=== mem_bus_wait_adapter_flat ===
### config.mk
export PLATFORM = sky130hd
export DESIGN_NAME = mem_bus_wait_adapter_flat
export DESIGN_NICKNAME = d
export VERILOG_FILES = /design/src/rtl/mem_bus_wait_adapter_if.sv /design/src/rtl/mem_bus_wait_adapter.sv /design/src/flat_wrapper.sv
export SDC_FILE = /design/constraint.sdc
export NUM_CORES = 1
export LEC_CHECK = 0
export ABC_AREA = 1
export CAP_MARGIN = 15
export CORE_UTILIZATION = 35
export DETAILED_ROUTE_END_ITERATION = 12
export PLACE_DENSITY = 0.64
export SKIP_CTS_REPAIR_TIMING = 1
export SLEW_MARGIN = 5
export SYNTH_ARGS = -nofsm -noshare
export SYNTH_HDL_FRONTEND = slang
export SYNTH_SLANG_ARGS = --single-unit
### constraint.sdc
create_clock -name clk -period 5.35 [get_ports clk]
set_input_delay 0.8025 -clock clk [delete_from_list [all_inputs] [get_ports clk]]
set_output_delay 0.8025 -clock clk [all_outputs]
set_load 0.005 [all_outputs]
### src/rtl/mem_bus_wait_adapter_if.sv
// Bundle of master-side (CPU) and slave-side (RAM) bus signals around mem_bus_wait_adapter.
// The adapter takes the slave modport; the CPU/RAM environment takes the master modport.
interface mem_bus_wait_adapter_if;
    logic [31:0] m_address;
    logic        m_read;
    logic        m_write;
    logic [3:0]  m_byteenable;
    logic [31:0] m_writedata;
    logic        m_waitrequest;
    logic [31:0] m_readdata;
    logic [31:0] s_address;
    logic        s_read;
    logic        s_write;
    logic [3:0]  s_byteenable;
    logic [31:0] s_writedata;
    logic [31:0] s_readdata;

    modport slave (
        input  m_address, m_read, m_write, m_byteenable, m_writedata,
        output m_waitrequest, m_readdata,
        output s_address, s_read, s_write, s_byteenable, s_writedata,
        input  s_readdata
    );

    modport master (
        output m_address, m_read, m_write, m_byteenable, m_writedata,
        input  m_waitrequest, m_readdata,
        input  s_address, s_read, s_write, s_byteenable, s_writedata,
        output s_readdata
    );
endinterface

### src/rtl/mem_bus_wait_adapter.sv
// Wait-state inserter between a CPU master and a zero-wait synchronous RAM; counts transactions.
// Define RANDOM_WAIT_EN to draw each stall length from an 8-bit LFSR instead of WAIT_CYCLES.
module mem_bus_wait_adapter #(
    parameter int unsigned WAIT_CYCLES = 2,
    parameter logic [7:0]  LFSR_SEED   = 8'hA5
) (
    input  logic                    clk,
    input  logic                    reset,
    mem_bus_wait_adapter_if.slave   bus,
    output logic [31:0]             txn_count,
    output logic                    protocol_err
);
    typedef enum logic [1:0] {IDLE, WAIT, ACCESS, RESP} state_t;

    localparam logic [7:0] WAIT_LOAD = 8'(WAIT_CYCLES);

    state_t      state_reg, state_next;
    logic [7:0]  cnt_reg, cnt_next;
    logic [31:0] addr_reg, addr_next;
    logic [3:0]  be_reg, be_next;
    logic [31:0] wdata_reg, wdata_next;
    logic        op_write_reg, op_write_next;
    logic [31:0] rdata_reg, rdata_next;
    logic [31:0] txn_reg, txn_next;
    logic        perr_reg, perr_next;
    logic [7:0]  load_val;

`ifdef RANDOM_WAIT_EN
    localparam logic [7:0] SEED_FIX = (LFSR_SEED == 8'h00) ? 8'h01 : LFSR_SEED;
    logic [7:0] lfsr_reg, lfsr_next;
    logic       lfsr_fb;

    // Fibonacci taps for x^8+x^6+x^5+x^4+1
    assign lfsr_fb  = lfsr_reg[7] ^ lfsr_reg[5] ^ lfsr_reg[4] ^ lfsr_reg[3];
    assign load_val = {4'b0000, lfsr_reg[3:0]};

    always_ff @(posedge clk or posedge reset) begin
        if (reset) lfsr_reg <= SEED_FIX;
        else       lfsr_reg <= lfsr_next;
    end
`else
    assign load_val = WAIT_LOAD;
`endif

    always_ff @(posedge clk or posedge reset) begin
        if (reset) begin
            state_reg    <= IDLE;
            cnt_reg      <= 8'd0;
            addr_reg     <= 32'd0;
            be_reg       <= 4'd0;
            wdata_reg    <= 32'd0;
            op_write_reg <= 1'b0;
            rdata_reg    <= 32'd0;
            txn_reg      <= 32'd0;
            perr_reg     <= 1'b0;
        end else begin
            state_reg    <= state_next;
            cnt_reg      <= cnt_next;
            addr_reg     <= addr_next;
            be_reg       <= be_next;
            wdata_reg    <= wdata_next;
            op_write_reg <= op_write_next;
            rdata_reg    <= rdata_next;
            txn_reg      <= txn_next;
            perr_reg     <= perr_next;
        end
    end

    always_comb begin
        state_next    = state_reg;
        cnt_next      = cnt_reg;
        addr_next     = addr_reg;
        be_next       = be_reg;
        wdata_next    = wdata_reg;
        op_write_next = op_write_reg;
        rdata_next    = rdata_reg;
        txn_next      = txn_reg;
        perr_next     = perr_reg;
`ifdef RANDOM_WAIT_EN
        lfsr_next     = lfsr_reg;
`endif
        case (state_reg)
            IDLE: begin
                if (bus.m_read || bus.m_write) begin
                    addr_next     = bus.m_address;
                    be_next       = bus.m_byteenable;
                    wdata_next    = bus.m_writedata;
                    // Simultaneous read+write resolves to a write
                    op_write_next = bus.m_write;
                    perr_next     = perr_reg | (bus.m_read & bus.m_write);
                    cnt_next      = load_val;
                    state_next    = (load_val != 8'd0) ? WAIT : ACCESS;
`ifdef RANDOM_WAIT_EN
                    lfsr_next     = {lfsr_reg[6:0], lfsr_fb};
`endif
                end
            end
            WAIT: begin
                cnt_next = cnt_reg - 8'd1;
                if (cnt_reg == 8'd1) state_next = ACCESS;
            end
            ACCESS: begin
                state_next = RESP;
            end
            RESP: begin
                state_next = IDLE;
                txn_next   = txn_reg + 32'd1;
                if (!op_write_reg) rdata_next = bus.s_readdata;
            end
            default: state_next = IDLE;
        endcase
    end

    // RAM data lands during RESP; pass it through then, hold the captured copy afterwards
    assign bus.m_waitrequest = (state_reg != RESP);
    assign bus.m_readdata    = (state_reg == RESP && !op_write_reg) ? bus.s_readdata : rdata_reg;
    assign bus.s_address     = addr_reg;
    assign bus.s_byteenable  = be_reg;
    assign bus.s_writedata   = wdata_reg;
    assign bus.s_read        = (state_reg == ACCESS) && !op_write_reg;
    assign bus.s_write       = (state_reg == ACCESS) && op_write_reg;
    assign txn_count         = txn_reg;
    assign protocol_err      = perr_reg;
endmodule

### src/flat_wrapper.sv
// flat-port wrapper written by rule: the top's interface ports become plain ports
module mem_bus_wait_adapter_flat 
#(
    parameter int unsigned WAIT_CYCLES = 2,
    parameter logic [7:0]  LFSR_SEED   = 8'hA5
)
  (clk, reset, txn_count, protocol_err, bus_m_address, bus_m_read, bus_m_write, bus_m_byteenable, bus_m_writedata, bus_m_waitrequest, bus_m_readdata, bus_s_address, bus_s_read, bus_s_write, bus_s_byteenable, bus_s_writedata, bus_s_readdata);
  mem_bus_wait_adapter_if bus_i ();
  input  logic clk;
  input  logic reset;
  output logic [31:0] txn_count;
  output logic protocol_err;
  input wire logic [$bits(bus_i.m_address)-1:0] bus_m_address;
  input wire logic [$bits(bus_i.m_read)-1:0] bus_m_read;
  input wire logic [$bits(bus_i.m_write)-1:0] bus_m_write;
  input wire logic [$bits(bus_i.m_byteenable)-1:0] bus_m_byteenable;
  input wire logic [$bits(bus_i.m_writedata)-1:0] bus_m_writedata;
  output wire logic [$bits(bus_i.m_waitrequest)-1:0] bus_m_waitrequest;
  output wire logic [$bits(bus_i.m_readdata)-1:0] bus_m_readdata;
  output wire logic [$bits(bus_i.s_address)-1:0] bus_s_address;
  output wire logic [$bits(bus_i.s_read)-1:0] bus_s_read;
  output wire logic [$bits(bus_i.s_write)-1:0] bus_s_write;
  output wire logic [$bits(bus_i.s_byteenable)-1:0] bus_s_byteenable;
  output wire logic [$bits(bus_i.s_writedata)-1:0] bus_s_writedata;
  input wire logic [$bits(bus_i.s_readdata)-1:0] bus_s_readdata;
  assign bus_i.m_address = bus_m_address;
  assign bus_i.m_read = bus_m_read;
  assign bus_i.m_write = bus_m_write;
  assign bus_i.m_byteenable = bus_m_byteenable;
  assign bus_i.m_writedata = bus_m_writedata;
  assign bus_m_waitrequest = bus_i.m_waitrequest;
  assign bus_m_readdata = bus_i.m_readdata;
  assign bus_s_address = bus_i.s_address;
  assign bus_s_read = bus_i.s_read;
  assign bus_s_write = bus_i.s_write;
  assign bus_s_byteenable = bus_i.s_byteenable;
  assign bus_s_writedata = bus_i.s_writedata;
  assign bus_i.s_readdata = bus_s_readdata;
  mem_bus_wait_adapter #(.WAIT_CYCLES(WAIT_CYCLES), .LFSR_SEED(LFSR_SEED)) u_core (.clk(clk), .reset(reset), .bus(bus_i), .txn_count(txn_count), .protocol_err(protocol_err));
endmodule
=== pip_reg_gen ===
===== src/rtl/core_pkg.sv =====
// Shared RV32I core definitions: architectural widths and the decoded control
// field that travels with each instruction through the pipeline registers.
package core_pkg;

  localparam int XLEN       = 32;
  localparam int REG_ADDR_W = 5;
  localparam int MAX_STAGES = 8;

  typedef struct packed {
    logic       lui;
    logic       mem_mux;
    logic [2:0] dmem_we;
    logic       reg_we;
    logic [1:0] wb_mux;
  } ctrl_t;

  // Width of the control field, derived from the struct so they cannot drift apart.
  localparam int CTRL_FIELD_W = $bits(ctrl_t);

endpackage


===== src/rtl/pip_stage.sv =====
// One pipeline boundary register: flush beats stall beats load.
// A loaded bubble always carries an all-zero control field.
module pip_stage #(
  parameter int DATA_W = 96,
  parameter int CTRL_W = 8
) (
  input  logic              clk,
  input  logic              rst_n,
  input  logic              flush,
  input  logic              stall,
  input  logic              load_valid,
  input  logic [CTRL_W-1:0] load_ctrl,
  input  logic [DATA_W-1:0] load_data,
  output logic              valid,
  output logic [CTRL_W-1:0] ctrl,
  output logic [DATA_W-1:0] data
);

  always_ff @(posedge clk or negedge rst_n) begin
    if (!rst_n) begin
      valid <= 1'b0;
      ctrl  <= '0;
      data  <= '0;
    end else if (flush) begin
      // Payload is left alone; only the entry's validity and side effects are killed.
      valid <= 1'b0;
      ctrl  <= '0;
    end else if (!stall) begin
      valid <= load_valid;
      ctrl  <= load_ctrl & {CTRL_W{load_valid}};
      data  <= load_data;
    end
  end

endmodule


===== src/rtl/pip_reg_gen.sv =====
// Generic multi-stage pipeline register with global stall, per-stage flush
// and a saturating count of bubbles reaching the last stage.
module pip_reg_gen
  import core_pkg::*;
#(
  parameter int DATA_W     = 96,
  parameter int CTRL_W     = core_pkg::CTRL_FIELD_W,
  parameter int NUM_STAGES = 1,
  parameter int CNT_W      = 16
) (
  input  logic                  clk,
  input  logic                  rst_n,
  input  logic                  valid_i,
  input  logic [CTRL_W-1:0]     ctrl_i,
  input  logic [DATA_W-1:0]     data_i,
  input  logic                  stall_i,
  input  logic [NUM_STAGES-1:0] flush_i,
  input  logic                  cnt_clr_i,
  output logic                  valid_o,
  output logic [CTRL_W-1:0]     ctrl_o,
  output logic [DATA_W-1:0]     data_o,
  output logic [NUM_STAGES-1:0] stage_valid_o,
  output logic [CNT_W-1:0]      bubble_cnt_o
);

  if (NUM_STAGES < 1 || NUM_STAGES > MAX_STAGES) begin : g_bad_stages
    $error("pip_reg_gen: NUM_STAGES must be in 1..%0d", MAX_STAGES);
  end

  logic [NUM_STAGES-1:0] stage_valid;
  logic [NUM_STAGES-1:0] load_valid;
  logic [CTRL_W-1:0]     stage_ctrl [NUM_STAGES];
  logic [CTRL_W-1:0]     load_ctrl  [NUM_STAGES];
  logic [DATA_W-1:0]     stage_data [NUM_STAGES];
  logic [DATA_W-1:0]     load_data  [NUM_STAGES];

  for (genvar gi = 0; gi < NUM_STAGES; gi++) begin : g_stage
    if (gi == 0) begin : g_head
      assign load_valid[gi] = valid_i;
      assign load_ctrl[gi]  = ctrl_i;
      assign load_data[gi]  = data_i;
    end else begin : g_chain
      assign load_valid[gi] = stage_valid[gi-1];
      assign load_ctrl[gi]  = stage_ctrl[gi-1];
      assign load_data[gi]  = stage_data[gi-1];
    end

    pip_stage #(
      .DATA_W (DATA_W),
      .CTRL_W (CTRL_W)
    ) u_stage (
      .clk        (clk),
      .rst_n      (rst_n),
      .flush      (flush_i[gi]),
      .stall      (stall_i),
      .load_valid (load_valid[gi]),
      .load_ctrl  (load_ctrl[gi]),
      .load_data  (load_data[gi]),
      .valid      (stage_valid[gi]),
      .ctrl       (stage_ctrl[gi]),
      .data       (stage_data[gi])
    );
  end

  // A bubble is counted on any advancing edge that leaves the last stage invalid.
  logic             out_bubble;
  logic [CNT_W-1:0] bubble_cnt;

  assign out_bubble = !stall_i && (flush_i[NUM_STAGES-1] || !load_valid[NUM_STAGES-1]);

  always_ff @(posedge clk or negedge rst_n) begin
    if (!rst_n) begin
      bubble_cnt <= '0;
    end else if (cnt_clr_i) begin
      bubble_cnt <= '0;
    end else if (out_bubble && bubble_cnt != {CNT_W{1'b1}}) begin
      bubble_cnt <= bubble_cnt + 1'b1;
    end
  end

  assign valid_o       = stage_valid[NUM_STAGES-1];
  assign ctrl_o        = stage_ctrl[NUM_STAGES-1];
  assign data_o        = stage_data[NUM_STAGES-1];
  assign stage_valid_o = stage_valid;
  assign bubble_cnt_o  = bubble_cnt;

endmodule

===== config.mk =====
export PLATFORM = sky130hd
export DESIGN_NAME = pip_reg_gen
export DESIGN_NICKNAME = d
export VERILOG_FILES = /design/src/rtl/core_pkg.sv /design/src/rtl/pip_stage.sv /design/src/rtl/pip_reg_gen.sv
export SDC_FILE = /design/constraint.sdc
export NUM_CORES = 1
export LEC_CHECK = 0
export CAP_MARGIN = 10
export CELL_PAD_IN_SITES_DETAIL_PLACEMENT = 1
export CELL_PAD_IN_SITES_GLOBAL_PLACEMENT = 1
export CORE_AREA = 2 2 129 131
export DETAILED_ROUTE_END_ITERATION = 12
export DIE_AREA = 0 0 131 133
export GPL_ROUTABILITY_DRIVEN = 0
export HOLD_SLACK_MARGIN = 0.08
export PLACE_DENSITY = 0.74
export SETUP_SLACK_MARGIN = 0.05
export SYNTH_ARGS = -nofsm -noshare
export SYNTH_HDL_FRONTEND = slang
export SYNTH_SLANG_ARGS = --single-unit

===== constraint.sdc =====
create_clock -name clk -period 2.2 [get_ports clk]
set_input_delay 0.66 -clock clk [delete_from_list [all_inputs] [get_ports clk]]
set_output_delay 0.66 -clock clk [all_outputs]
set_load 0.01 [all_outputs]


## Gallery

Clock network drawn from the DEF.
The bar under the picture is 50 um long.
shot_01.png
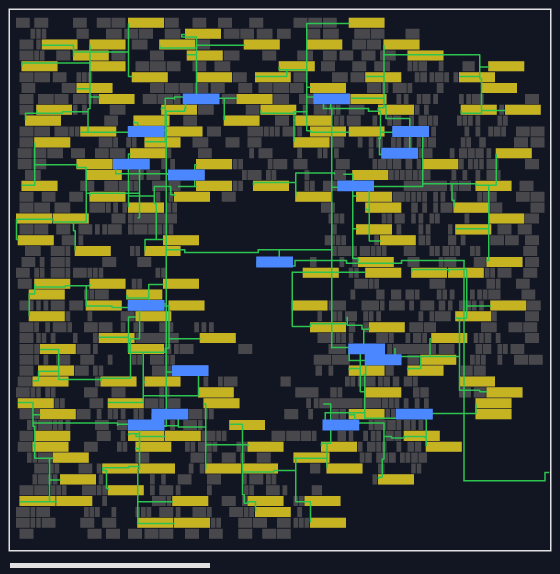
shot_02.png
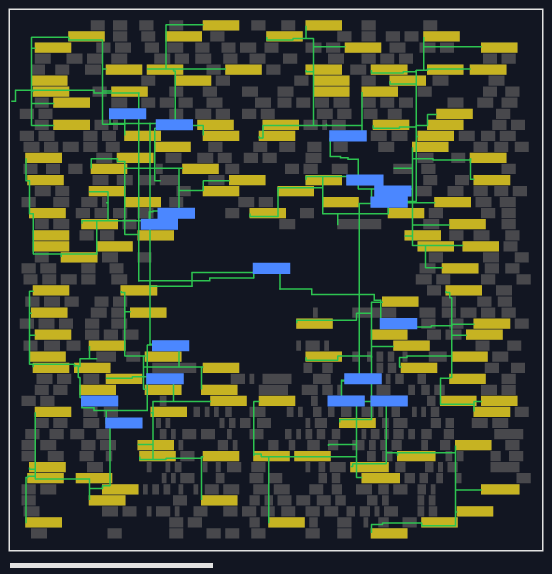
- most sequential cells: shot_01.png
- shot_01.png = mem_bus_wait_adapter_flat
- shot_02.png = pip_reg_gen

### Logic cells by family, pip_reg_gen

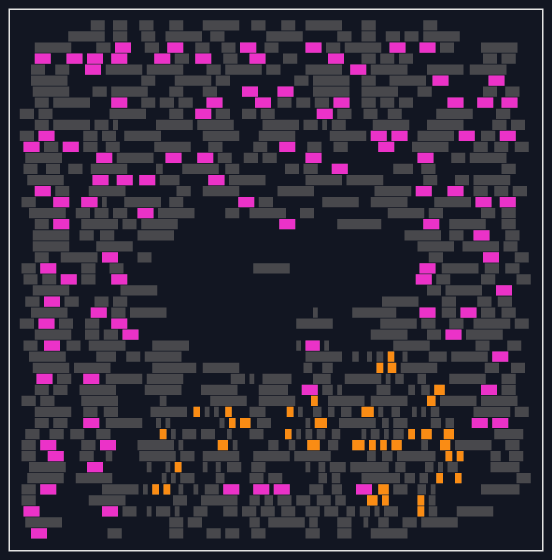
color	family	cells	most used
magenta	mux cells	99	mux2_2
orange	aoi and oai cells	37	a21oi_1
logic share of the area: 0.214
fin cells: 836

### Metal layers overlaid, pip_reg_gen

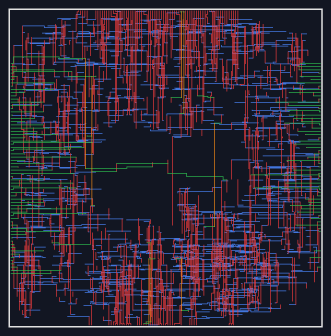
color	layer	wire length
red	metal 2	7680 um
green	metal 3	1300 um
blue	metal 1	5310 um
orange	metal 4	305 um

==> impl_metrics.env, pip_reg_gen <==
# yosys + openroad results
export IMPL_outcome="finished, final reports clean"
export IMPL_cts_htree_levels=4
export IMPL_p_clk_frac=0.412
export IMPL_syn_avg_cell_area_um2=13.7
export IMPL_crit_path_start="bubble_cnt_o[0]"
export IMPL_tap_cells=220
export IMPL_netlist_area_leader_share=0.623
export IMPL_cts_root_buf="clkbuf_16"
export IMPL_cts_resized=0
export IMPL_path_max_fanout=5
export IMPL_tns_ns=0
export IMPL_final_clk_cell_share=0.0736
export IMPL_drive_gt1_frac=0.245
export IMPL_logic_gate_count=213
export IMPL_largest_register_ff_count=96
export IMPL_end_kind="primary output"
export IMPL_fin_nets=714
export IMPL_avgViaCountPerCell=4.57
export IMPL_cts_tree="built"
export IMPL_clkbuf_count=24
export IMPL_cp_arrival_ns=1.44
export IMPL_r2r_start="bubble_cnt_o[0]"
export IMPL_setup_ws_ns=0.0981
export IMPL_p_int_w=0.00525
export IMPL_ff_type="dfrtp_1"
export IMPL_wl_met2_um=7680
export IMPL_r2r_end="bubble_cnt_o[14]"
export IMPL_drt_initial_drc_count=133
export IMPL_power_density_mw_per_mm2=841
export IMPL_cp_start_kind="flop"
export IMPL_path_buffers=2
export IMPL_rr_worst_depth=5
export IMPL_pg_comb_w=0.00138
export IMPL_clk_pin_slew_ns=0.06
export IMPL_top_register="g_stage.u_stage.data"
export IMPL_dp_hpwl_um=10900
export IMPL_synth_most_common_cell="dfrtp_1"
export IMPL_yosysWarnings=0
export IMPL_fp_coreArea_mm2=0.0162
## pip_reg_gen: logic make-up after synthesis
kind of cell	count (synthesis)	synth area share
AND/OR/NAND/NOR	76	0.0796
adder cells (fa/ha/maj)	1	0.00257
multiplexers	99	0.229
AND-OR/OR-AND	37	0.0464
buffers and inverters	20	0.0191
flip-flops	121	0.623
### Nets reached from selected ports, mem_bus_wait_adapter_flat

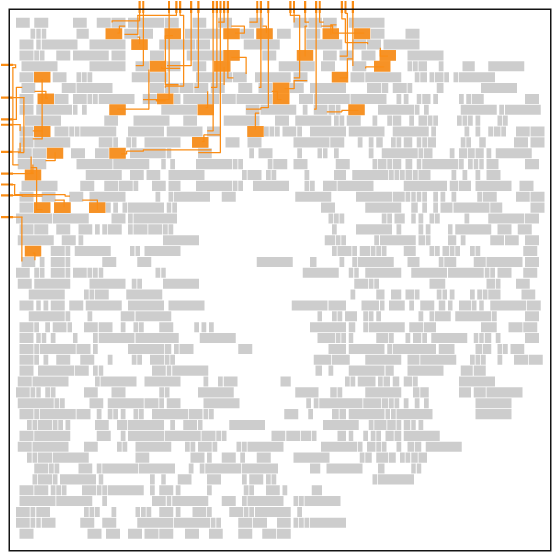
color	port	bits	direction	end cells	buffers	wire
orange	bus_s_readdata	32	input	32	32	746 um

==> impl_metrics.env, mem_bus_wait_adapter_flat <==
# yosys + openroad results
export IMPL_grt_max_degree=67
export IMPL_cts_max_path_buffers=2
export IMPL_synth_cells=677
export IMPL_async_flop_share=1.00
export IMPL_edf_count=0
export IMPL_cts_root_buf="clkbuf_16"
export IMPL_path_cells="ha_1 -> nand2_1 -> buf_4 -> mux2_2 -> clkdlybuf4s50_1"
export IMPL_drtPass1Iterations=6
export IMPL_r2r_start="u_core.state_reg[1]"
export IMPL_switching_share=0.311
export IMPL_wl_met3_um=1540
export IMPL_mappedNetlistArea_mm2=0.00620
export IMPL_mux_area_frac=0.0581
export IMPL_wl_met1_um=7080
export IMPL_skew_ns=0.00780
export IMPL_end_kind="primary output"
export IMPL_clock_power_w=0.00130
export IMPL_ys_sh_adder=0.0161
export IMPL_p_int_w=0.00348
export IMPL_synth_seq_share=0.581
export IMPL_holdPathStages=2
export IMPL_p_comb_frac=0.397
export IMPL_syn_avg_cell_area_um2=9.16
export IMPL_slew_headroom=0.382
export IMPL_insertion_delay_ns=0.42
export IMPL_max_cap_violations=0
export IMPL_finalWeightedCongestion=0.824
export IMPL_cts_tree="built"
export IMPL_tns_ns=0
export IMPL_hold_ws_ns=0.477
export IMPL_final_area_mm2=0.00949
export IMPL_wirelength_um=16800
export IMPL_ff2ff_setup_slack_ns=3.16
export IMPL_period_used=0.616
export IMPL_drt_initial_drc_count=264
export IMPL_avgViaCountPerCell=4.50
export IMPL_outcome="finished, final reports clean"
export IMPL_hold_violations=0
export IMPL_finalSetupViolations=0
export IMPL_ys_area_mm2=0.00620
export IMPL_yosys_area_top_type="dfrtp_1"
export IMPL_power_density_mw_per_mm2=533
## mem_bus_wait_adapter_flat: layout make-up
| type | count | area [um^2] | area share |
|---|---|---|---|
| Multi-Input combinational cell | 460 | 2320 | 0.245 |
| Tap cell | 225 | 282 | 0.0297 |
| Timing Repair Buffer | 244 | 2430 | 0.256 |
| Clock inverter | 14 | 213 | 0.0224 |
| Clock buffer | 18 | 429 | 0.0452 |
| Sequential cell | 144 | 3600 | 0.380 |
| Inverter | 54 | 208 | 0.0219 |

=== gpr_wb_ctrl ===
### Nets reached from selected ports, gpr_wb_ctrl

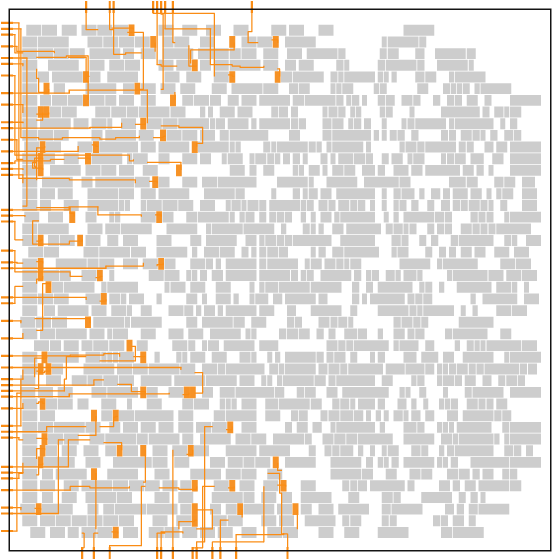

**src/rtl/gpr_wb_ctrl_pkg.sv**
```systemverilog
// Shared definitions for the GPR writeback controller: default widths,
// the pending-counter width, source identifiers and the counter update rule.
package gpr_wb_ctrl_pkg;

  localparam int GPR_DATA_WIDTH = 64;
  localparam int GPR_ADDR_WIDTH = 5;
  localparam int CNT_WIDTH      = 2;
  localparam int NUM_SRC        = 2;

  // Writeback sources; the value doubles as the bit index in a grant vector.
  typedef enum logic [0:0] {
    SRC_ALU = 1'b0,
    SRC_LSU = 1'b1
  } src_e;

  // Next value of one pending counter. A simultaneous reserve and retire
  // cancel out, the counter saturates at all-ones and never wraps below zero.
  function automatic logic [CNT_WIDTH-1:0] cnt_next(
    input logic [CNT_WIDTH-1:0] cur,
    input logic                 inc,
    input logic                 dec
  );
    logic [CNT_WIDTH-1:0] nxt;
    nxt = cur;
    if (inc && !dec && (cur != '1)) begin
      nxt = cur + CNT_WIDTH'(1);
    end else if (dec && !inc && (cur != '0)) begin
      nxt = cur - CNT_WIDTH'(1);
    end
    return nxt;
  endfunction

endpackage

```
**src/rtl/gpr_wb_arb.sv**
```systemverilog
// Writeback source arbiter: picks at most one of ALU/LSU per cycle.
// Default build: fixed priority, LSU wins any contention, no state.
// With GPR_WB_RR_EN defined: round-robin, the source that lost the previous
// contention wins the next one; the pointer starts out favouring LSU.
module gpr_wb_arb
  import gpr_wb_ctrl_pkg::*;
(
`ifdef GPR_WB_RR_EN
  input  logic               clk,
  input  logic               rst,
`endif
  input  logic               alu_valid_i,
  input  logic               lsu_valid_i,
  output logic [NUM_SRC-1:0] grant_o
);

`ifdef GPR_WB_RR_EN
  src_e last_q, last_d;

  // Grant selection; on contention the pointer decides and is then advanced.
  always_comb begin
    // NOTE: every output of a combinational block gets a default first so no path leaves it unassigned (which would infer a latch).
    grant_o = '0;
    last_d  = last_q;
    if (alu_valid_i && lsu_valid_i) begin
      if (last_q == SRC_LSU) begin
        grant_o[SRC_ALU] = 1'b1;
        last_d           = SRC_ALU;
      end else begin
        grant_o[SRC_LSU] = 1'b1;
        last_d           = SRC_LSU;
      end
    end else if (lsu_valid_i) begin
      grant_o[SRC_LSU] = 1'b1;
    end else if (alu_valid_i) begin
      grant_o[SRC_ALU] = 1'b1;
    end
  end

  // Remember the winner of the last contention; reset makes LSU win first.
  always_ff @(posedge clk) begin
    // NOTE: clocked state uses non-blocking assignments so every flop samples pre-edge values regardless of block order.
    if (rst) begin
      last_q <= SRC_ALU;
    end else begin
      last_q <= last_d;
    end
  end
`else
  // Fixed LSU-first priority.
  always_comb begin
    grant_o = '0;
    if (lsu_valid_i) begin
      grant_o[SRC_LSU] = 1'b1;
    end else if (alu_valid_i) begin
      grant_o[SRC_ALU] = 1'b1;
    end
  end
`endif

endmodule

```
**src/rtl/gpr_wb_ctrl.sv**
```systemverilog
// GPR writeback controller: arbitrates ALU and load results onto the single
// regfile write port (registered, one cycle after acceptance) and tracks
// outstanding writes per register with 2-bit saturating pending counters for
// issue-side hazard checks. Optional round-robin arbitration: GPR_WB_RR_EN.
module gpr_wb_ctrl
  import gpr_wb_ctrl_pkg::*;
#(
  parameter int DATA_WIDTH = GPR_DATA_WIDTH,
  parameter int ADDR_WIDTH = GPR_ADDR_WIDTH
) (
  input  logic                  clk,
  input  logic                  rst,
  input  logic                  alu_valid,
  output logic                  alu_ready,
  input  logic [ADDR_WIDTH-1:0] alu_rd,
  input  logic [DATA_WIDTH-1:0] alu_data,
  input  logic                  lsu_valid,
  output logic                  lsu_ready,
  input  logic [ADDR_WIDTH-1:0] lsu_rd,
  input  logic [DATA_WIDTH-1:0] lsu_data,
  input  logic                  iss_valid,
  output logic                  iss_ready,
  input  logic [ADDR_WIDTH-1:0] iss_rd,
  input  logic [ADDR_WIDTH-1:0] q_rs1,
  input  logic [ADDR_WIDTH-1:0] q_rs2,
  output logic                  q_busy1,
  output logic                  q_busy2,
  output logic                  rf_wen,
  output logic [ADDR_WIDTH-1:0] rf_waddr,
  output logic [DATA_WIDTH-1:0] rf_wdata
);

  localparam int NUM_REGS = 1 << ADDR_WIDTH;
  localparam logic [CNT_WIDTH-1:0] CNT_FULL = '1;

  logic [NUM_SRC-1:0]    grant;
  logic                  alu_acc, lsu_acc, wb_acc;
  logic [ADDR_WIDTH-1:0] wb_rd;
  logic [DATA_WIDTH-1:0] wb_data;

  logic                  rf_wen_q, rf_wen_d;
  logic [ADDR_WIDTH-1:0] rf_waddr_q, rf_waddr_d;
  logic [DATA_WIDTH-1:0] rf_wdata_q, rf_wdata_d;

  logic [CNT_WIDTH-1:0]  cnt_q [NUM_REGS];
  logic [CNT_WIDTH-1:0]  cnt_d [NUM_REGS];
  logic                  inc_en, dec_en;

  gpr_wb_arb u_arb (
`ifdef GPR_WB_RR_EN
    .clk         (clk),
    .rst         (rst),
`endif
    .alu_valid_i (alu_valid),
    .lsu_valid_i (lsu_valid),
    .grant_o     (grant)
  );

  // Readies follow the grant (the regfile never stalls) and are held low in reset.
  always_comb begin
    alu_ready = grant[SRC_ALU] & ~rst;
    lsu_ready = grant[SRC_LSU] & ~rst;
    alu_acc   = alu_valid & alu_ready;
    lsu_acc   = lsu_valid & lsu_ready;
    wb_acc    = alu_acc | lsu_acc;
    wb_rd     = lsu_acc ? lsu_rd   : alu_rd;
    wb_data   = lsu_acc ? lsu_data : alu_data;
  end

  // Next write-port drive: pulse only for a non-zero destination, else hold.
  always_comb begin
    rf_wen_d   = wb_acc && (wb_rd != '0);
    rf_waddr_d = rf_waddr_q;
    rf_wdata_d = rf_wdata_q;
    if (wb_acc) begin
      rf_waddr_d = wb_rd;
      rf_wdata_d = wb_data;
    end
  end

  // Registered regfile write port; reset also drops a same-cycle acceptance.
  always_ff @(posedge clk) begin
    if (rst) begin
      rf_wen_q   <= 1'b0;
      rf_waddr_q <= '0;
      rf_wdata_q <= '0;
    end else begin
      rf_wen_q   <= rf_wen_d;
      rf_waddr_q <= rf_waddr_d;
      rf_wdata_q <= rf_wdata_d;
    end
  end

  assign rf_wen   = rf_wen_q;
  assign rf_waddr = rf_waddr_q;
  assign rf_wdata = rf_wdata_q;

  // Issue back-pressure when the destination's counter is full, and hazard flags.
  always_comb begin
    iss_ready = (cnt_q[iss_rd] != CNT_FULL);
    q_busy1   = (q_rs1 != '0) && (cnt_q[q_rs1] != '0);
    q_busy2   = (q_rs2 != '0) && (cnt_q[q_rs2] != '0);
  end

  // Pending-counter updates: reserve on accepted issue, retire on each write pulse.
  always_comb begin
    inc_en = iss_valid && iss_ready && (iss_rd != '0);
    dec_en = rf_wen_q;
    for (int i = 0; i < NUM_REGS; i++) begin
      cnt_d[i] = cnt_next(cnt_q[i],
                          inc_en && (iss_rd == ADDR_WIDTH'(i)),
                          dec_en && (rf_waddr_q == ADDR_WIDTH'(i)));
    end
  end

  // Pending-counter state.
  always_ff @(posedge clk) begin
    // NOTE: the counter array is flop-based and must start clean, so it is reset as a whole rather than left to a RAM macro.
    if (rst) begin
      cnt_q <= '{default: '0};
    end else begin
      cnt_q <= cnt_d;
    end
  end

  // A write to a register with no outstanding reservation is a protocol error.
  a_no_underflow: assert property (@(posedge clk) disable iff (rst)
    rf_wen_q |-> (cnt_q[rf_waddr_q] != '0));

endmodule
```
**config.mk**
```make
export PLATFORM = sky130hd
export DESIGN_NAME = gpr_wb_ctrl
export DESIGN_NICKNAME = d
export VERILOG_FILES = /design/src/rtl/gpr_wb_ctrl_pkg.sv /design/src/rtl/gpr_wb_arb.sv /design/src/rtl/gpr_wb_ctrl.sv
export SDC_FILE = /design/constraint.sdc
export NUM_CORES = 1
export LEC_CHECK = 0
export ABC_AREA = 0
export CAP_MARGIN = 20
export CORE_MARGIN = 2
export CORE_UTILIZATION = 51
export CTS_BUF_LIST = sky130_fd_sc_hd__clkbuf_16
export CTS_CLUSTER_SIZE = 30
export DETAILED_ROUTE_END_ITERATION = 16
export GPL_TIMING_DRIVEN = 0
export PLACE_DENSITY_LB_ADDON = 0.05
export SETUP_SLACK_MARGIN = 0.1
export SYNTH_ARGS = -nofsm -noshare
export SYNTH_HDL_FRONTEND = slang
export SYNTH_HIERARCHICAL = 1
export SYNTH_SLANG_ARGS = --single-unit
```
**constraint.sdc**
```tcl
create_clock -name clk -period 7.4 [get_ports clk]
set_input_delay 2.22 -clock clk [delete_from_list [all_inputs] [get_ports clk]]
set_output_delay 2.22 -clock clk [all_outputs]
set_load 0.02 [all_outputs]
```
=== mips_multicycle_control ===
File: config.mk
export PLATFORM = sky130hd
export DESIGN_NAME = mips_multicycle_control
export DESIGN_NICKNAME = d
export VERILOG_FILES = /design/src/rtl/mips_ctl_pkg.sv /design/src/rtl/alu_control.sv /design/src/rtl/mips_multicycle_control.sv
export SDC_FILE = /design/constraint.sdc
export NUM_CORES = 1
export LEC_CHECK = 0
export ABC_AREA = 1
export CAP_MARGIN = 25
export CORE_UTILIZATION = 49
export CTS_BUF_LIST = sky130_fd_sc_hd__clkbuf_8
export CTS_CLUSTER_SIZE = 24
export DETAILED_ROUTE_END_ITERATION = 12
export GPL_TIMING_DRIVEN = 0
export PLACE_DENSITY_LB_ADDON = 0.15
export SLEW_MARGIN = 20
export SYNTH_ARGS = -nofsm -noshare
export SYNTH_HDL_FRONTEND = slang
export SYNTH_HIERARCHICAL = 1
export SYNTH_SLANG_ARGS = --single-unit
export TNS_END_PERCENT = 20
File: constraint.sdc
create_clock -name clk -period 2.9 [get_ports clk]
set_input_delay 0.725 -clock clk [delete_from_list [all_inputs] [get_ports clk]]
set_output_delay 0.725 -clock clk [all_outputs]
set_load 0.005 [all_outputs]
File: src/rtl/mips_ctl_pkg.sv
// rtl/mips_ctl_pkg.sv - encodings shared by the multicycle MIPS control unit
package mips_ctl_pkg;

    typedef enum logic [3:0] {
        S_FETCH  = 4'd0,
        S_DECODE = 4'd1,
        S_MEMADR = 4'd2,
        S_MEMRD  = 4'd3,
        S_MEMWB  = 4'd4,
        S_MEMWR  = 4'd5,
        S_REXEC  = 4'd6,
        S_RWB    = 4'd7,
        S_BRANCH = 4'd8,
        S_JUMP   = 4'd9,
        S_IEXEC  = 4'd10,
        S_IWB    = 4'd11
    } state_t;

    typedef enum logic [1:0] {
        ALUOP_ADD   = 2'b00,
        ALUOP_SUB   = 2'b01,
        ALUOP_FUNCT = 2'b10,
        ALUOP_SLT   = 2'b11
    } alu_op_t;

    localparam logic [5:0] OP_RTYPE = 6'b000000;
    localparam logic [5:0] OP_J     = 6'b000010;
    localparam logic [5:0] OP_BEQ   = 6'b000100;
    localparam logic [5:0] OP_BNE   = 6'b000101;
    localparam logic [5:0] OP_ADDI  = 6'b001000;
    localparam logic [5:0] OP_SLTI  = 6'b001010;
    localparam logic [5:0] OP_LW    = 6'b100011;
    localparam logic [5:0] OP_SW    = 6'b101011;

    localparam logic [5:0] FN_ADD = 6'b100000;
    localparam logic [5:0] FN_SUB = 6'b100010;
    localparam logic [5:0] FN_SLT = 6'b101010;
    localparam logic [5:0] FN_AND = 6'b100100;
    localparam logic [5:0] FN_OR  = 6'b100101;

    localparam logic [2:0] ALU_ADD = 3'b010;
    localparam logic [2:0] ALU_SUB = 3'b110;
    localparam logic [2:0] ALU_SLT = 3'b111;
    localparam logic [2:0] ALU_AND = 3'b000;
    localparam logic [2:0] ALU_OR  = 3'b001;

    localparam logic [1:0] SRCB_B      = 2'b00;
    localparam logic [1:0] SRCB_FOUR   = 2'b01;
    localparam logic [1:0] SRCB_IMM    = 2'b10;
    localparam logic [1:0] SRCB_IMM_SH = 2'b11;

    localparam logic [1:0] PCSRC_ALU    = 2'b00;
    localparam logic [1:0] PCSRC_ALUOUT = 2'b01;
    localparam logic [1:0] PCSRC_JUMP   = 2'b10;

    // States whose exit back to FETCH marks a retired instruction.
    function automatic logic is_final_state(state_t s);
        return (s == S_MEMWB) || (s == S_MEMWR) || (s == S_RWB) ||
               (s == S_IWB)   || (s == S_BRANCH) || (s == S_JUMP);
    endfunction

endpackage

File: src/rtl/alu_control.sv
// rtl/alu_control.sv - maps ALUOp and funct to the ALU control code
module alu_control
    import mips_ctl_pkg::*;
(
    input  alu_op_t     alu_op_i,
    input  logic [5:0]  funct_i,
    output logic [2:0]  alu_ctl_o,
    output logic        funct_ok_o
);

    logic [2:0] funct_ctl;

    // Decode the R-type funct field and select the operation requested by ALUOp.
    always_comb begin
        funct_ok_o = 1'b1;
        funct_ctl  = ALU_ADD;
        case (funct_i)
            FN_ADD:  funct_ctl = ALU_ADD;
            FN_SUB:  funct_ctl = ALU_SUB;
            FN_SLT:  funct_ctl = ALU_SLT;
            FN_AND:  funct_ctl = ALU_AND;
            FN_OR:   funct_ctl = ALU_OR;
            default: funct_ok_o = 1'b0;
        endcase
        case (alu_op_i)
            ALUOP_ADD:   alu_ctl_o = ALU_ADD;
            ALUOP_SUB:   alu_ctl_o = ALU_SUB;
            ALUOP_FUNCT: alu_ctl_o = funct_ctl;
            default:     alu_ctl_o = ALU_SLT;
        endcase
    end

endmodule

File: src/rtl/mips_multicycle_control.sv
// rtl/mips_multicycle_control.sv - Moore control FSM for the multicycle MIPS datapath
module mips_multicycle_control
    import mips_ctl_pkg::*;
(
    input  logic        clk,
    input  logic        reset,
    input  logic [5:0]  opcode,
    input  logic [5:0]  funct,
    input  logic        mem_ready,
    output logic        PCWrite,
    output logic        PCWriteCond,
    output logic        BranchNE,
    output logic        IorD,
    output logic        MemRead,
    output logic        MemWrite,
    output logic        IRWrite,
    output logic        MemtoReg,
    output logic        RegDst,
    output logic        RegWrite,
    output logic        ALUSrcA,
    output logic [1:0]  ALUSrcB,
    output logic [1:0]  PCSource,
    output logic [2:0]  ALUCtl,
    output logic        Illegal,
    output logic [3:0]  State,
    output logic [31:0] InstrCount
);

    state_t      state_q, state_d;
    logic        illegal_q, illegal_d;
    logic [31:0] count_q;
    logic        retire;
    alu_op_t     alu_op;
    logic        alu_en;
    logic [2:0]  alu_ctl;
    logic        funct_ok;

    alu_control u_alu_control (
        .alu_op_i   (alu_op),
        .funct_i    (funct),
        .alu_ctl_o  (alu_ctl),
        .funct_ok_o (funct_ok)
    );

    // Next-state selection; DECODE also flags opcodes/functs it cannot dispatch.
    always_comb begin
        state_d   = state_q;
        illegal_d = 1'b0;
        case (state_q)
            S_FETCH:  if (mem_ready) state_d = S_DECODE;
            S_DECODE: begin
                case (opcode)
                    OP_LW, OP_SW:     state_d = S_MEMADR;
                    OP_BEQ, OP_BNE:   state_d = S_BRANCH;
                    OP_J:             state_d = S_JUMP;
                    OP_ADDI, OP_SLTI: state_d = S_IEXEC;
                    OP_RTYPE: begin
                        if (funct_ok) begin
                            state_d = S_REXEC;
                        end else begin
                            state_d   = S_FETCH;
                            illegal_d = 1'b1;
                        end
                    end
                    default: begin
                        state_d   = S_FETCH;
                        illegal_d = 1'b1;
                    end
                endcase
            end
            S_MEMADR: state_d = (opcode == OP_SW) ? S_MEMWR : S_MEMRD;
            S_MEMRD:  if (mem_ready) state_d = S_MEMWB;
            S_MEMWR:  if (mem_ready) state_d = S_FETCH;
            S_REXEC:  state_d = S_RWB;
            S_IEXEC:  state_d = S_IWB;
            default:  state_d = S_FETCH;
        endcase
        retire = is_final_state(state_q) && (state_d == S_FETCH);
    end

    // State, retired-instruction counter and the illegal pulse are registered.
    always_ff @(posedge clk) begin
        if (!reset) begin
            state_q   <= S_FETCH;
            count_q   <= 32'd0;
            illegal_q <= 1'b0;
        end else begin
            state_q   <= state_d;
            count_q   <= count_q + {31'd0, retire};
            illegal_q <= illegal_d;
        end
    end

    // Moore datapath controls; FETCH write enables wait for the memory handshake.
    always_comb begin
        PCWrite     = 1'b0;
        PCWriteCond = 1'b0;
        BranchNE    = 1'b0;
        IorD        = 1'b0;
        MemRead     = 1'b0;
        MemWrite    = 1'b0;
        IRWrite     = 1'b0;
        MemtoReg    = 1'b0;
        RegDst      = 1'b0;
        RegWrite    = 1'b0;
        ALUSrcA     = 1'b0;
        ALUSrcB     = SRCB_B;
        PCSource    = PCSRC_ALU;
        alu_op      = ALUOP_ADD;
        alu_en      = 1'b0;
        case (state_q)
            S_FETCH: begin
                MemRead = 1'b1;
                ALUSrcB = SRCB_FOUR;
                alu_en  = 1'b1;
                IRWrite = mem_ready;
                PCWrite = mem_ready;
            end
            S_DECODE: begin
                ALUSrcB = SRCB_IMM_SH;
                alu_en  = 1'b1;
            end
            S_MEMADR: begin
                ALUSrcA = 1'b1;
                ALUSrcB = SRCB_IMM;
                alu_en  = 1'b1;
            end
            S_MEMRD: begin
                MemRead = 1'b1;
                IorD    = 1'b1;
            end
            S_MEMWB: begin
                RegWrite = 1'b1;
                MemtoReg = 1'b1;
            end
            S_MEMWR: begin
                MemWrite = 1'b1;
                IorD     = 1'b1;
            end
            S_REXEC: begin
                ALUSrcA = 1'b1;
                alu_op  = ALUOP_FUNCT;
                alu_en  = 1'b1;
            end
            S_RWB: begin
                RegWrite = 1'b1;
                RegDst   = 1'b1;
            end
            S_IEXEC: begin
                ALUSrcA = 1'b1;
                ALUSrcB = SRCB_IMM;
                alu_op  = (opcode == OP_SLTI) ? ALUOP_SLT : ALUOP_ADD;
                alu_en  = 1'b1;
            end
            S_IWB: begin
                RegWrite = 1'b1;
            end
            S_BRANCH: begin
                ALUSrcA     = 1'b1;
                alu_op      = ALUOP_SUB;
                alu_en      = 1'b1;
                PCWriteCond = 1'b1;
                PCSource    = PCSRC_ALUOUT;
                BranchNE    = opcode[0];
            end
            S_JUMP: begin
                PCWrite  = 1'b1;
                PCSource = PCSRC_JUMP;
            end
            default: ;
        endcase
        if (!reset) begin
            PCWrite     = 1'b0;
            PCWriteCond = 1'b0;
            MemRead     = 1'b0;
            MemWrite    = 1'b0;
            IRWrite     = 1'b0;
            RegWrite    = 1'b0;
        end
    end

    assign ALUCtl     = alu_en ? alu_ctl : 3'b000;
    assign Illegal    = illegal_q & reset;
    assign State      = state_q;
    assign InstrCount = count_q;

endmodule
### Nets reached from selected ports, mips_multicycle_control

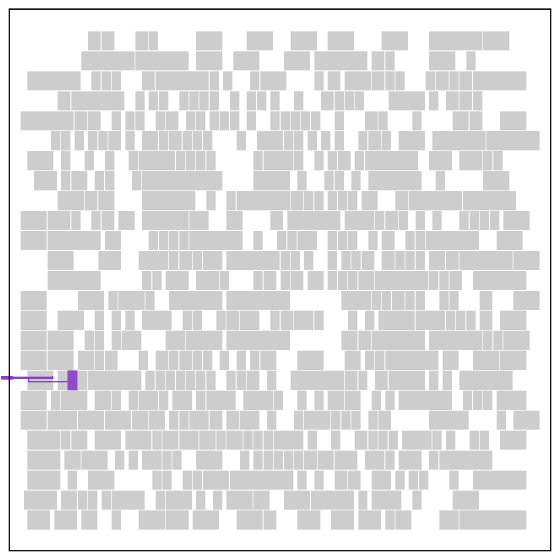
color	port	bits	direction	end cells	buffers	wire
purple	MemWrite	1	output	1	1	11.8 um

==> impl_metrics.env, mips_multicycle_control <==
# yosys + openroad results
export IMPL_end_kind="primary output"
export IMPL_seqCellArea_um2=752
export IMPL_whs_endpoint="InstrCount[28]"
export IMPL_cts_hold_buf=0
export IMPL_fillers=412
export IMPL_place_ws_ns=-0.481
export IMPL_netlist_area_leader_share=0.295
export IMPL_crit_required_ns=2.17
export IMPL_wl_met1_um=3350
export IMPL_logic_area_mm2=0.00163
export IMPL_n_sequential_cell=37
export IMPL_async_flop_share=0
export IMPL_io_buffers=69
export IMPL_synthTopLogicFamily="simple AND/OR/NAND/NOR gates"
export IMPL_tns_ns=0
export IMPL_slew_headroom=0.651
export IMPL_slowest_delay_ns=0.53
export IMPL_outcome="finished, final reports clean"
export IMPL_edf_count=0
==> mips_multicycle_control: registers in the layout, indices dropped and copies added (netlist names) <==
register,flops
State,4
InstrCount,32
illegal_q,1
==> mips_multicycle_control: what timing repair did <==
item / in CTS / in global routing
pin swaps: 5 / 15
setup endpoints to repair: 20 / 15
cloned: 0 / 0
buffers inserted: 1 / 7
gates resized: 32 / 36
### Clock network drawn from the DEF, gpr_wb_ctrl

The bar under the picture is 50 um long.
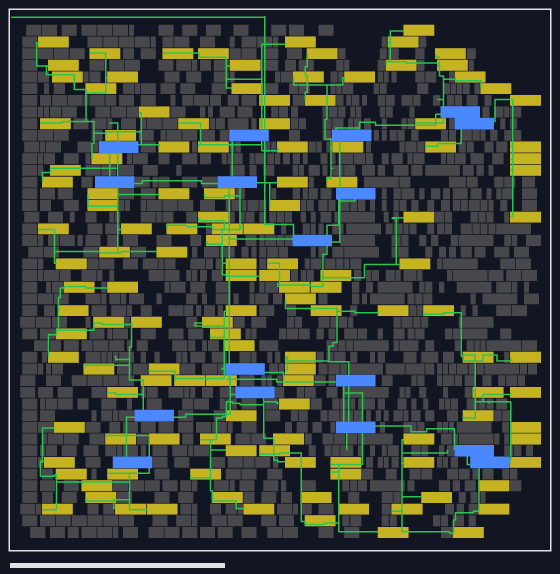
[green] clock wires | length: 1840 um
[blue] clock drivers | count: 17
[yellow] flip-flops | count: 134
routed clock nets	18
flops lie	all over the die

### Metal layers overlaid, gpr_wb_ctrl

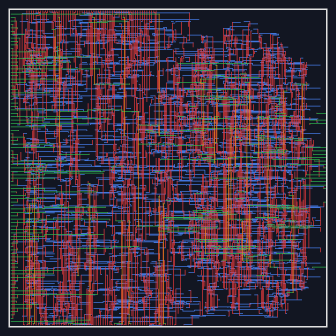
color	layer	wire length
blue	metal 1	9980 um
red	metal 2	12200 um
orange	metal 4	1070 um
green	metal 3	2140 um
final wirelength: 25400 um
post-DR wirelength/cell: 19.0 um
Vias: 7955
Total Routing Usage GR: 0.317

About 'Nets reached from selected ports' of gpr_wb_ctrl:
color	port	bits	direction	end cells	buffers	wire
orange	lsu_data	64	input	64	64	1530 um

==> impl_metrics.env, gpr_wb_ctrl <==
# yosys + openroad results
export IMPL_final_area_mm2=0.0106
export IMPL_yosys_area_top_type="dfxtp_1"
export IMPL_clock_power_w=0.000771
export IMPL_switchingPower_w=0.000486
export IMPL_p_clk_frac=0.418
export IMPL_hold_class="reg2reg"
export IMPL_synth_distinct_cells=44
export IMPL_crit_path_start="iss_rd[0]"
export IMPL_cts_resized=1
export IMPL_drv_slew=0
export IMPL_crit_type="in2out"
export IMPL_path_cells="clkdlybuf4s50_1 -> buf_6 -> buf_2 -> clkbuf_4 -> o21ai_0 -> mux4_2 -> mux2_2 -> mux2i_1 -> dlygate4sd2_1"
export IMPL_path_max_fanout=10
export IMPL_fillers=1161
export IMPL_ys_area_mm2=0.00756
export IMPL_grt_busiest_layer="met2"
export IMPL_period_minus_slack_ns=7.17
export IMPL_slowest_delay_ns=0.60
export IMPL_max_cap_violations=0
export IMPL_antenna_left=0
export IMPL_grt_max_degree=17
export IMPL_comb_area_frac=0.431
export IMPL_finalWeightedCongestion=0.904
export IMPL_die_area_mm2=0.0158
export IMPL_ff2ff_setup_slack_ns=5.08
export IMPL_cts_hold_buf=0
export IMPL_worstHoldStart="cnt_q[25]"
export IMPL_slew_headroom=0.508
export IMPL_hold_violations=0
export IMPL_yosysWarnings=6
export IMPL_rows=44
export IMPL_whs_endpoint="cnt_q[25]"
export IMPL_edf_count=0
export IMPL_p_comb_frac=0.168
export IMPL_outcome="finished, final reports clean"
export IMPL_cts_htree_levels=4
export IMPL_wl_met3_um=2140
export IMPL_tightest_slew_ns=0.738
export IMPL_lay_top_cells="clkdlybuf4s50_1 (226), nor2_1 (135), dfxtp_1 (134)"
export IMPL_nNonClkInverters=16
export IMPL_cp_depth=9
export IMPL_power_leader="clock"
export IMPL_postLayoutCoreUtil=0.729
export IMPL_grt_use_met1=0.376
export IMPL_drtPass1Iterations=6
export IMPL_cts_max_path_buffers=2
export IMPL_io_pins=233
export IMPL_insertion_delay_ns=0.42
export IMPL_r2r_start="cnt_q[57]"
[gpr_wb_ctrl: cells by family after synthesis]
| family | Yosys count | share of synthesized area |
|---|---|---|
| mux | 97 | 0.168 |
| simple gates | 326 | 0.200 |
| fa+ha+maj | 1 | 0.00165 |
| buf+inv | 76 | 0.0412 |
| compound gates | 264 | 0.233 |
| xor+xnor | 1 | 0.00116 |
| flops | 134 | 0.355 |

==> screenshots <==
Logic cells by family.
image #1
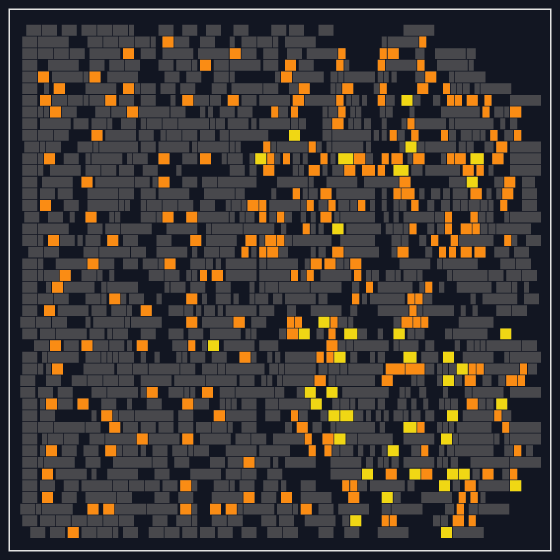
image #2
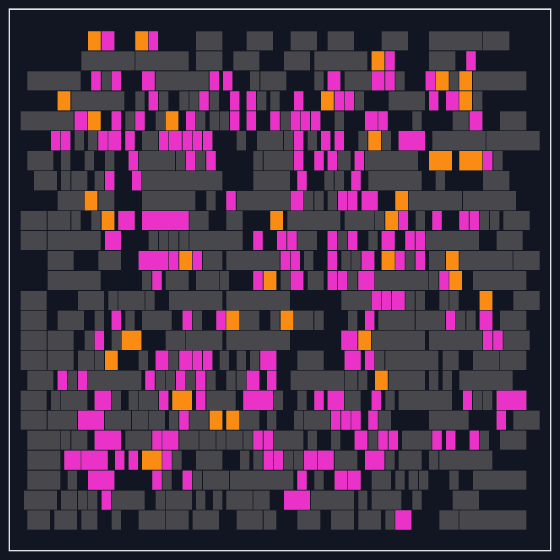
Of these, most cells: image #1
For mips_multicycle_control, see image #2.
For gpr_wb_ctrl, see image #1.


=== servo_pwm_decoder ===
### Metal layers overlaid, servo_pwm_decoder

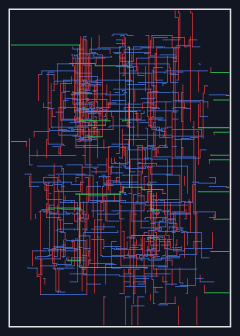

<file path="src/rtl/servo_pwm_decoder.sv">
// Servo PWM receiver: synchronizes one PWM line, measures pulse width and frame
// period in clock ticks, classifies the width into a speed code, flags signal loss.
module servo_pwm_decoder #(
    parameter int CNT_W   = 8,
    parameter int MIN_W   = 5,
    parameter int MAX_W   = 25,
    parameter int SPLIT_W = 15,
    parameter int TIMEOUT = 250
) (
    input  logic             clk_10KHz,
    input  logic             rst_n,
    input  logic             pwm_in,
    output logic [CNT_W-1:0] width,
    output logic [CNT_W-1:0] period,
    output logic [1:0]       vel_code,
    output logic             meas_valid,
    output logic             sig_lost
);

    typedef enum logic [1:0] {IDLE, ARM_HIGH, HIGH, LOW} state_t;

    localparam logic [CNT_W-1:0] CNT_MAX    = '1;
    localparam logic [CNT_W-1:0] TIMEOUT_C  = CNT_W'(TIMEOUT);
    localparam logic [CNT_W-1:0] TIMEOUT_M1 = CNT_W'(TIMEOUT - 1);

    state_t           state_q, state_d;
    logic [2:0]       sync_q;
    logic [CNT_W-1:0] width_cnt, period_cnt, idle_cnt, stored_w;
    logic             line, rise, fall, edge_det, timeout_hit;
    logic             publish, store_w;

    function automatic logic [1:0] speed_code(input logic [CNT_W-1:0] w);
        if (w < CNT_W'(MIN_W) || w > CNT_W'(MAX_W)) return 2'd3;
        else if (w < CNT_W'(SPLIT_W))                return 2'd1;
        else                                         return 2'd2;
    endfunction

    // Chain resets high so a line already high at reset release is not seen as a rise.
    always_ff @(posedge clk_10KHz or negedge rst_n) begin
        if (!rst_n) sync_q <= 3'b111;
        else        sync_q <= {sync_q[1:0], pwm_in};
    end

    assign line        = sync_q[1];
    assign rise        = sync_q[1] & ~sync_q[2];
    assign fall        = ~sync_q[1] & sync_q[2];
    assign edge_det    = rise | fall;
    assign timeout_hit = !edge_det && (idle_cnt == TIMEOUT_M1);

    always_comb begin
        state_d = state_q;
        publish = 1'b0;
        store_w = 1'b0;
        case (state_q)
            IDLE:     if (rise) state_d = ARM_HIGH;
            ARM_HIGH,
            HIGH:     if (fall) begin
                          store_w = 1'b1;
                          state_d = LOW;
                      end
            LOW:      if (rise) begin
                          publish = 1'b1;
                          state_d = HIGH;
                      end
            default:  state_d = IDLE;
        endcase
        // An edge on the same cycle blocks timeout_hit, so the edge always wins.
        if (timeout_hit) begin
            state_d = IDLE;
            publish = 1'b0;
            store_w = 1'b0;
        end
    end

    always_ff @(posedge clk_10KHz or negedge rst_n) begin
        if (!rst_n) state_q <= IDLE;
        else        state_q <= state_d;
    end

    always_ff @(posedge clk_10KHz or negedge rst_n) begin
        if (!rst_n) begin
            width_cnt  <= '0;
            period_cnt <= '0;
            idle_cnt   <= '0;
            stored_w   <= '0;
        end else begin
            if (rise)                              width_cnt <= CNT_W'(1);
            else if (line && width_cnt != CNT_MAX) width_cnt <= width_cnt + 1'b1;

            if (rise)                        period_cnt <= CNT_W'(1);
            else if (period_cnt != CNT_MAX)  period_cnt <= period_cnt + 1'b1;

            if (edge_det)                    idle_cnt <= '0;
            else if (idle_cnt != TIMEOUT_C)  idle_cnt <= idle_cnt + 1'b1;

            if (store_w) stored_w <= width_cnt;
        end
    end

    // Published period is the count reached just before the new rise reloads it.
    always_ff @(posedge clk_10KHz or negedge rst_n) begin
        if (!rst_n) begin
            width      <= '0;
            period     <= '0;
            vel_code   <= 2'd0;
            meas_valid <= 1'b0;
            sig_lost   <= 1'b1;
        end else begin
            meas_valid <= publish;
            if (publish) begin
                width  <= stored_w;
                period <= period_cnt;
            end
            if (timeout_hit)  vel_code <= 2'd0;
            else if (publish) vel_code <= speed_code(stored_w);
            if (timeout_hit)  sig_lost <= 1'b1;
            else if (rise)    sig_lost <= 1'b0;
        end
    end

endmodule
</file>
<file path="config.mk">
export PLATFORM = sky130hd
export DESIGN_NAME = servo_pwm_decoder
export DESIGN_NICKNAME = d
export VERILOG_FILES = /design/src/rtl/servo_pwm_decoder.sv
export SDC_FILE = /design/constraint.sdc
export NUM_CORES = 1
export LEC_CHECK = 0
export CAP_MARGIN = 20
export CORE_ASPECT_RATIO = 1.5
export CORE_MARGIN = 4
export CORE_UTILIZATION = 55
export CTS_BUF_LIST = sky130_fd_sc_hd__clkbuf_4 sky130_fd_sc_hd__clkbuf_8
export DETAILED_ROUTE_END_ITERATION = 6
export HOLD_SLACK_MARGIN = 0.15
export PLACE_DENSITY_LB_ADDON = 0.3
export SLEW_MARGIN = 20
export SYNTH_ARGS = -nofsm -noshare
export SYNTH_HDL_FRONTEND = slang
export SYNTH_SLANG_ARGS = --single-unit
export TNS_END_PERCENT = 50
</file>
<file path="constraint.sdc">
create_clock -name clk_10KHz -period 2.74 [get_ports clk_10KHz]
set_clock_uncertainty 0.15 [all_clocks]
set_input_delay 0.411 -clock clk_10KHz [delete_from_list [all_inputs] [get_ports clk_10KHz]]
set_output_delay 0.411 -clock clk_10KHz [all_outputs]
set_load 0.01 [all_outputs]
</file>
=== i2c_target_responder ===
$ cat src/rtl/i2c_pkg.sv
// Shared I2C definitions: FSM state numbering, address width and R/W bit values.
package i2c_pkg;

  localparam int unsigned I2C_ADDR_W = 7;

  localparam logic I2C_WRITE = 1'b0;
  localparam logic I2C_READ  = 1'b1;

  typedef enum logic [3:0] {
    ST_IDLE      = 4'd0,
    ST_ADDR      = 4'd1,
    ST_ACK_ADDR  = 4'd2,
    ST_RX        = 4'd3,
    ST_ACK_RX    = 4'd4,
    ST_TX        = 4'd5,
    ST_ACK_TX    = 4'd6,
    ST_WAIT_STOP = 4'd7
  } i2c_state_e;

endpackage

$ cat src/rtl/i2c_bus_sync.sv
// SCL/SDA synchroniser with SCL edge and START/STOP condition detection.
module i2c_bus_sync #(
  parameter int unsigned SYNC_STAGES = 2
) (
  input  logic clk,
  input  logic rst,
  input  logic scl_in,
  input  logic sda_in,
  output logic scl_rise,
  output logic scl_fall,
  output logic start_det,
  output logic stop_det,
  output logic sda_s
);

  logic [SYNC_STAGES-1:0] scl_sync_q;
  logic [SYNC_STAGES-1:0] sda_sync_q;
  logic                   scl_p_q;
  logic                   sda_p_q;
  logic                   scl_s;

  // Flops reset to the idle bus level so leaving reset never looks like a START.
  always_ff @(posedge clk) begin
    if (rst) begin
      scl_sync_q <= '1;
      sda_sync_q <= '1;
      scl_p_q    <= 1'b1;
      sda_p_q    <= 1'b1;
    end else begin
      scl_sync_q <= {scl_sync_q[SYNC_STAGES-2:0], scl_in};
      sda_sync_q <= {sda_sync_q[SYNC_STAGES-2:0], sda_in};
      scl_p_q    <= scl_s;
      sda_p_q    <= sda_s;
    end
  end

  assign scl_s     = scl_sync_q[SYNC_STAGES-1];
  assign sda_s     = sda_sync_q[SYNC_STAGES-1];
  assign scl_rise  = ~scl_p_q & scl_s;
  assign scl_fall  = scl_p_q & ~scl_s;
  assign start_det = scl_p_q & scl_s & sda_p_q & ~sda_s;
  assign stop_det  = scl_p_q & scl_s & ~sda_p_q & sda_s;

endmodule

$ cat src/rtl/i2c_target_responder.sv
// I2C target: address match, byte receive and byte serve over a one-byte handshake.
module i2c_target_responder
  import i2c_pkg::*;
#(
  parameter logic [I2C_ADDR_W-1:0] TARGET_ADDR = 7'h77,
  parameter int unsigned           SYNC_STAGES = 2
) (
  input  logic       clk,
  input  logic       rst,
  input  logic       scl_in,
  input  logic       sda_in,
  output logic       sda_oe,
  output logic [7:0] rx_data,
  output logic       rx_valid,
  input  logic [7:0] tx_data,
  output logic       tx_req,
  output logic       busy,
  output logic [3:0] state
);

  logic scl_rise, scl_fall, start_det, stop_det, sda_s;

  i2c_bus_sync #(.SYNC_STAGES(SYNC_STAGES)) u_sync (
    .clk       (clk),
    .rst       (rst),
    .scl_in    (scl_in),
    .sda_in    (sda_in),
    .scl_rise  (scl_rise),
    .scl_fall  (scl_fall),
    .start_det (start_det),
    .stop_det  (stop_det),
    .sda_s     (sda_s)
  );

  i2c_state_e state_q;
  logic [3:0] bit_cnt_q;
  logic [7:0] shift_q;
  logic       rw_q;
  logic       sda_oe_q;
  logic       busy_q;
  logic [7:0] rx_data_q;
  logic       rx_valid_q;
  logic       tx_req_q;

  always_ff @(posedge clk) begin
    if (rst) begin
      state_q    <= ST_IDLE;
      bit_cnt_q  <= '0;
      shift_q    <= '0;
      rw_q       <= I2C_WRITE;
      sda_oe_q   <= 1'b0;
      busy_q     <= 1'b0;
      rx_data_q  <= '0;
      rx_valid_q <= 1'b0;
      tx_req_q   <= 1'b0;
    end else begin
      rx_valid_q <= 1'b0;
      tx_req_q   <= 1'b0;
      if (stop_det) begin
        state_q  <= ST_IDLE;
        sda_oe_q <= 1'b0;
        busy_q   <= 1'b0;
      end else if (start_det) begin
        state_q   <= ST_ADDR;
        bit_cnt_q <= '0;
        shift_q   <= '0;
        sda_oe_q  <= 1'b0;
        busy_q    <= 1'b0;
      end else begin
        case (state_q)
          ST_IDLE: ;
          ST_ADDR: begin
            if (scl_rise) begin
              shift_q   <= {shift_q[6:0], sda_s};
              bit_cnt_q <= bit_cnt_q + 4'd1;
            end else if (scl_fall && bit_cnt_q == 4'd8) begin
              bit_cnt_q <= '0;
              if (shift_q[7:1] == TARGET_ADDR) begin
                state_q  <= ST_ACK_ADDR;
                sda_oe_q <= 1'b1;
                busy_q   <= 1'b1;
                rw_q     <= shift_q[0];
                tx_req_q <= (shift_q[0] == I2C_READ);
              end else begin
                state_q  <= ST_WAIT_STOP;
                sda_oe_q <= 1'b0;
              end
            end
          end
          ST_ACK_ADDR: begin
            if (scl_fall) begin
              if (rw_q == I2C_READ) begin
                shift_q   <= tx_data;
                sda_oe_q  <= ~tx_data[7];
                bit_cnt_q <= 4'd1;
                state_q   <= ST_TX;
              end else begin
                sda_oe_q  <= 1'b0;
                bit_cnt_q <= '0;
                state_q   <= ST_RX;
              end
            end
          end
          ST_RX: begin
            if (scl_rise) begin
              shift_q   <= {shift_q[6:0], sda_s};
              bit_cnt_q <= bit_cnt_q + 4'd1;
              if (bit_cnt_q == 4'd7) begin
                rx_data_q  <= {shift_q[6:0], sda_s};
                rx_valid_q <= 1'b1;
              end
            end else if (scl_fall && bit_cnt_q == 4'd8) begin
              sda_oe_q  <= 1'b1;
              bit_cnt_q <= '0;
              state_q   <= ST_ACK_RX;
            end
          end
          ST_ACK_RX: begin
            if (scl_fall) begin
              sda_oe_q <= 1'b0;
              state_q  <= ST_RX;
            end
          end
          // bit_cnt_q counts bits already placed on the bus; shift_q[7] is the bit on the wire.
          ST_TX: begin
            if (scl_fall) begin
              if (bit_cnt_q == 4'd8) begin
                sda_oe_q  <= 1'b0;
                bit_cnt_q <= '0;
                state_q   <= ST_ACK_TX;
              end else begin
                shift_q   <= {shift_q[6:0], 1'b0};
                sda_oe_q  <= ~shift_q[6];
                bit_cnt_q <= bit_cnt_q + 4'd1;
              end
            end
          end
          ST_ACK_TX: begin
            if (scl_rise) begin
              if (sda_s == 1'b0) begin
                tx_req_q <= 1'b1;
              end else begin
                state_q <= ST_WAIT_STOP;
                busy_q  <= 1'b0;
              end
            end else if (scl_fall) begin
              shift_q   <= tx_data;
              sda_oe_q  <= ~tx_data[7];
              bit_cnt_q <= 4'd1;
              state_q   <= ST_TX;
            end
          end
          ST_WAIT_STOP: begin
            sda_oe_q <= 1'b0;
            busy_q   <= 1'b0;
          end
          default: state_q <= ST_IDLE;
        endcase
      end
    end
  end

  assign sda_oe   = sda_oe_q;
  assign rx_data  = rx_data_q;
  assign rx_valid = rx_valid_q;
  assign tx_req   = tx_req_q;
  assign busy     = busy_q;
  assign state    = state_q;

endmodule

$ cat config.mk
export PLATFORM = sky130hd
export DESIGN_NAME = i2c_target_responder
export DESIGN_NICKNAME = d
export VERILOG_FILES = /design/src/rtl/i2c_pkg.sv /design/src/rtl/i2c_bus_sync.sv /design/src/rtl/i2c_target_responder.sv
export SDC_FILE = /design/constraint.sdc
export NUM_CORES = 1
export LEC_CHECK = 0
export ABC_AREA = 1
export CORE_MARGIN = 2
export CORE_UTILIZATION = 40
export DETAILED_ROUTE_END_ITERATION = 6
export MAX_ROUTING_LAYER = met4
export PLACE_DENSITY = 0.65
export SETUP_SLACK_MARGIN = 0.05
export SYNTH_ARGS = -nofsm -noshare
export SYNTH_HDL_FRONTEND = slang
export SYNTH_SLANG_ARGS = --single-unit
$ cat constraint.sdc
create_clock -name clk -period 3 [get_ports clk]
set_input_delay 0.6 -clock clk [delete_from_list [all_inputs] [get_ports clk]]
set_output_delay 0.6 -clock clk [all_outputs]
set_load 0.02 [all_outputs]
=== pipe_stage_reg ===
--- src/rtl/pipe_stage_reg.sv ---
// pipe_stage_reg: pipeline stage register with valid/ready handshake, flush,
// optional skid slot and a saturating stall counter.
//
// Ports:
//   CLK        in   1      clock, rising edge
//   RESET      in   1      asynchronous active-high reset
//   D          in   WIDTH  upstream payload
//   IN_VALID   in   1      upstream word valid
//   IN_READY   out  1      stage accepts a word this cycle
//   Q          out  WIDTH  downstream payload, BUBBLE when OUT_VALID=0
//   OUT_VALID  out  1      Q holds a valid word
//   OUT_READY  in   1      downstream accepts Q this cycle
//   FLUSH      in   1      synchronous squash of all held words
//   CNT_CLR    in   1      synchronous clear of STALL_CNT
//   STALL_CNT  out  CNT_W  saturating count of OUT_VALID & !OUT_READY cycles
module pipe_stage_reg #(
  parameter int unsigned      WIDTH   = 64,
  parameter logic [WIDTH-1:0] BUBBLE  = '0,
  parameter bit               SKID_EN = 1'b1,
  parameter int unsigned      CNT_W   = 16
) (
  input  logic             CLK,
  input  logic             RESET,
  input  logic [WIDTH-1:0] D,
  input  logic             IN_VALID,
  output logic             IN_READY,
  output logic [WIDTH-1:0] Q,
  output logic             OUT_VALID,
  input  logic             OUT_READY,
  input  logic             FLUSH,
  input  logic             CNT_CLR,
  output logic [CNT_W-1:0] STALL_CNT
);

  typedef enum logic [1:0] {
    ST_EMPTY = 2'd0,
    ST_BUSY  = 2'd1,
    ST_FULL  = 2'd2
  } state_t;

  state_t           state_q, state_d;
  logic [WIDTH-1:0] q_q, q_d;
  logic [WIDTH-1:0] skid_q, skid_d;
  logic [CNT_W-1:0] cnt_q, cnt_d;
  logic             in_xfer;
  logic             out_xfer;
  logic             stall;

  // Handshake decode; with the skid slot IN_READY depends on state only.
  assign OUT_VALID = (state_q != ST_EMPTY);
  assign IN_READY  = SKID_EN ? (state_q != ST_FULL)
                             : ((state_q == ST_EMPTY) || OUT_READY);
  assign in_xfer   = IN_VALID && IN_READY;
  assign out_xfer  = OUT_VALID && OUT_READY;
  assign stall     = OUT_VALID && !OUT_READY;

  assign Q         = q_q;
  assign STALL_CNT = cnt_q;

  // State, payload and counter registers.
  always_ff @(posedge CLK or posedge RESET) begin
    if (RESET) begin
      state_q <= ST_EMPTY;
      q_q     <= BUBBLE;
      skid_q  <= '0;
      cnt_q   <= '0;
    end else begin
      state_q <= state_d;
      q_q     <= q_d;
      skid_q  <= skid_d;
      cnt_q   <= cnt_d;
    end
  end

  // Next-state and payload steering; every path into EMPTY reloads BUBBLE.
  always_comb begin
    state_d = state_q;
    q_d     = q_q;
    skid_d  = skid_q;

    if (FLUSH) begin
      state_d = ST_EMPTY;
      q_d     = BUBBLE;
      skid_d  = '0;
    end else begin
      case (state_q)
        ST_EMPTY: begin
          if (in_xfer) begin
            state_d = ST_BUSY;
            q_d     = D;
          end
        end
        ST_BUSY: begin
          if (in_xfer && out_xfer) begin
            q_d = D;
          end else if (out_xfer) begin
            state_d = ST_EMPTY;
            q_d     = BUBBLE;
          end else if (in_xfer && SKID_EN) begin
            state_d = ST_FULL;
            skid_d  = D;
          end
        end
        ST_FULL: begin
          if (out_xfer) begin
            state_d = ST_BUSY;
            q_d     = skid_q;
          end
        end
        default: begin
          state_d = ST_EMPTY;
          q_d     = BUBBLE;
        end
      endcase
    end
  end

  // Stall counter: clear wins, otherwise saturating increment.
  always_comb begin
    cnt_d = cnt_q;
    if (CNT_CLR) begin
      cnt_d = '0;
    end else if (stall && (cnt_q != {CNT_W{1'b1}})) begin
      cnt_d = cnt_q + CNT_W'(1);
    end
  end

endmodule

--- config.mk ---
export PLATFORM = sky130hd
export DESIGN_NAME = pipe_stage_reg
export DESIGN_NICKNAME = d
export VERILOG_FILES = /design/src/rtl/pipe_stage_reg.sv
export SDC_FILE = /design/constraint.sdc
export NUM_CORES = 1
export LEC_CHECK = 0
export ABC_AREA = 1
export CORE_AREA = 5 5 117 119
export CTS_CLUSTER_SIZE = 24
export DETAILED_ROUTE_END_ITERATION = 8
export DIE_AREA = 0 0 122 124
export PLACE_DENSITY = 0.84
export SLEW_MARGIN = 20
export SYNTH_ARGS = -nofsm -noshare
export SYNTH_HDL_FRONTEND = slang
export SYNTH_SLANG_ARGS = --single-unit
export TNS_END_PERCENT = 100
--- constraint.sdc ---
create_clock -name CLK -period 13.4 [get_ports CLK]
set_input_delay 2.68 -clock CLK [delete_from_list [all_inputs] [get_ports CLK]]
set_output_delay 2.68 -clock CLK [all_outputs]
set_load 0.01 [all_outputs]
=== simd_sequencer_flat ===
===== src/rtl/ca_pkg.sv =====
// Shared definitions for the cellular-array control path:
// widths, opcodes and sequencer states.
package ca_pkg;

    localparam int PC_W    = 12;
    localparam int SP_W    = 5;
    localparam int INSTR_W = 16;

    localparam logic [3:0] OP_HALT = 4'hF;
    localparam logic [3:0] OP_JMP  = 4'hE;
    localparam logic [3:0] OP_JDC  = 4'hD;
    localparam logic [3:0] OP_CALL = 4'hC;
    localparam logic [3:0] OP_RET  = 4'hB;

    typedef enum logic [2:0] {
        IDLE,
        FETCH,
        EXEC,
        HALTED,
        FAULT
    } seq_state_t;

    function automatic logic [3:0] opcode(input logic [INSTR_W-1:0] ins);
        return ins[INSTR_W-1 -: 4];
    endfunction

endpackage


===== src/rtl/simd_sequencer_if.sv =====
// Bundle between the sequencer, its program ROM and the cell array.
// master = sequencer side, slave = ROM/array side.
interface simd_sequencer_if;
    import ca_pkg::*;

    logic               start;
    logic [PC_W-1:0]    rom_addr;
    logic [INSTR_W-1:0] rom_data;
    logic [INSTR_W-1:0] instruction;
    logic               execution_enable;
    logic [PC_W-1:0]    next_program_counter;
    logic [SP_W-1:0]    next_stack_pointer;
    logic               diverge_consensus;
    logic               busy;
    logic               halted;
    logic               fault;
    logic [31:0]        retired;

    modport master (
        input  start, rom_data, diverge_consensus,
        output rom_addr, instruction, execution_enable,
        output next_program_counter, next_stack_pointer,
        output busy, halted, fault, retired
    );

    modport slave (
        output start, rom_data, diverge_consensus,
        input  rom_addr, instruction, execution_enable,
        input  next_program_counter, next_stack_pointer,
        input  busy, halted, fault, retired
    );

endinterface


===== src/rtl/call_stack.sv =====
// Return-address register file: synchronous push at sp,
// combinational read of the top entry at sp-1.
module call_stack
    import ca_pkg::*;
(
    input  logic            clk,
    input  logic [SP_W-1:0] sp_i,
    input  logic            we_i,
    input  logic [PC_W-1:0] wdata_i,
    output logic [PC_W-1:0] rdata_o
);

    logic [PC_W-1:0] mem_q [2**SP_W];
    logic [SP_W-1:0] top;

    assign top = sp_i - 1'b1;

    always_ff @(posedge clk) begin
        if (we_i) begin
            mem_q[sp_i] <= wdata_i;
        end
    end

    assign rdata_o = mem_q[top];

endmodule


===== src/rtl/simd_sequencer.sv =====
// Fetch/broadcast control unit: PC, return stack and
// control-flow resolution for the cell array.
module simd_sequencer
    import ca_pkg::*;
#(
    parameter logic [PC_W-1:0] START_ADDR = '0
) (
    input logic              clk,
    input logic              rst,
    simd_sequencer_if.master bus
);

    localparam logic [SP_W-1:0] SP_MAX = '1;

    seq_state_t      state_q, state_d;
    logic [PC_W-1:0] pc_q, pc_d;
    logic [SP_W-1:0] sp_q, sp_d;
    logic [31:0]     ret_q, ret_d;

    logic               strobe;
    logic               push;
    logic [INSTR_W-1:0] instr;
    logic [3:0]         op;
    logic [PC_W-1:0]    tgt;
    logic [PC_W-1:0]    pc_inc;
    logic [PC_W-1:0]    stk_top;

    assign op     = opcode(bus.rom_data);
    assign tgt    = bus.rom_data[PC_W-1:0];
    assign pc_inc = pc_q + 1'b1;

    call_stack u_stack (
        .clk     (clk),
        .sp_i    (sp_q),
        .we_i    (push && !rst),
        .wdata_i (pc_inc),
        .rdata_o (stk_top)
    );

    always_comb begin
        state_d = state_q;
        pc_d    = pc_q;
        sp_d    = sp_q;
        ret_d   = ret_q;
        strobe  = 1'b0;
        push    = 1'b0;
        instr   = '0;
        unique case (state_q)
            IDLE, HALTED, FAULT: begin
                if (bus.start) begin
                    state_d = FETCH;
                    pc_d    = START_ADDR;
                    sp_d    = '0;
                    ret_d   = '0;
                end
            end
            FETCH: state_d = EXEC;
            EXEC: begin
                instr   = bus.rom_data;
                state_d = FETCH;
                strobe  = 1'b1;
                pc_d    = pc_inc;
                unique case (op)
                    OP_HALT: begin
                        strobe  = 1'b0;
                        pc_d    = pc_q;
                        state_d = HALTED;
                    end
                    OP_JMP: pc_d = tgt;
                    OP_JDC: begin
                        if (bus.diverge_consensus) pc_d = tgt;
                    end
                    OP_CALL: begin
                        if (sp_q == SP_MAX) begin
                            strobe  = 1'b0;
                            pc_d    = pc_q;
                            state_d = FAULT;
                        end else begin
                            push = 1'b1;
                            sp_d = sp_q + 1'b1;
                            pc_d = tgt;
                        end
                    end
                    OP_RET: begin
                        if (sp_q == '0) begin
                            strobe  = 1'b0;
                            pc_d    = pc_q;
                            state_d = FAULT;
                        end else begin
                            sp_d = sp_q - 1'b1;
                            pc_d = stk_top;
                        end
                    end
                    default: ;
                endcase
                if (strobe) ret_d = ret_q + 1'b1;
            end
            default: state_d = IDLE;
        endcase
    end

    always_ff @(posedge clk) begin
        if (rst) begin
            state_q <= IDLE;
            pc_q    <= '0;
            sp_q    <= '0;
            ret_q   <= '0;
        end else begin
            state_q <= state_d;
            pc_q    <= pc_d;
            sp_q    <= sp_d;
            ret_q   <= ret_d;
        end
    end

    // A reset arriving in EXEC suppresses that cycle's commit.
    assign bus.execution_enable     = strobe && !rst;
    assign bus.instruction          = instr;
    assign bus.rom_addr             = pc_q;
    assign bus.next_program_counter = pc_d;
    assign bus.next_stack_pointer   = sp_d;
    assign bus.busy                 = (state_q == FETCH) || (state_q == EXEC);
    assign bus.halted               = (state_q == HALTED);
    assign bus.fault                = (state_q == FAULT);
    assign bus.retired              = ret_q;

endmodule


===== src/flat_wrapper.sv =====
// flat-port wrapper written by rule: the top's interface ports become plain ports
module simd_sequencer_flat import ca_pkg::*;
#(
    parameter logic [PC_W-1:0] START_ADDR = '0
)
  (clk, rst, bus_start, bus_rom_data, bus_diverge_consensus, bus_rom_addr, bus_instruction, bus_execution_enable, bus_next_program_counter, bus_next_stack_pointer, bus_busy, bus_halted, bus_fault, bus_retired);
  simd_sequencer_if bus_i ();
  input logic clk;
  input logic rst;
  input wire logic [$bits(bus_i.start)-1:0] bus_start;
  input wire logic [$bits(bus_i.rom_data)-1:0] bus_rom_data;
  input wire logic [$bits(bus_i.diverge_consensus)-1:0] bus_diverge_consensus;
  output wire logic [$bits(bus_i.rom_addr)-1:0] bus_rom_addr;
  output wire logic [$bits(bus_i.instruction)-1:0] bus_instruction;
  output wire logic [$bits(bus_i.execution_enable)-1:0] bus_execution_enable;
  output wire logic [$bits(bus_i.next_program_counter)-1:0] bus_next_program_counter;
  output wire logic [$bits(bus_i.next_stack_pointer)-1:0] bus_next_stack_pointer;
  output wire logic [$bits(bus_i.busy)-1:0] bus_busy;
  output wire logic [$bits(bus_i.halted)-1:0] bus_halted;
  output wire logic [$bits(bus_i.fault)-1:0] bus_fault;
  output wire logic [$bits(bus_i.retired)-1:0] bus_retired;
  assign bus_i.start = bus_start;
  assign bus_i.rom_data = bus_rom_data;
  assign bus_i.diverge_consensus = bus_diverge_consensus;
  assign bus_rom_addr = bus_i.rom_addr;
  assign bus_instruction = bus_i.instruction;
  assign bus_execution_enable = bus_i.execution_enable;
  assign bus_next_program_counter = bus_i.next_program_counter;
  assign bus_next_stack_pointer = bus_i.next_stack_pointer;
  assign bus_busy = bus_i.busy;
  assign bus_halted = bus_i.halted;
  assign bus_fault = bus_i.fault;
  assign bus_retired = bus_i.retired;
  simd_sequencer #(.START_ADDR(START_ADDR)) u_core (.clk(clk), .rst(rst), .bus(bus_i));
endmodule

===== config.mk =====
export PLATFORM = sky130hd
export DESIGN_NAME = simd_sequencer_flat
export DESIGN_NICKNAME = d
export VERILOG_FILES = /design/src/rtl/ca_pkg.sv /design/src/rtl/simd_sequencer_if.sv /design/src/rtl/call_stack.sv /design/src/rtl/simd_sequencer.sv /design/src/flat_wrapper.sv
export SDC_FILE = /design/constraint.sdc
export NUM_CORES = 1
export LEC_CHECK = 0
export ABC_AREA = 1
export CAP_MARGIN = 20
export CORE_MARGIN = 5
export CORE_UTILIZATION = 60
export DETAILED_ROUTE_END_ITERATION = 6
export GPL_TIMING_DRIVEN = 0
export PLACE_DENSITY = 0.79
export RECOVER_POWER = 50
export SKIP_LAST_GASP = 1
export SYNTH_ARGS = -nofsm -noshare
export SYNTH_HDL_FRONTEND = slang
export SYNTH_SLANG_ARGS = --single-unit
export TNS_END_PERCENT = 20

===== constraint.sdc =====
create_clock -name clk -period 3.3 [get_ports clk]
set_input_delay 0.66 -clock clk [delete_from_list [all_inputs] [get_ports clk]]
set_output_delay 0.66 -clock clk [all_outputs]
set_load 0.02 [all_outputs]

### Metal layers overlaid, simd_sequencer_flat

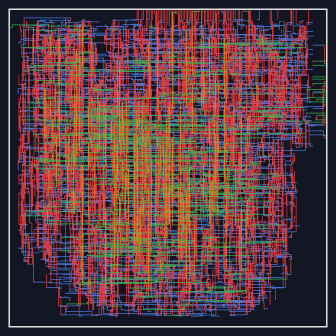
color	layer	wire length
red	metal 2	31.1 mm
green	metal 3	8440 um
blue	metal 1	22.3 mm
orange	metal 4	4790 um
final wirelength: 66700 um
Total Routing Usage GR: 0.356
Vias: 16909

==> impl_metrics.env, simd_sequencer_flat <==
# yosys + openroad results
export IMPL_drv_slew=0
export IMPL_worstHoldStart="u_core.bus.retired[9]"
export IMPL_warnings=32
export IMPL_slew_headroom=0.239
export IMPL_synth_distinct_cells=39
export IMPL_power_leader="sequential cells"
export IMPL_diodes=0
export IMPL_violations="DRC, setup timing"
export IMPL_drtPass1Iterations=7
export IMPL_drc=3
export IMPL_lay_top_count="nand2_1"
export IMPL_synth_most_common_cell="nand2_1"
export IMPL_seqPwrFrac=0.507
export IMPL_period_used=1.15
export IMPL_lay_top_cells="nand2_1 (593), edfxtp_1 (384), nand3_1 (304)"
export IMPL_wl_met3_um=8440
export IMPL_outcome="finished with violations"
export IMPL_rows=66
export IMPL_post_drt_wl_per_cell_um=24.9
export IMPL_pg_comb_w=0.000790
export IMPL_hold_class="reg2reg"
export IMPL_async_flop_share=0
export IMPL_use_met3=0.0807
export IMPL_synth_cellmix_compoundShare=0.0282
export IMPL_fin_nets=2226
export IMPL_antenna_found_initial=0
export IMPL_postLayoutCoreUtil=0.760
export IMPL_hold_violations=0
export IMPL_grt_max_degree=35
export IMPL_finalSetupViolations=38
export IMPL_skew_ns=0.0287
export IMPL_antenna_left=0
export IMPL_power_density_mw_per_mm2=482
export IMPL_synth_top_cells_by_area="edfxtp_1 (59%), nand2_1 (12%), nand3_1 (10%)"
export IMPL_ff_type="edfxtp_1"
export IMPL_worstSetupEndpoint="bus_next_program_counter[1]"
export IMPL_cts_root_buf="clkbuf_16"
export IMPL_setup_ws_ns=-0.511
export IMPL_ff2ff_setup_slack_ns=-0.44
export IMPL_cp_start_kind="flop"
-- simd_sequencer_flat: layout make-up --
type	instances	area, um^2	share of cell area
buffer	102	910	0.0371
inverter	84	340	0.0139
sequential	436	12600	0.512
tap	442	553	0.0225
clock inverter	25	263	0.0107
multi-input combinational	1349	6830	0.278
clock buffer	56	1170	0.0476
timing repair buffer	180	1890	0.0768
timing repair inverter	2	11.3	0.000459
### Metal layers overlaid, i2c_target_responder

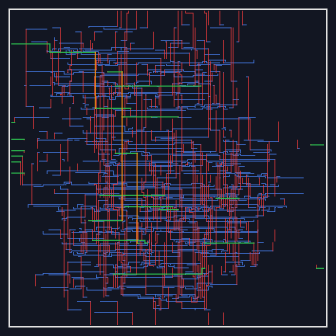
color	layer	wire length
blue	metal 1	2510 um
red	metal 2	2180 um
orange	metal 4	71.4 um
green	metal 3	188 um

==> impl_metrics.env, i2c_target_responder <==
# yosys + openroad results
export IMPL_p_int_w=0.00101
export IMPL_crit_required_ns=2.40
export IMPL_rr_worst_depth=8
export IMPL_syn_avg_cell_area_um2=6.73
export IMPL_pg_comb_w=0.000809
export IMPL_wl_met3_um=187
export IMPL_wl_met2_um=2180
export IMPL_cp_arrival_ns=1.69
export IMPL_drtPass1Iterations=4
export IMPL_synth_simple_area_share=0.430
export IMPL_slew_headroom=0.617
export IMPL_ys_sh_xor=0
export IMPL_synth_seq_share=0.323
export IMPL_clk_pin_slew_ns=0.08
export IMPL_cp_start_kind="flop"
export IMPL_seqCellArea_um2=681
export IMPL_fillers=550
export IMPL_fin_nets=355
export IMPL_outcome="finished, final reports clean"
export IMPL_drv_slew=0
export IMPL_nNonClkInverters=40
export IMPL_wl_met1_um=2510
export IMPL_ff_type="dfxtp_1"
export IMPL_max_cap_violations=0
export IMPL_drt_initial_drc_count=76
export IMPL_fp_coreArea_mm2=0.00511
-- i2c_target_responder: stage by stage --
step | total power [W] | std cells | util | cell area (um^2) | setup slack, ns
after detailed placement | 0.00145 | 401 | 0.466 | 2380 | 0.958
final | 0.00180 | 409 | 0.485 | 2480 | 0.714
after CTS | 0.00181 | 409 | 0.485 | 2480 | 0.708
after global routing | 0.00196 | 409 | 0.485 | 2480 | 0.640
after floorplan | 0.00128 | 313 | - | 2110 | 1.38
after global placement | 0.00144 | 401 | 0.466 | 2380 | 1.04
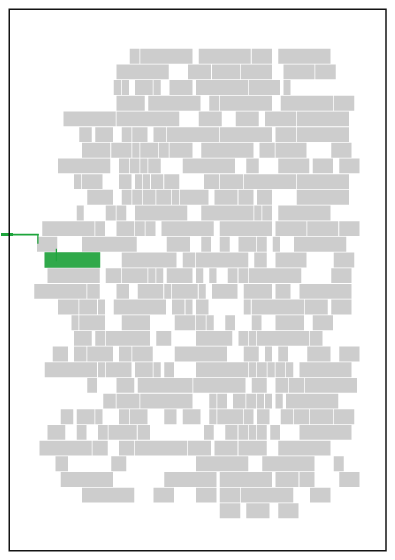
*Nets reached from selected ports, servo_pwm_decoder*
color	port	bits	direction	end cells	buffers	wire
green	pwm_in	1	input	1	1	7.90 um

Notes on 'Metal layers overlaid' of servo_pwm_decoder above:
color	layer	wire length
orange	metal 4	91.1 um
red	metal 2	2390 um
green	metal 3	225 um
blue	metal 1	1900 um

==> impl_metrics.env, servo_pwm_decoder <==
# yosys + openroad results
export IMPL_worstSetupEndpoint="period[6]"
export IMPL_ff_type="dfrtp_1"
export IMPL_rows=30
export IMPL_wirelength_um=4610
export IMPL_diodes=0
export IMPL_n_sequential_cell=57
export IMPL_place_ws_ns=0.457
export IMPL_grt_use_met2=0.295
export IMPL_grt_use_met1=0.195
export IMPL_r2r_start="sync_q[1]"
export IMPL_outcome="finished, final reports clean"
export IMPL_drv_slew=0
export IMPL_die_area_mm2=0.00610
export IMPL_tightest_slew_ns=0.491
export IMPL_rsz0062_at_grt="false"
export IMPL_setup_ws_ns=0.479
export IMPL_comb_area_frac=0.369
export IMPL_crit_path_start="sync_q[1]"
export IMPL_crit_required_ns=2.80
export IMPL_cts_hold_buf=1
export IMPL_nonClkBufAreaFrac=0.0780
export IMPL_cp_arrival_ns=2.32
export IMPL_postLayoutCoreUtil=0.688
export IMPL_path_buffers=1
export IMPL_top_layer_used="met4"
export IMPL_io_buffers=22
export IMPL_period_used=0.825
export IMPL_synth_seq_share=0.532
export IMPL_n_all_buffers=26
export IMPL_die_w_um=65.1
export IMPL_max_cap_violations=0
export IMPL_antenna_left=0
export IMPL_ff2ff_setup_slack_ns=0.48
export IMPL_grt_pass1_vias=1785
export IMPL_netlist_top_cells_count="dfrtp_1 (53), mux2_2 (15), inv_1 (13), nand2_1 (13)"
export IMPL_dpl_cell_area_mm2=0.00297
export IMPL_sh_seq_area=0.451
export IMPL_dp_hpwl_um=3250
export IMPL_hold_violations=0
export IMPL_wl_met2_um=2390
export IMPL_path_max_fanout=17
export IMPL_cts_resized=0
export IMPL_async_flop_share=1.00
export IMPL_worstHoldStart="sync_q[0]"
export IMPL_insertion_delay_ns=0.34
export IMPL_yosys_area_top_type="dfrtp_1"
export IMPL_nNonClkInverters=13
[servo_pwm_decoder: cell families after synthesis]
logic type	Yosys count	synth area share
AOI/OAI and AO/OA	33	0.0753
xor gates and xnor gates	8	0.0260
adders and majority gates	10	0.0465
buffers and inverters	18	0.0330
DFF	57	0.532
muxes	26	0.120
and+or+nand+nor	78	0.167
[servo_pwm_decoder: power breakdown]
part	leakage (nW)	switching [W]	internal (W)
logic	0.604	0.000288	0.000368
registers	0.737	0.000167	0.00101
clock network	0.0924	0.000330	0.000438
### Clock network drawn from the DEF, pipe_stage_reg

The bar under the picture is 20 um long.
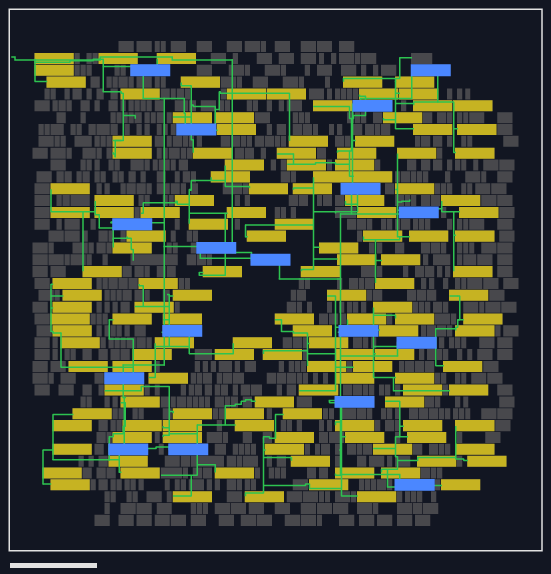
[yellow] flip-flops | count: 146
[green] clock wires | length: 1650 um
[blue] clock drivers | count: 17
flops lie	all over the die

==> impl_metrics.env, pipe_stage_reg <==
# yosys + openroad results
export IMPL_outcome="finished, final reports clean"
export IMPL_r2r_end="Q[59]"
export IMPL_rows=41
export IMPL_seqCellArea_mm2=0.00365
export IMPL_end_kind="primary output"
export IMPL_ir_drop_uv=78.3
export IMPL_holdPathStages=2
export IMPL_pg_comb_w=0.000182
export IMPL_p_clk_frac=0.394
export IMPL_die_area_mm2=0.0151
export IMPL_syn2layout_area_growth_pct=31.8
export IMPL_syn_avg_cell_area_um2=8.30
export IMPL_setup_ws_ns=8.34
export IMPL_synth_seq_share=0.551
export IMPL_wirelength_um=16800
export IMPL_logic_gate_count=463
export IMPL_diodes=0
export IMPL_fp_util=0.531
export IMPL_yosys_area_top_type="dfrtp_1"
export IMPL_cts_max_path_buffers=2
export IMPL_io_buffers=151
export IMPL_dp_hpwl_um=10700
export IMPL_logic_area_mm2=0.00220
export IMPL_tns_ns=0
export IMPL_switching_share=0.257
export IMPL_grt_max_degree=82
export IMPL_globalRouteOverflowTotal=0
export IMPL_cts_hold_buf=0
export IMPL_cts_sinks=146
export IMPL_clk_pin_slew_ns=0.06
export IMPL_crit_type="reg2out"
export IMPL_die_w_um=122
export IMPL_n_all_buffers=157
export IMPL_yosysWarnings=0
export IMPL_slowest_delay_ns=0.67
export IMPL_cp_start_kind="flop"
export IMPL_place_ws_ns=8.03
export IMPL_power_total_w=0.00110
export IMPL_vias=5899
export IMPL_postLayoutCoreUtil=0.700
export IMPL_r2r_start="state_q[1]"
export IMPL_track_usage=0.233
export IMPL_crit_path_start="state_q[1]"
export IMPL_cts_tree="built"
export IMPL_drive_gt1_frac=0.0445
export IMPL_fillers=967
export IMPL_max_cap_violations=0
export IMPL_antenna_left=0
export IMPL_finalSetupViolations=0
export IMPL_p_comb_frac=0.165
-- pipe_stage_reg: kinds of logic (layout without fill, tap and decap cells) --
group                      count (synthesis)  after routing  share of synthesized area
and+or+nand+nor                          321            321                      0.194
adders and majority gates                  1              1                    0.00189
buffers and inverters                    189            335                      0.118
DFF                                      146            146                      0.551
xor gates and xnor gates                   5              5                    0.00661
AOI/OAI and AO/OA                        136            136                      0.129
-- pipe_stage_reg: layer usage --
layer	global-route usage	vias to the layer above	share of wire
met1	0.327	2777	0.43
met4	0.0770	0	0.017
met5	0	-	0
met2	0.362	259	0.48
li1	-	2834	-
met3	0.0513	29	0.072


==> notes/layouts.md <==
Pictures saved along the way, in no particular order.

Nets reached from selected ports.
panel A
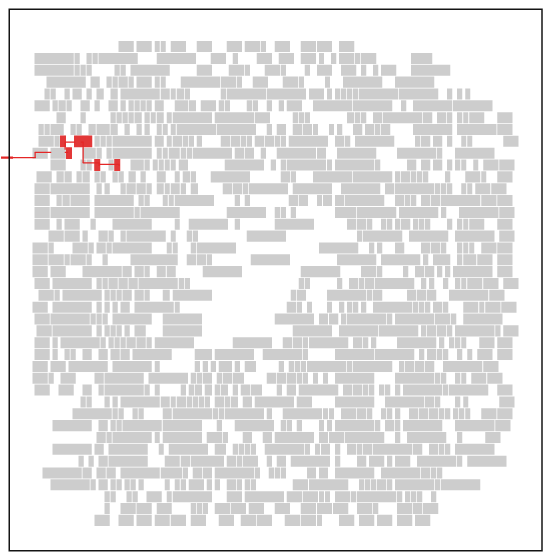
panel B
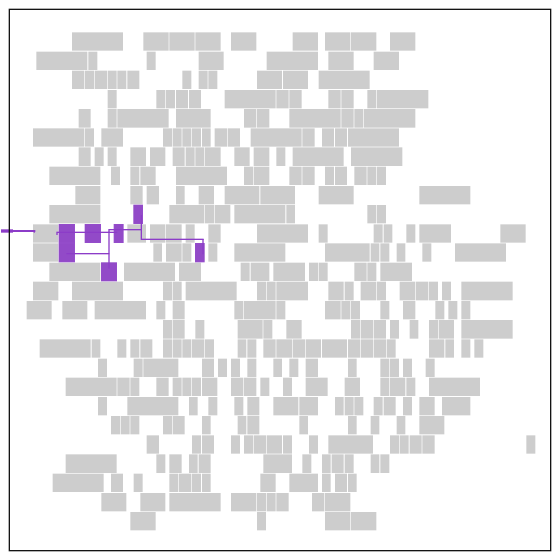
panel C
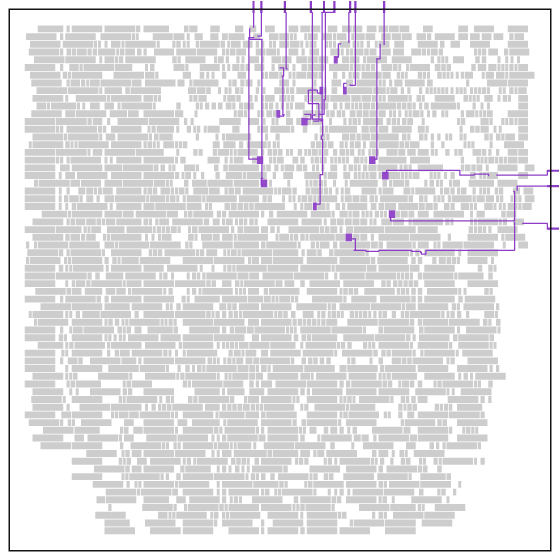
panel D
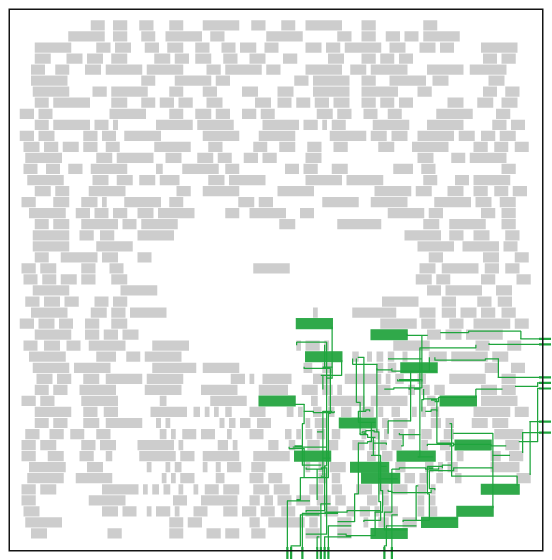
i2c_target_responder: panel B
simd_sequencer_flat: panel C
pipe_stage_reg: panel A
pip_reg_gen: panel D


==> layout pictures side by side <==
Clock wiring as the flow saved it.
Plate I
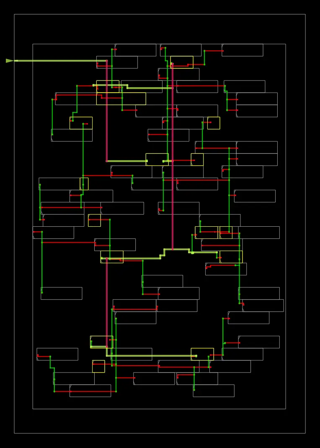
Plate II
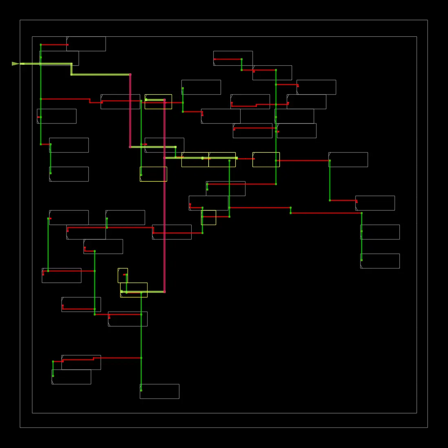
Plate III
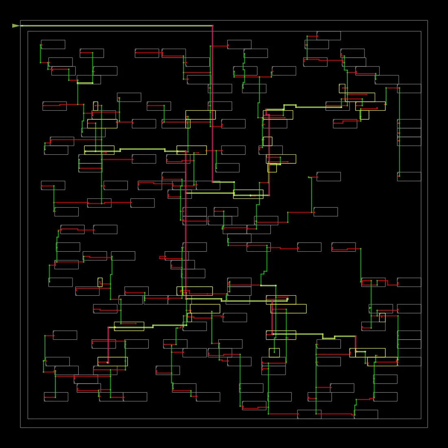
Plate IV
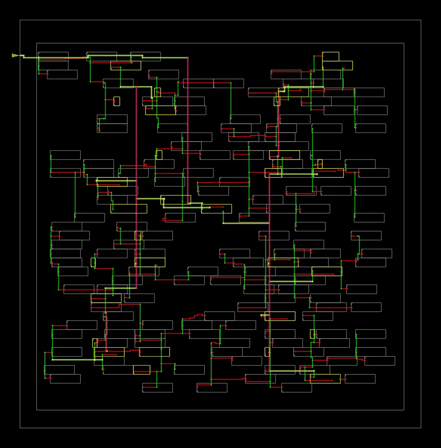
Plate V
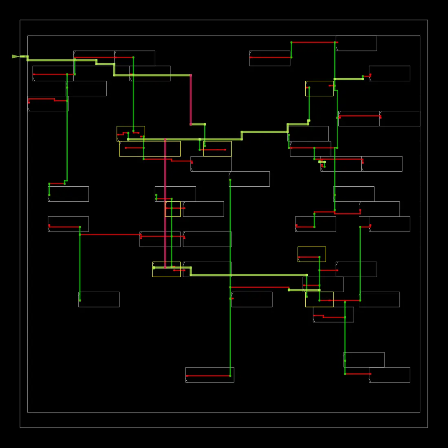
Plate VI
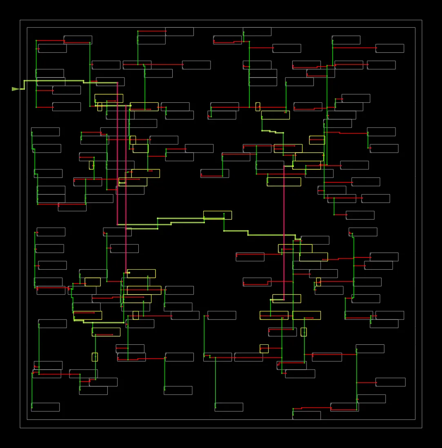
- Plate I = servo_pwm_decoder
- Plate V = mips_multicycle_control
- Plate II = i2c_target_responder
- Plate IV = pipe_stage_reg
- Plate III = gpr_wb_ctrl
- Plate VI = pip_reg_gen

Power and IR drop assume default switching activity.
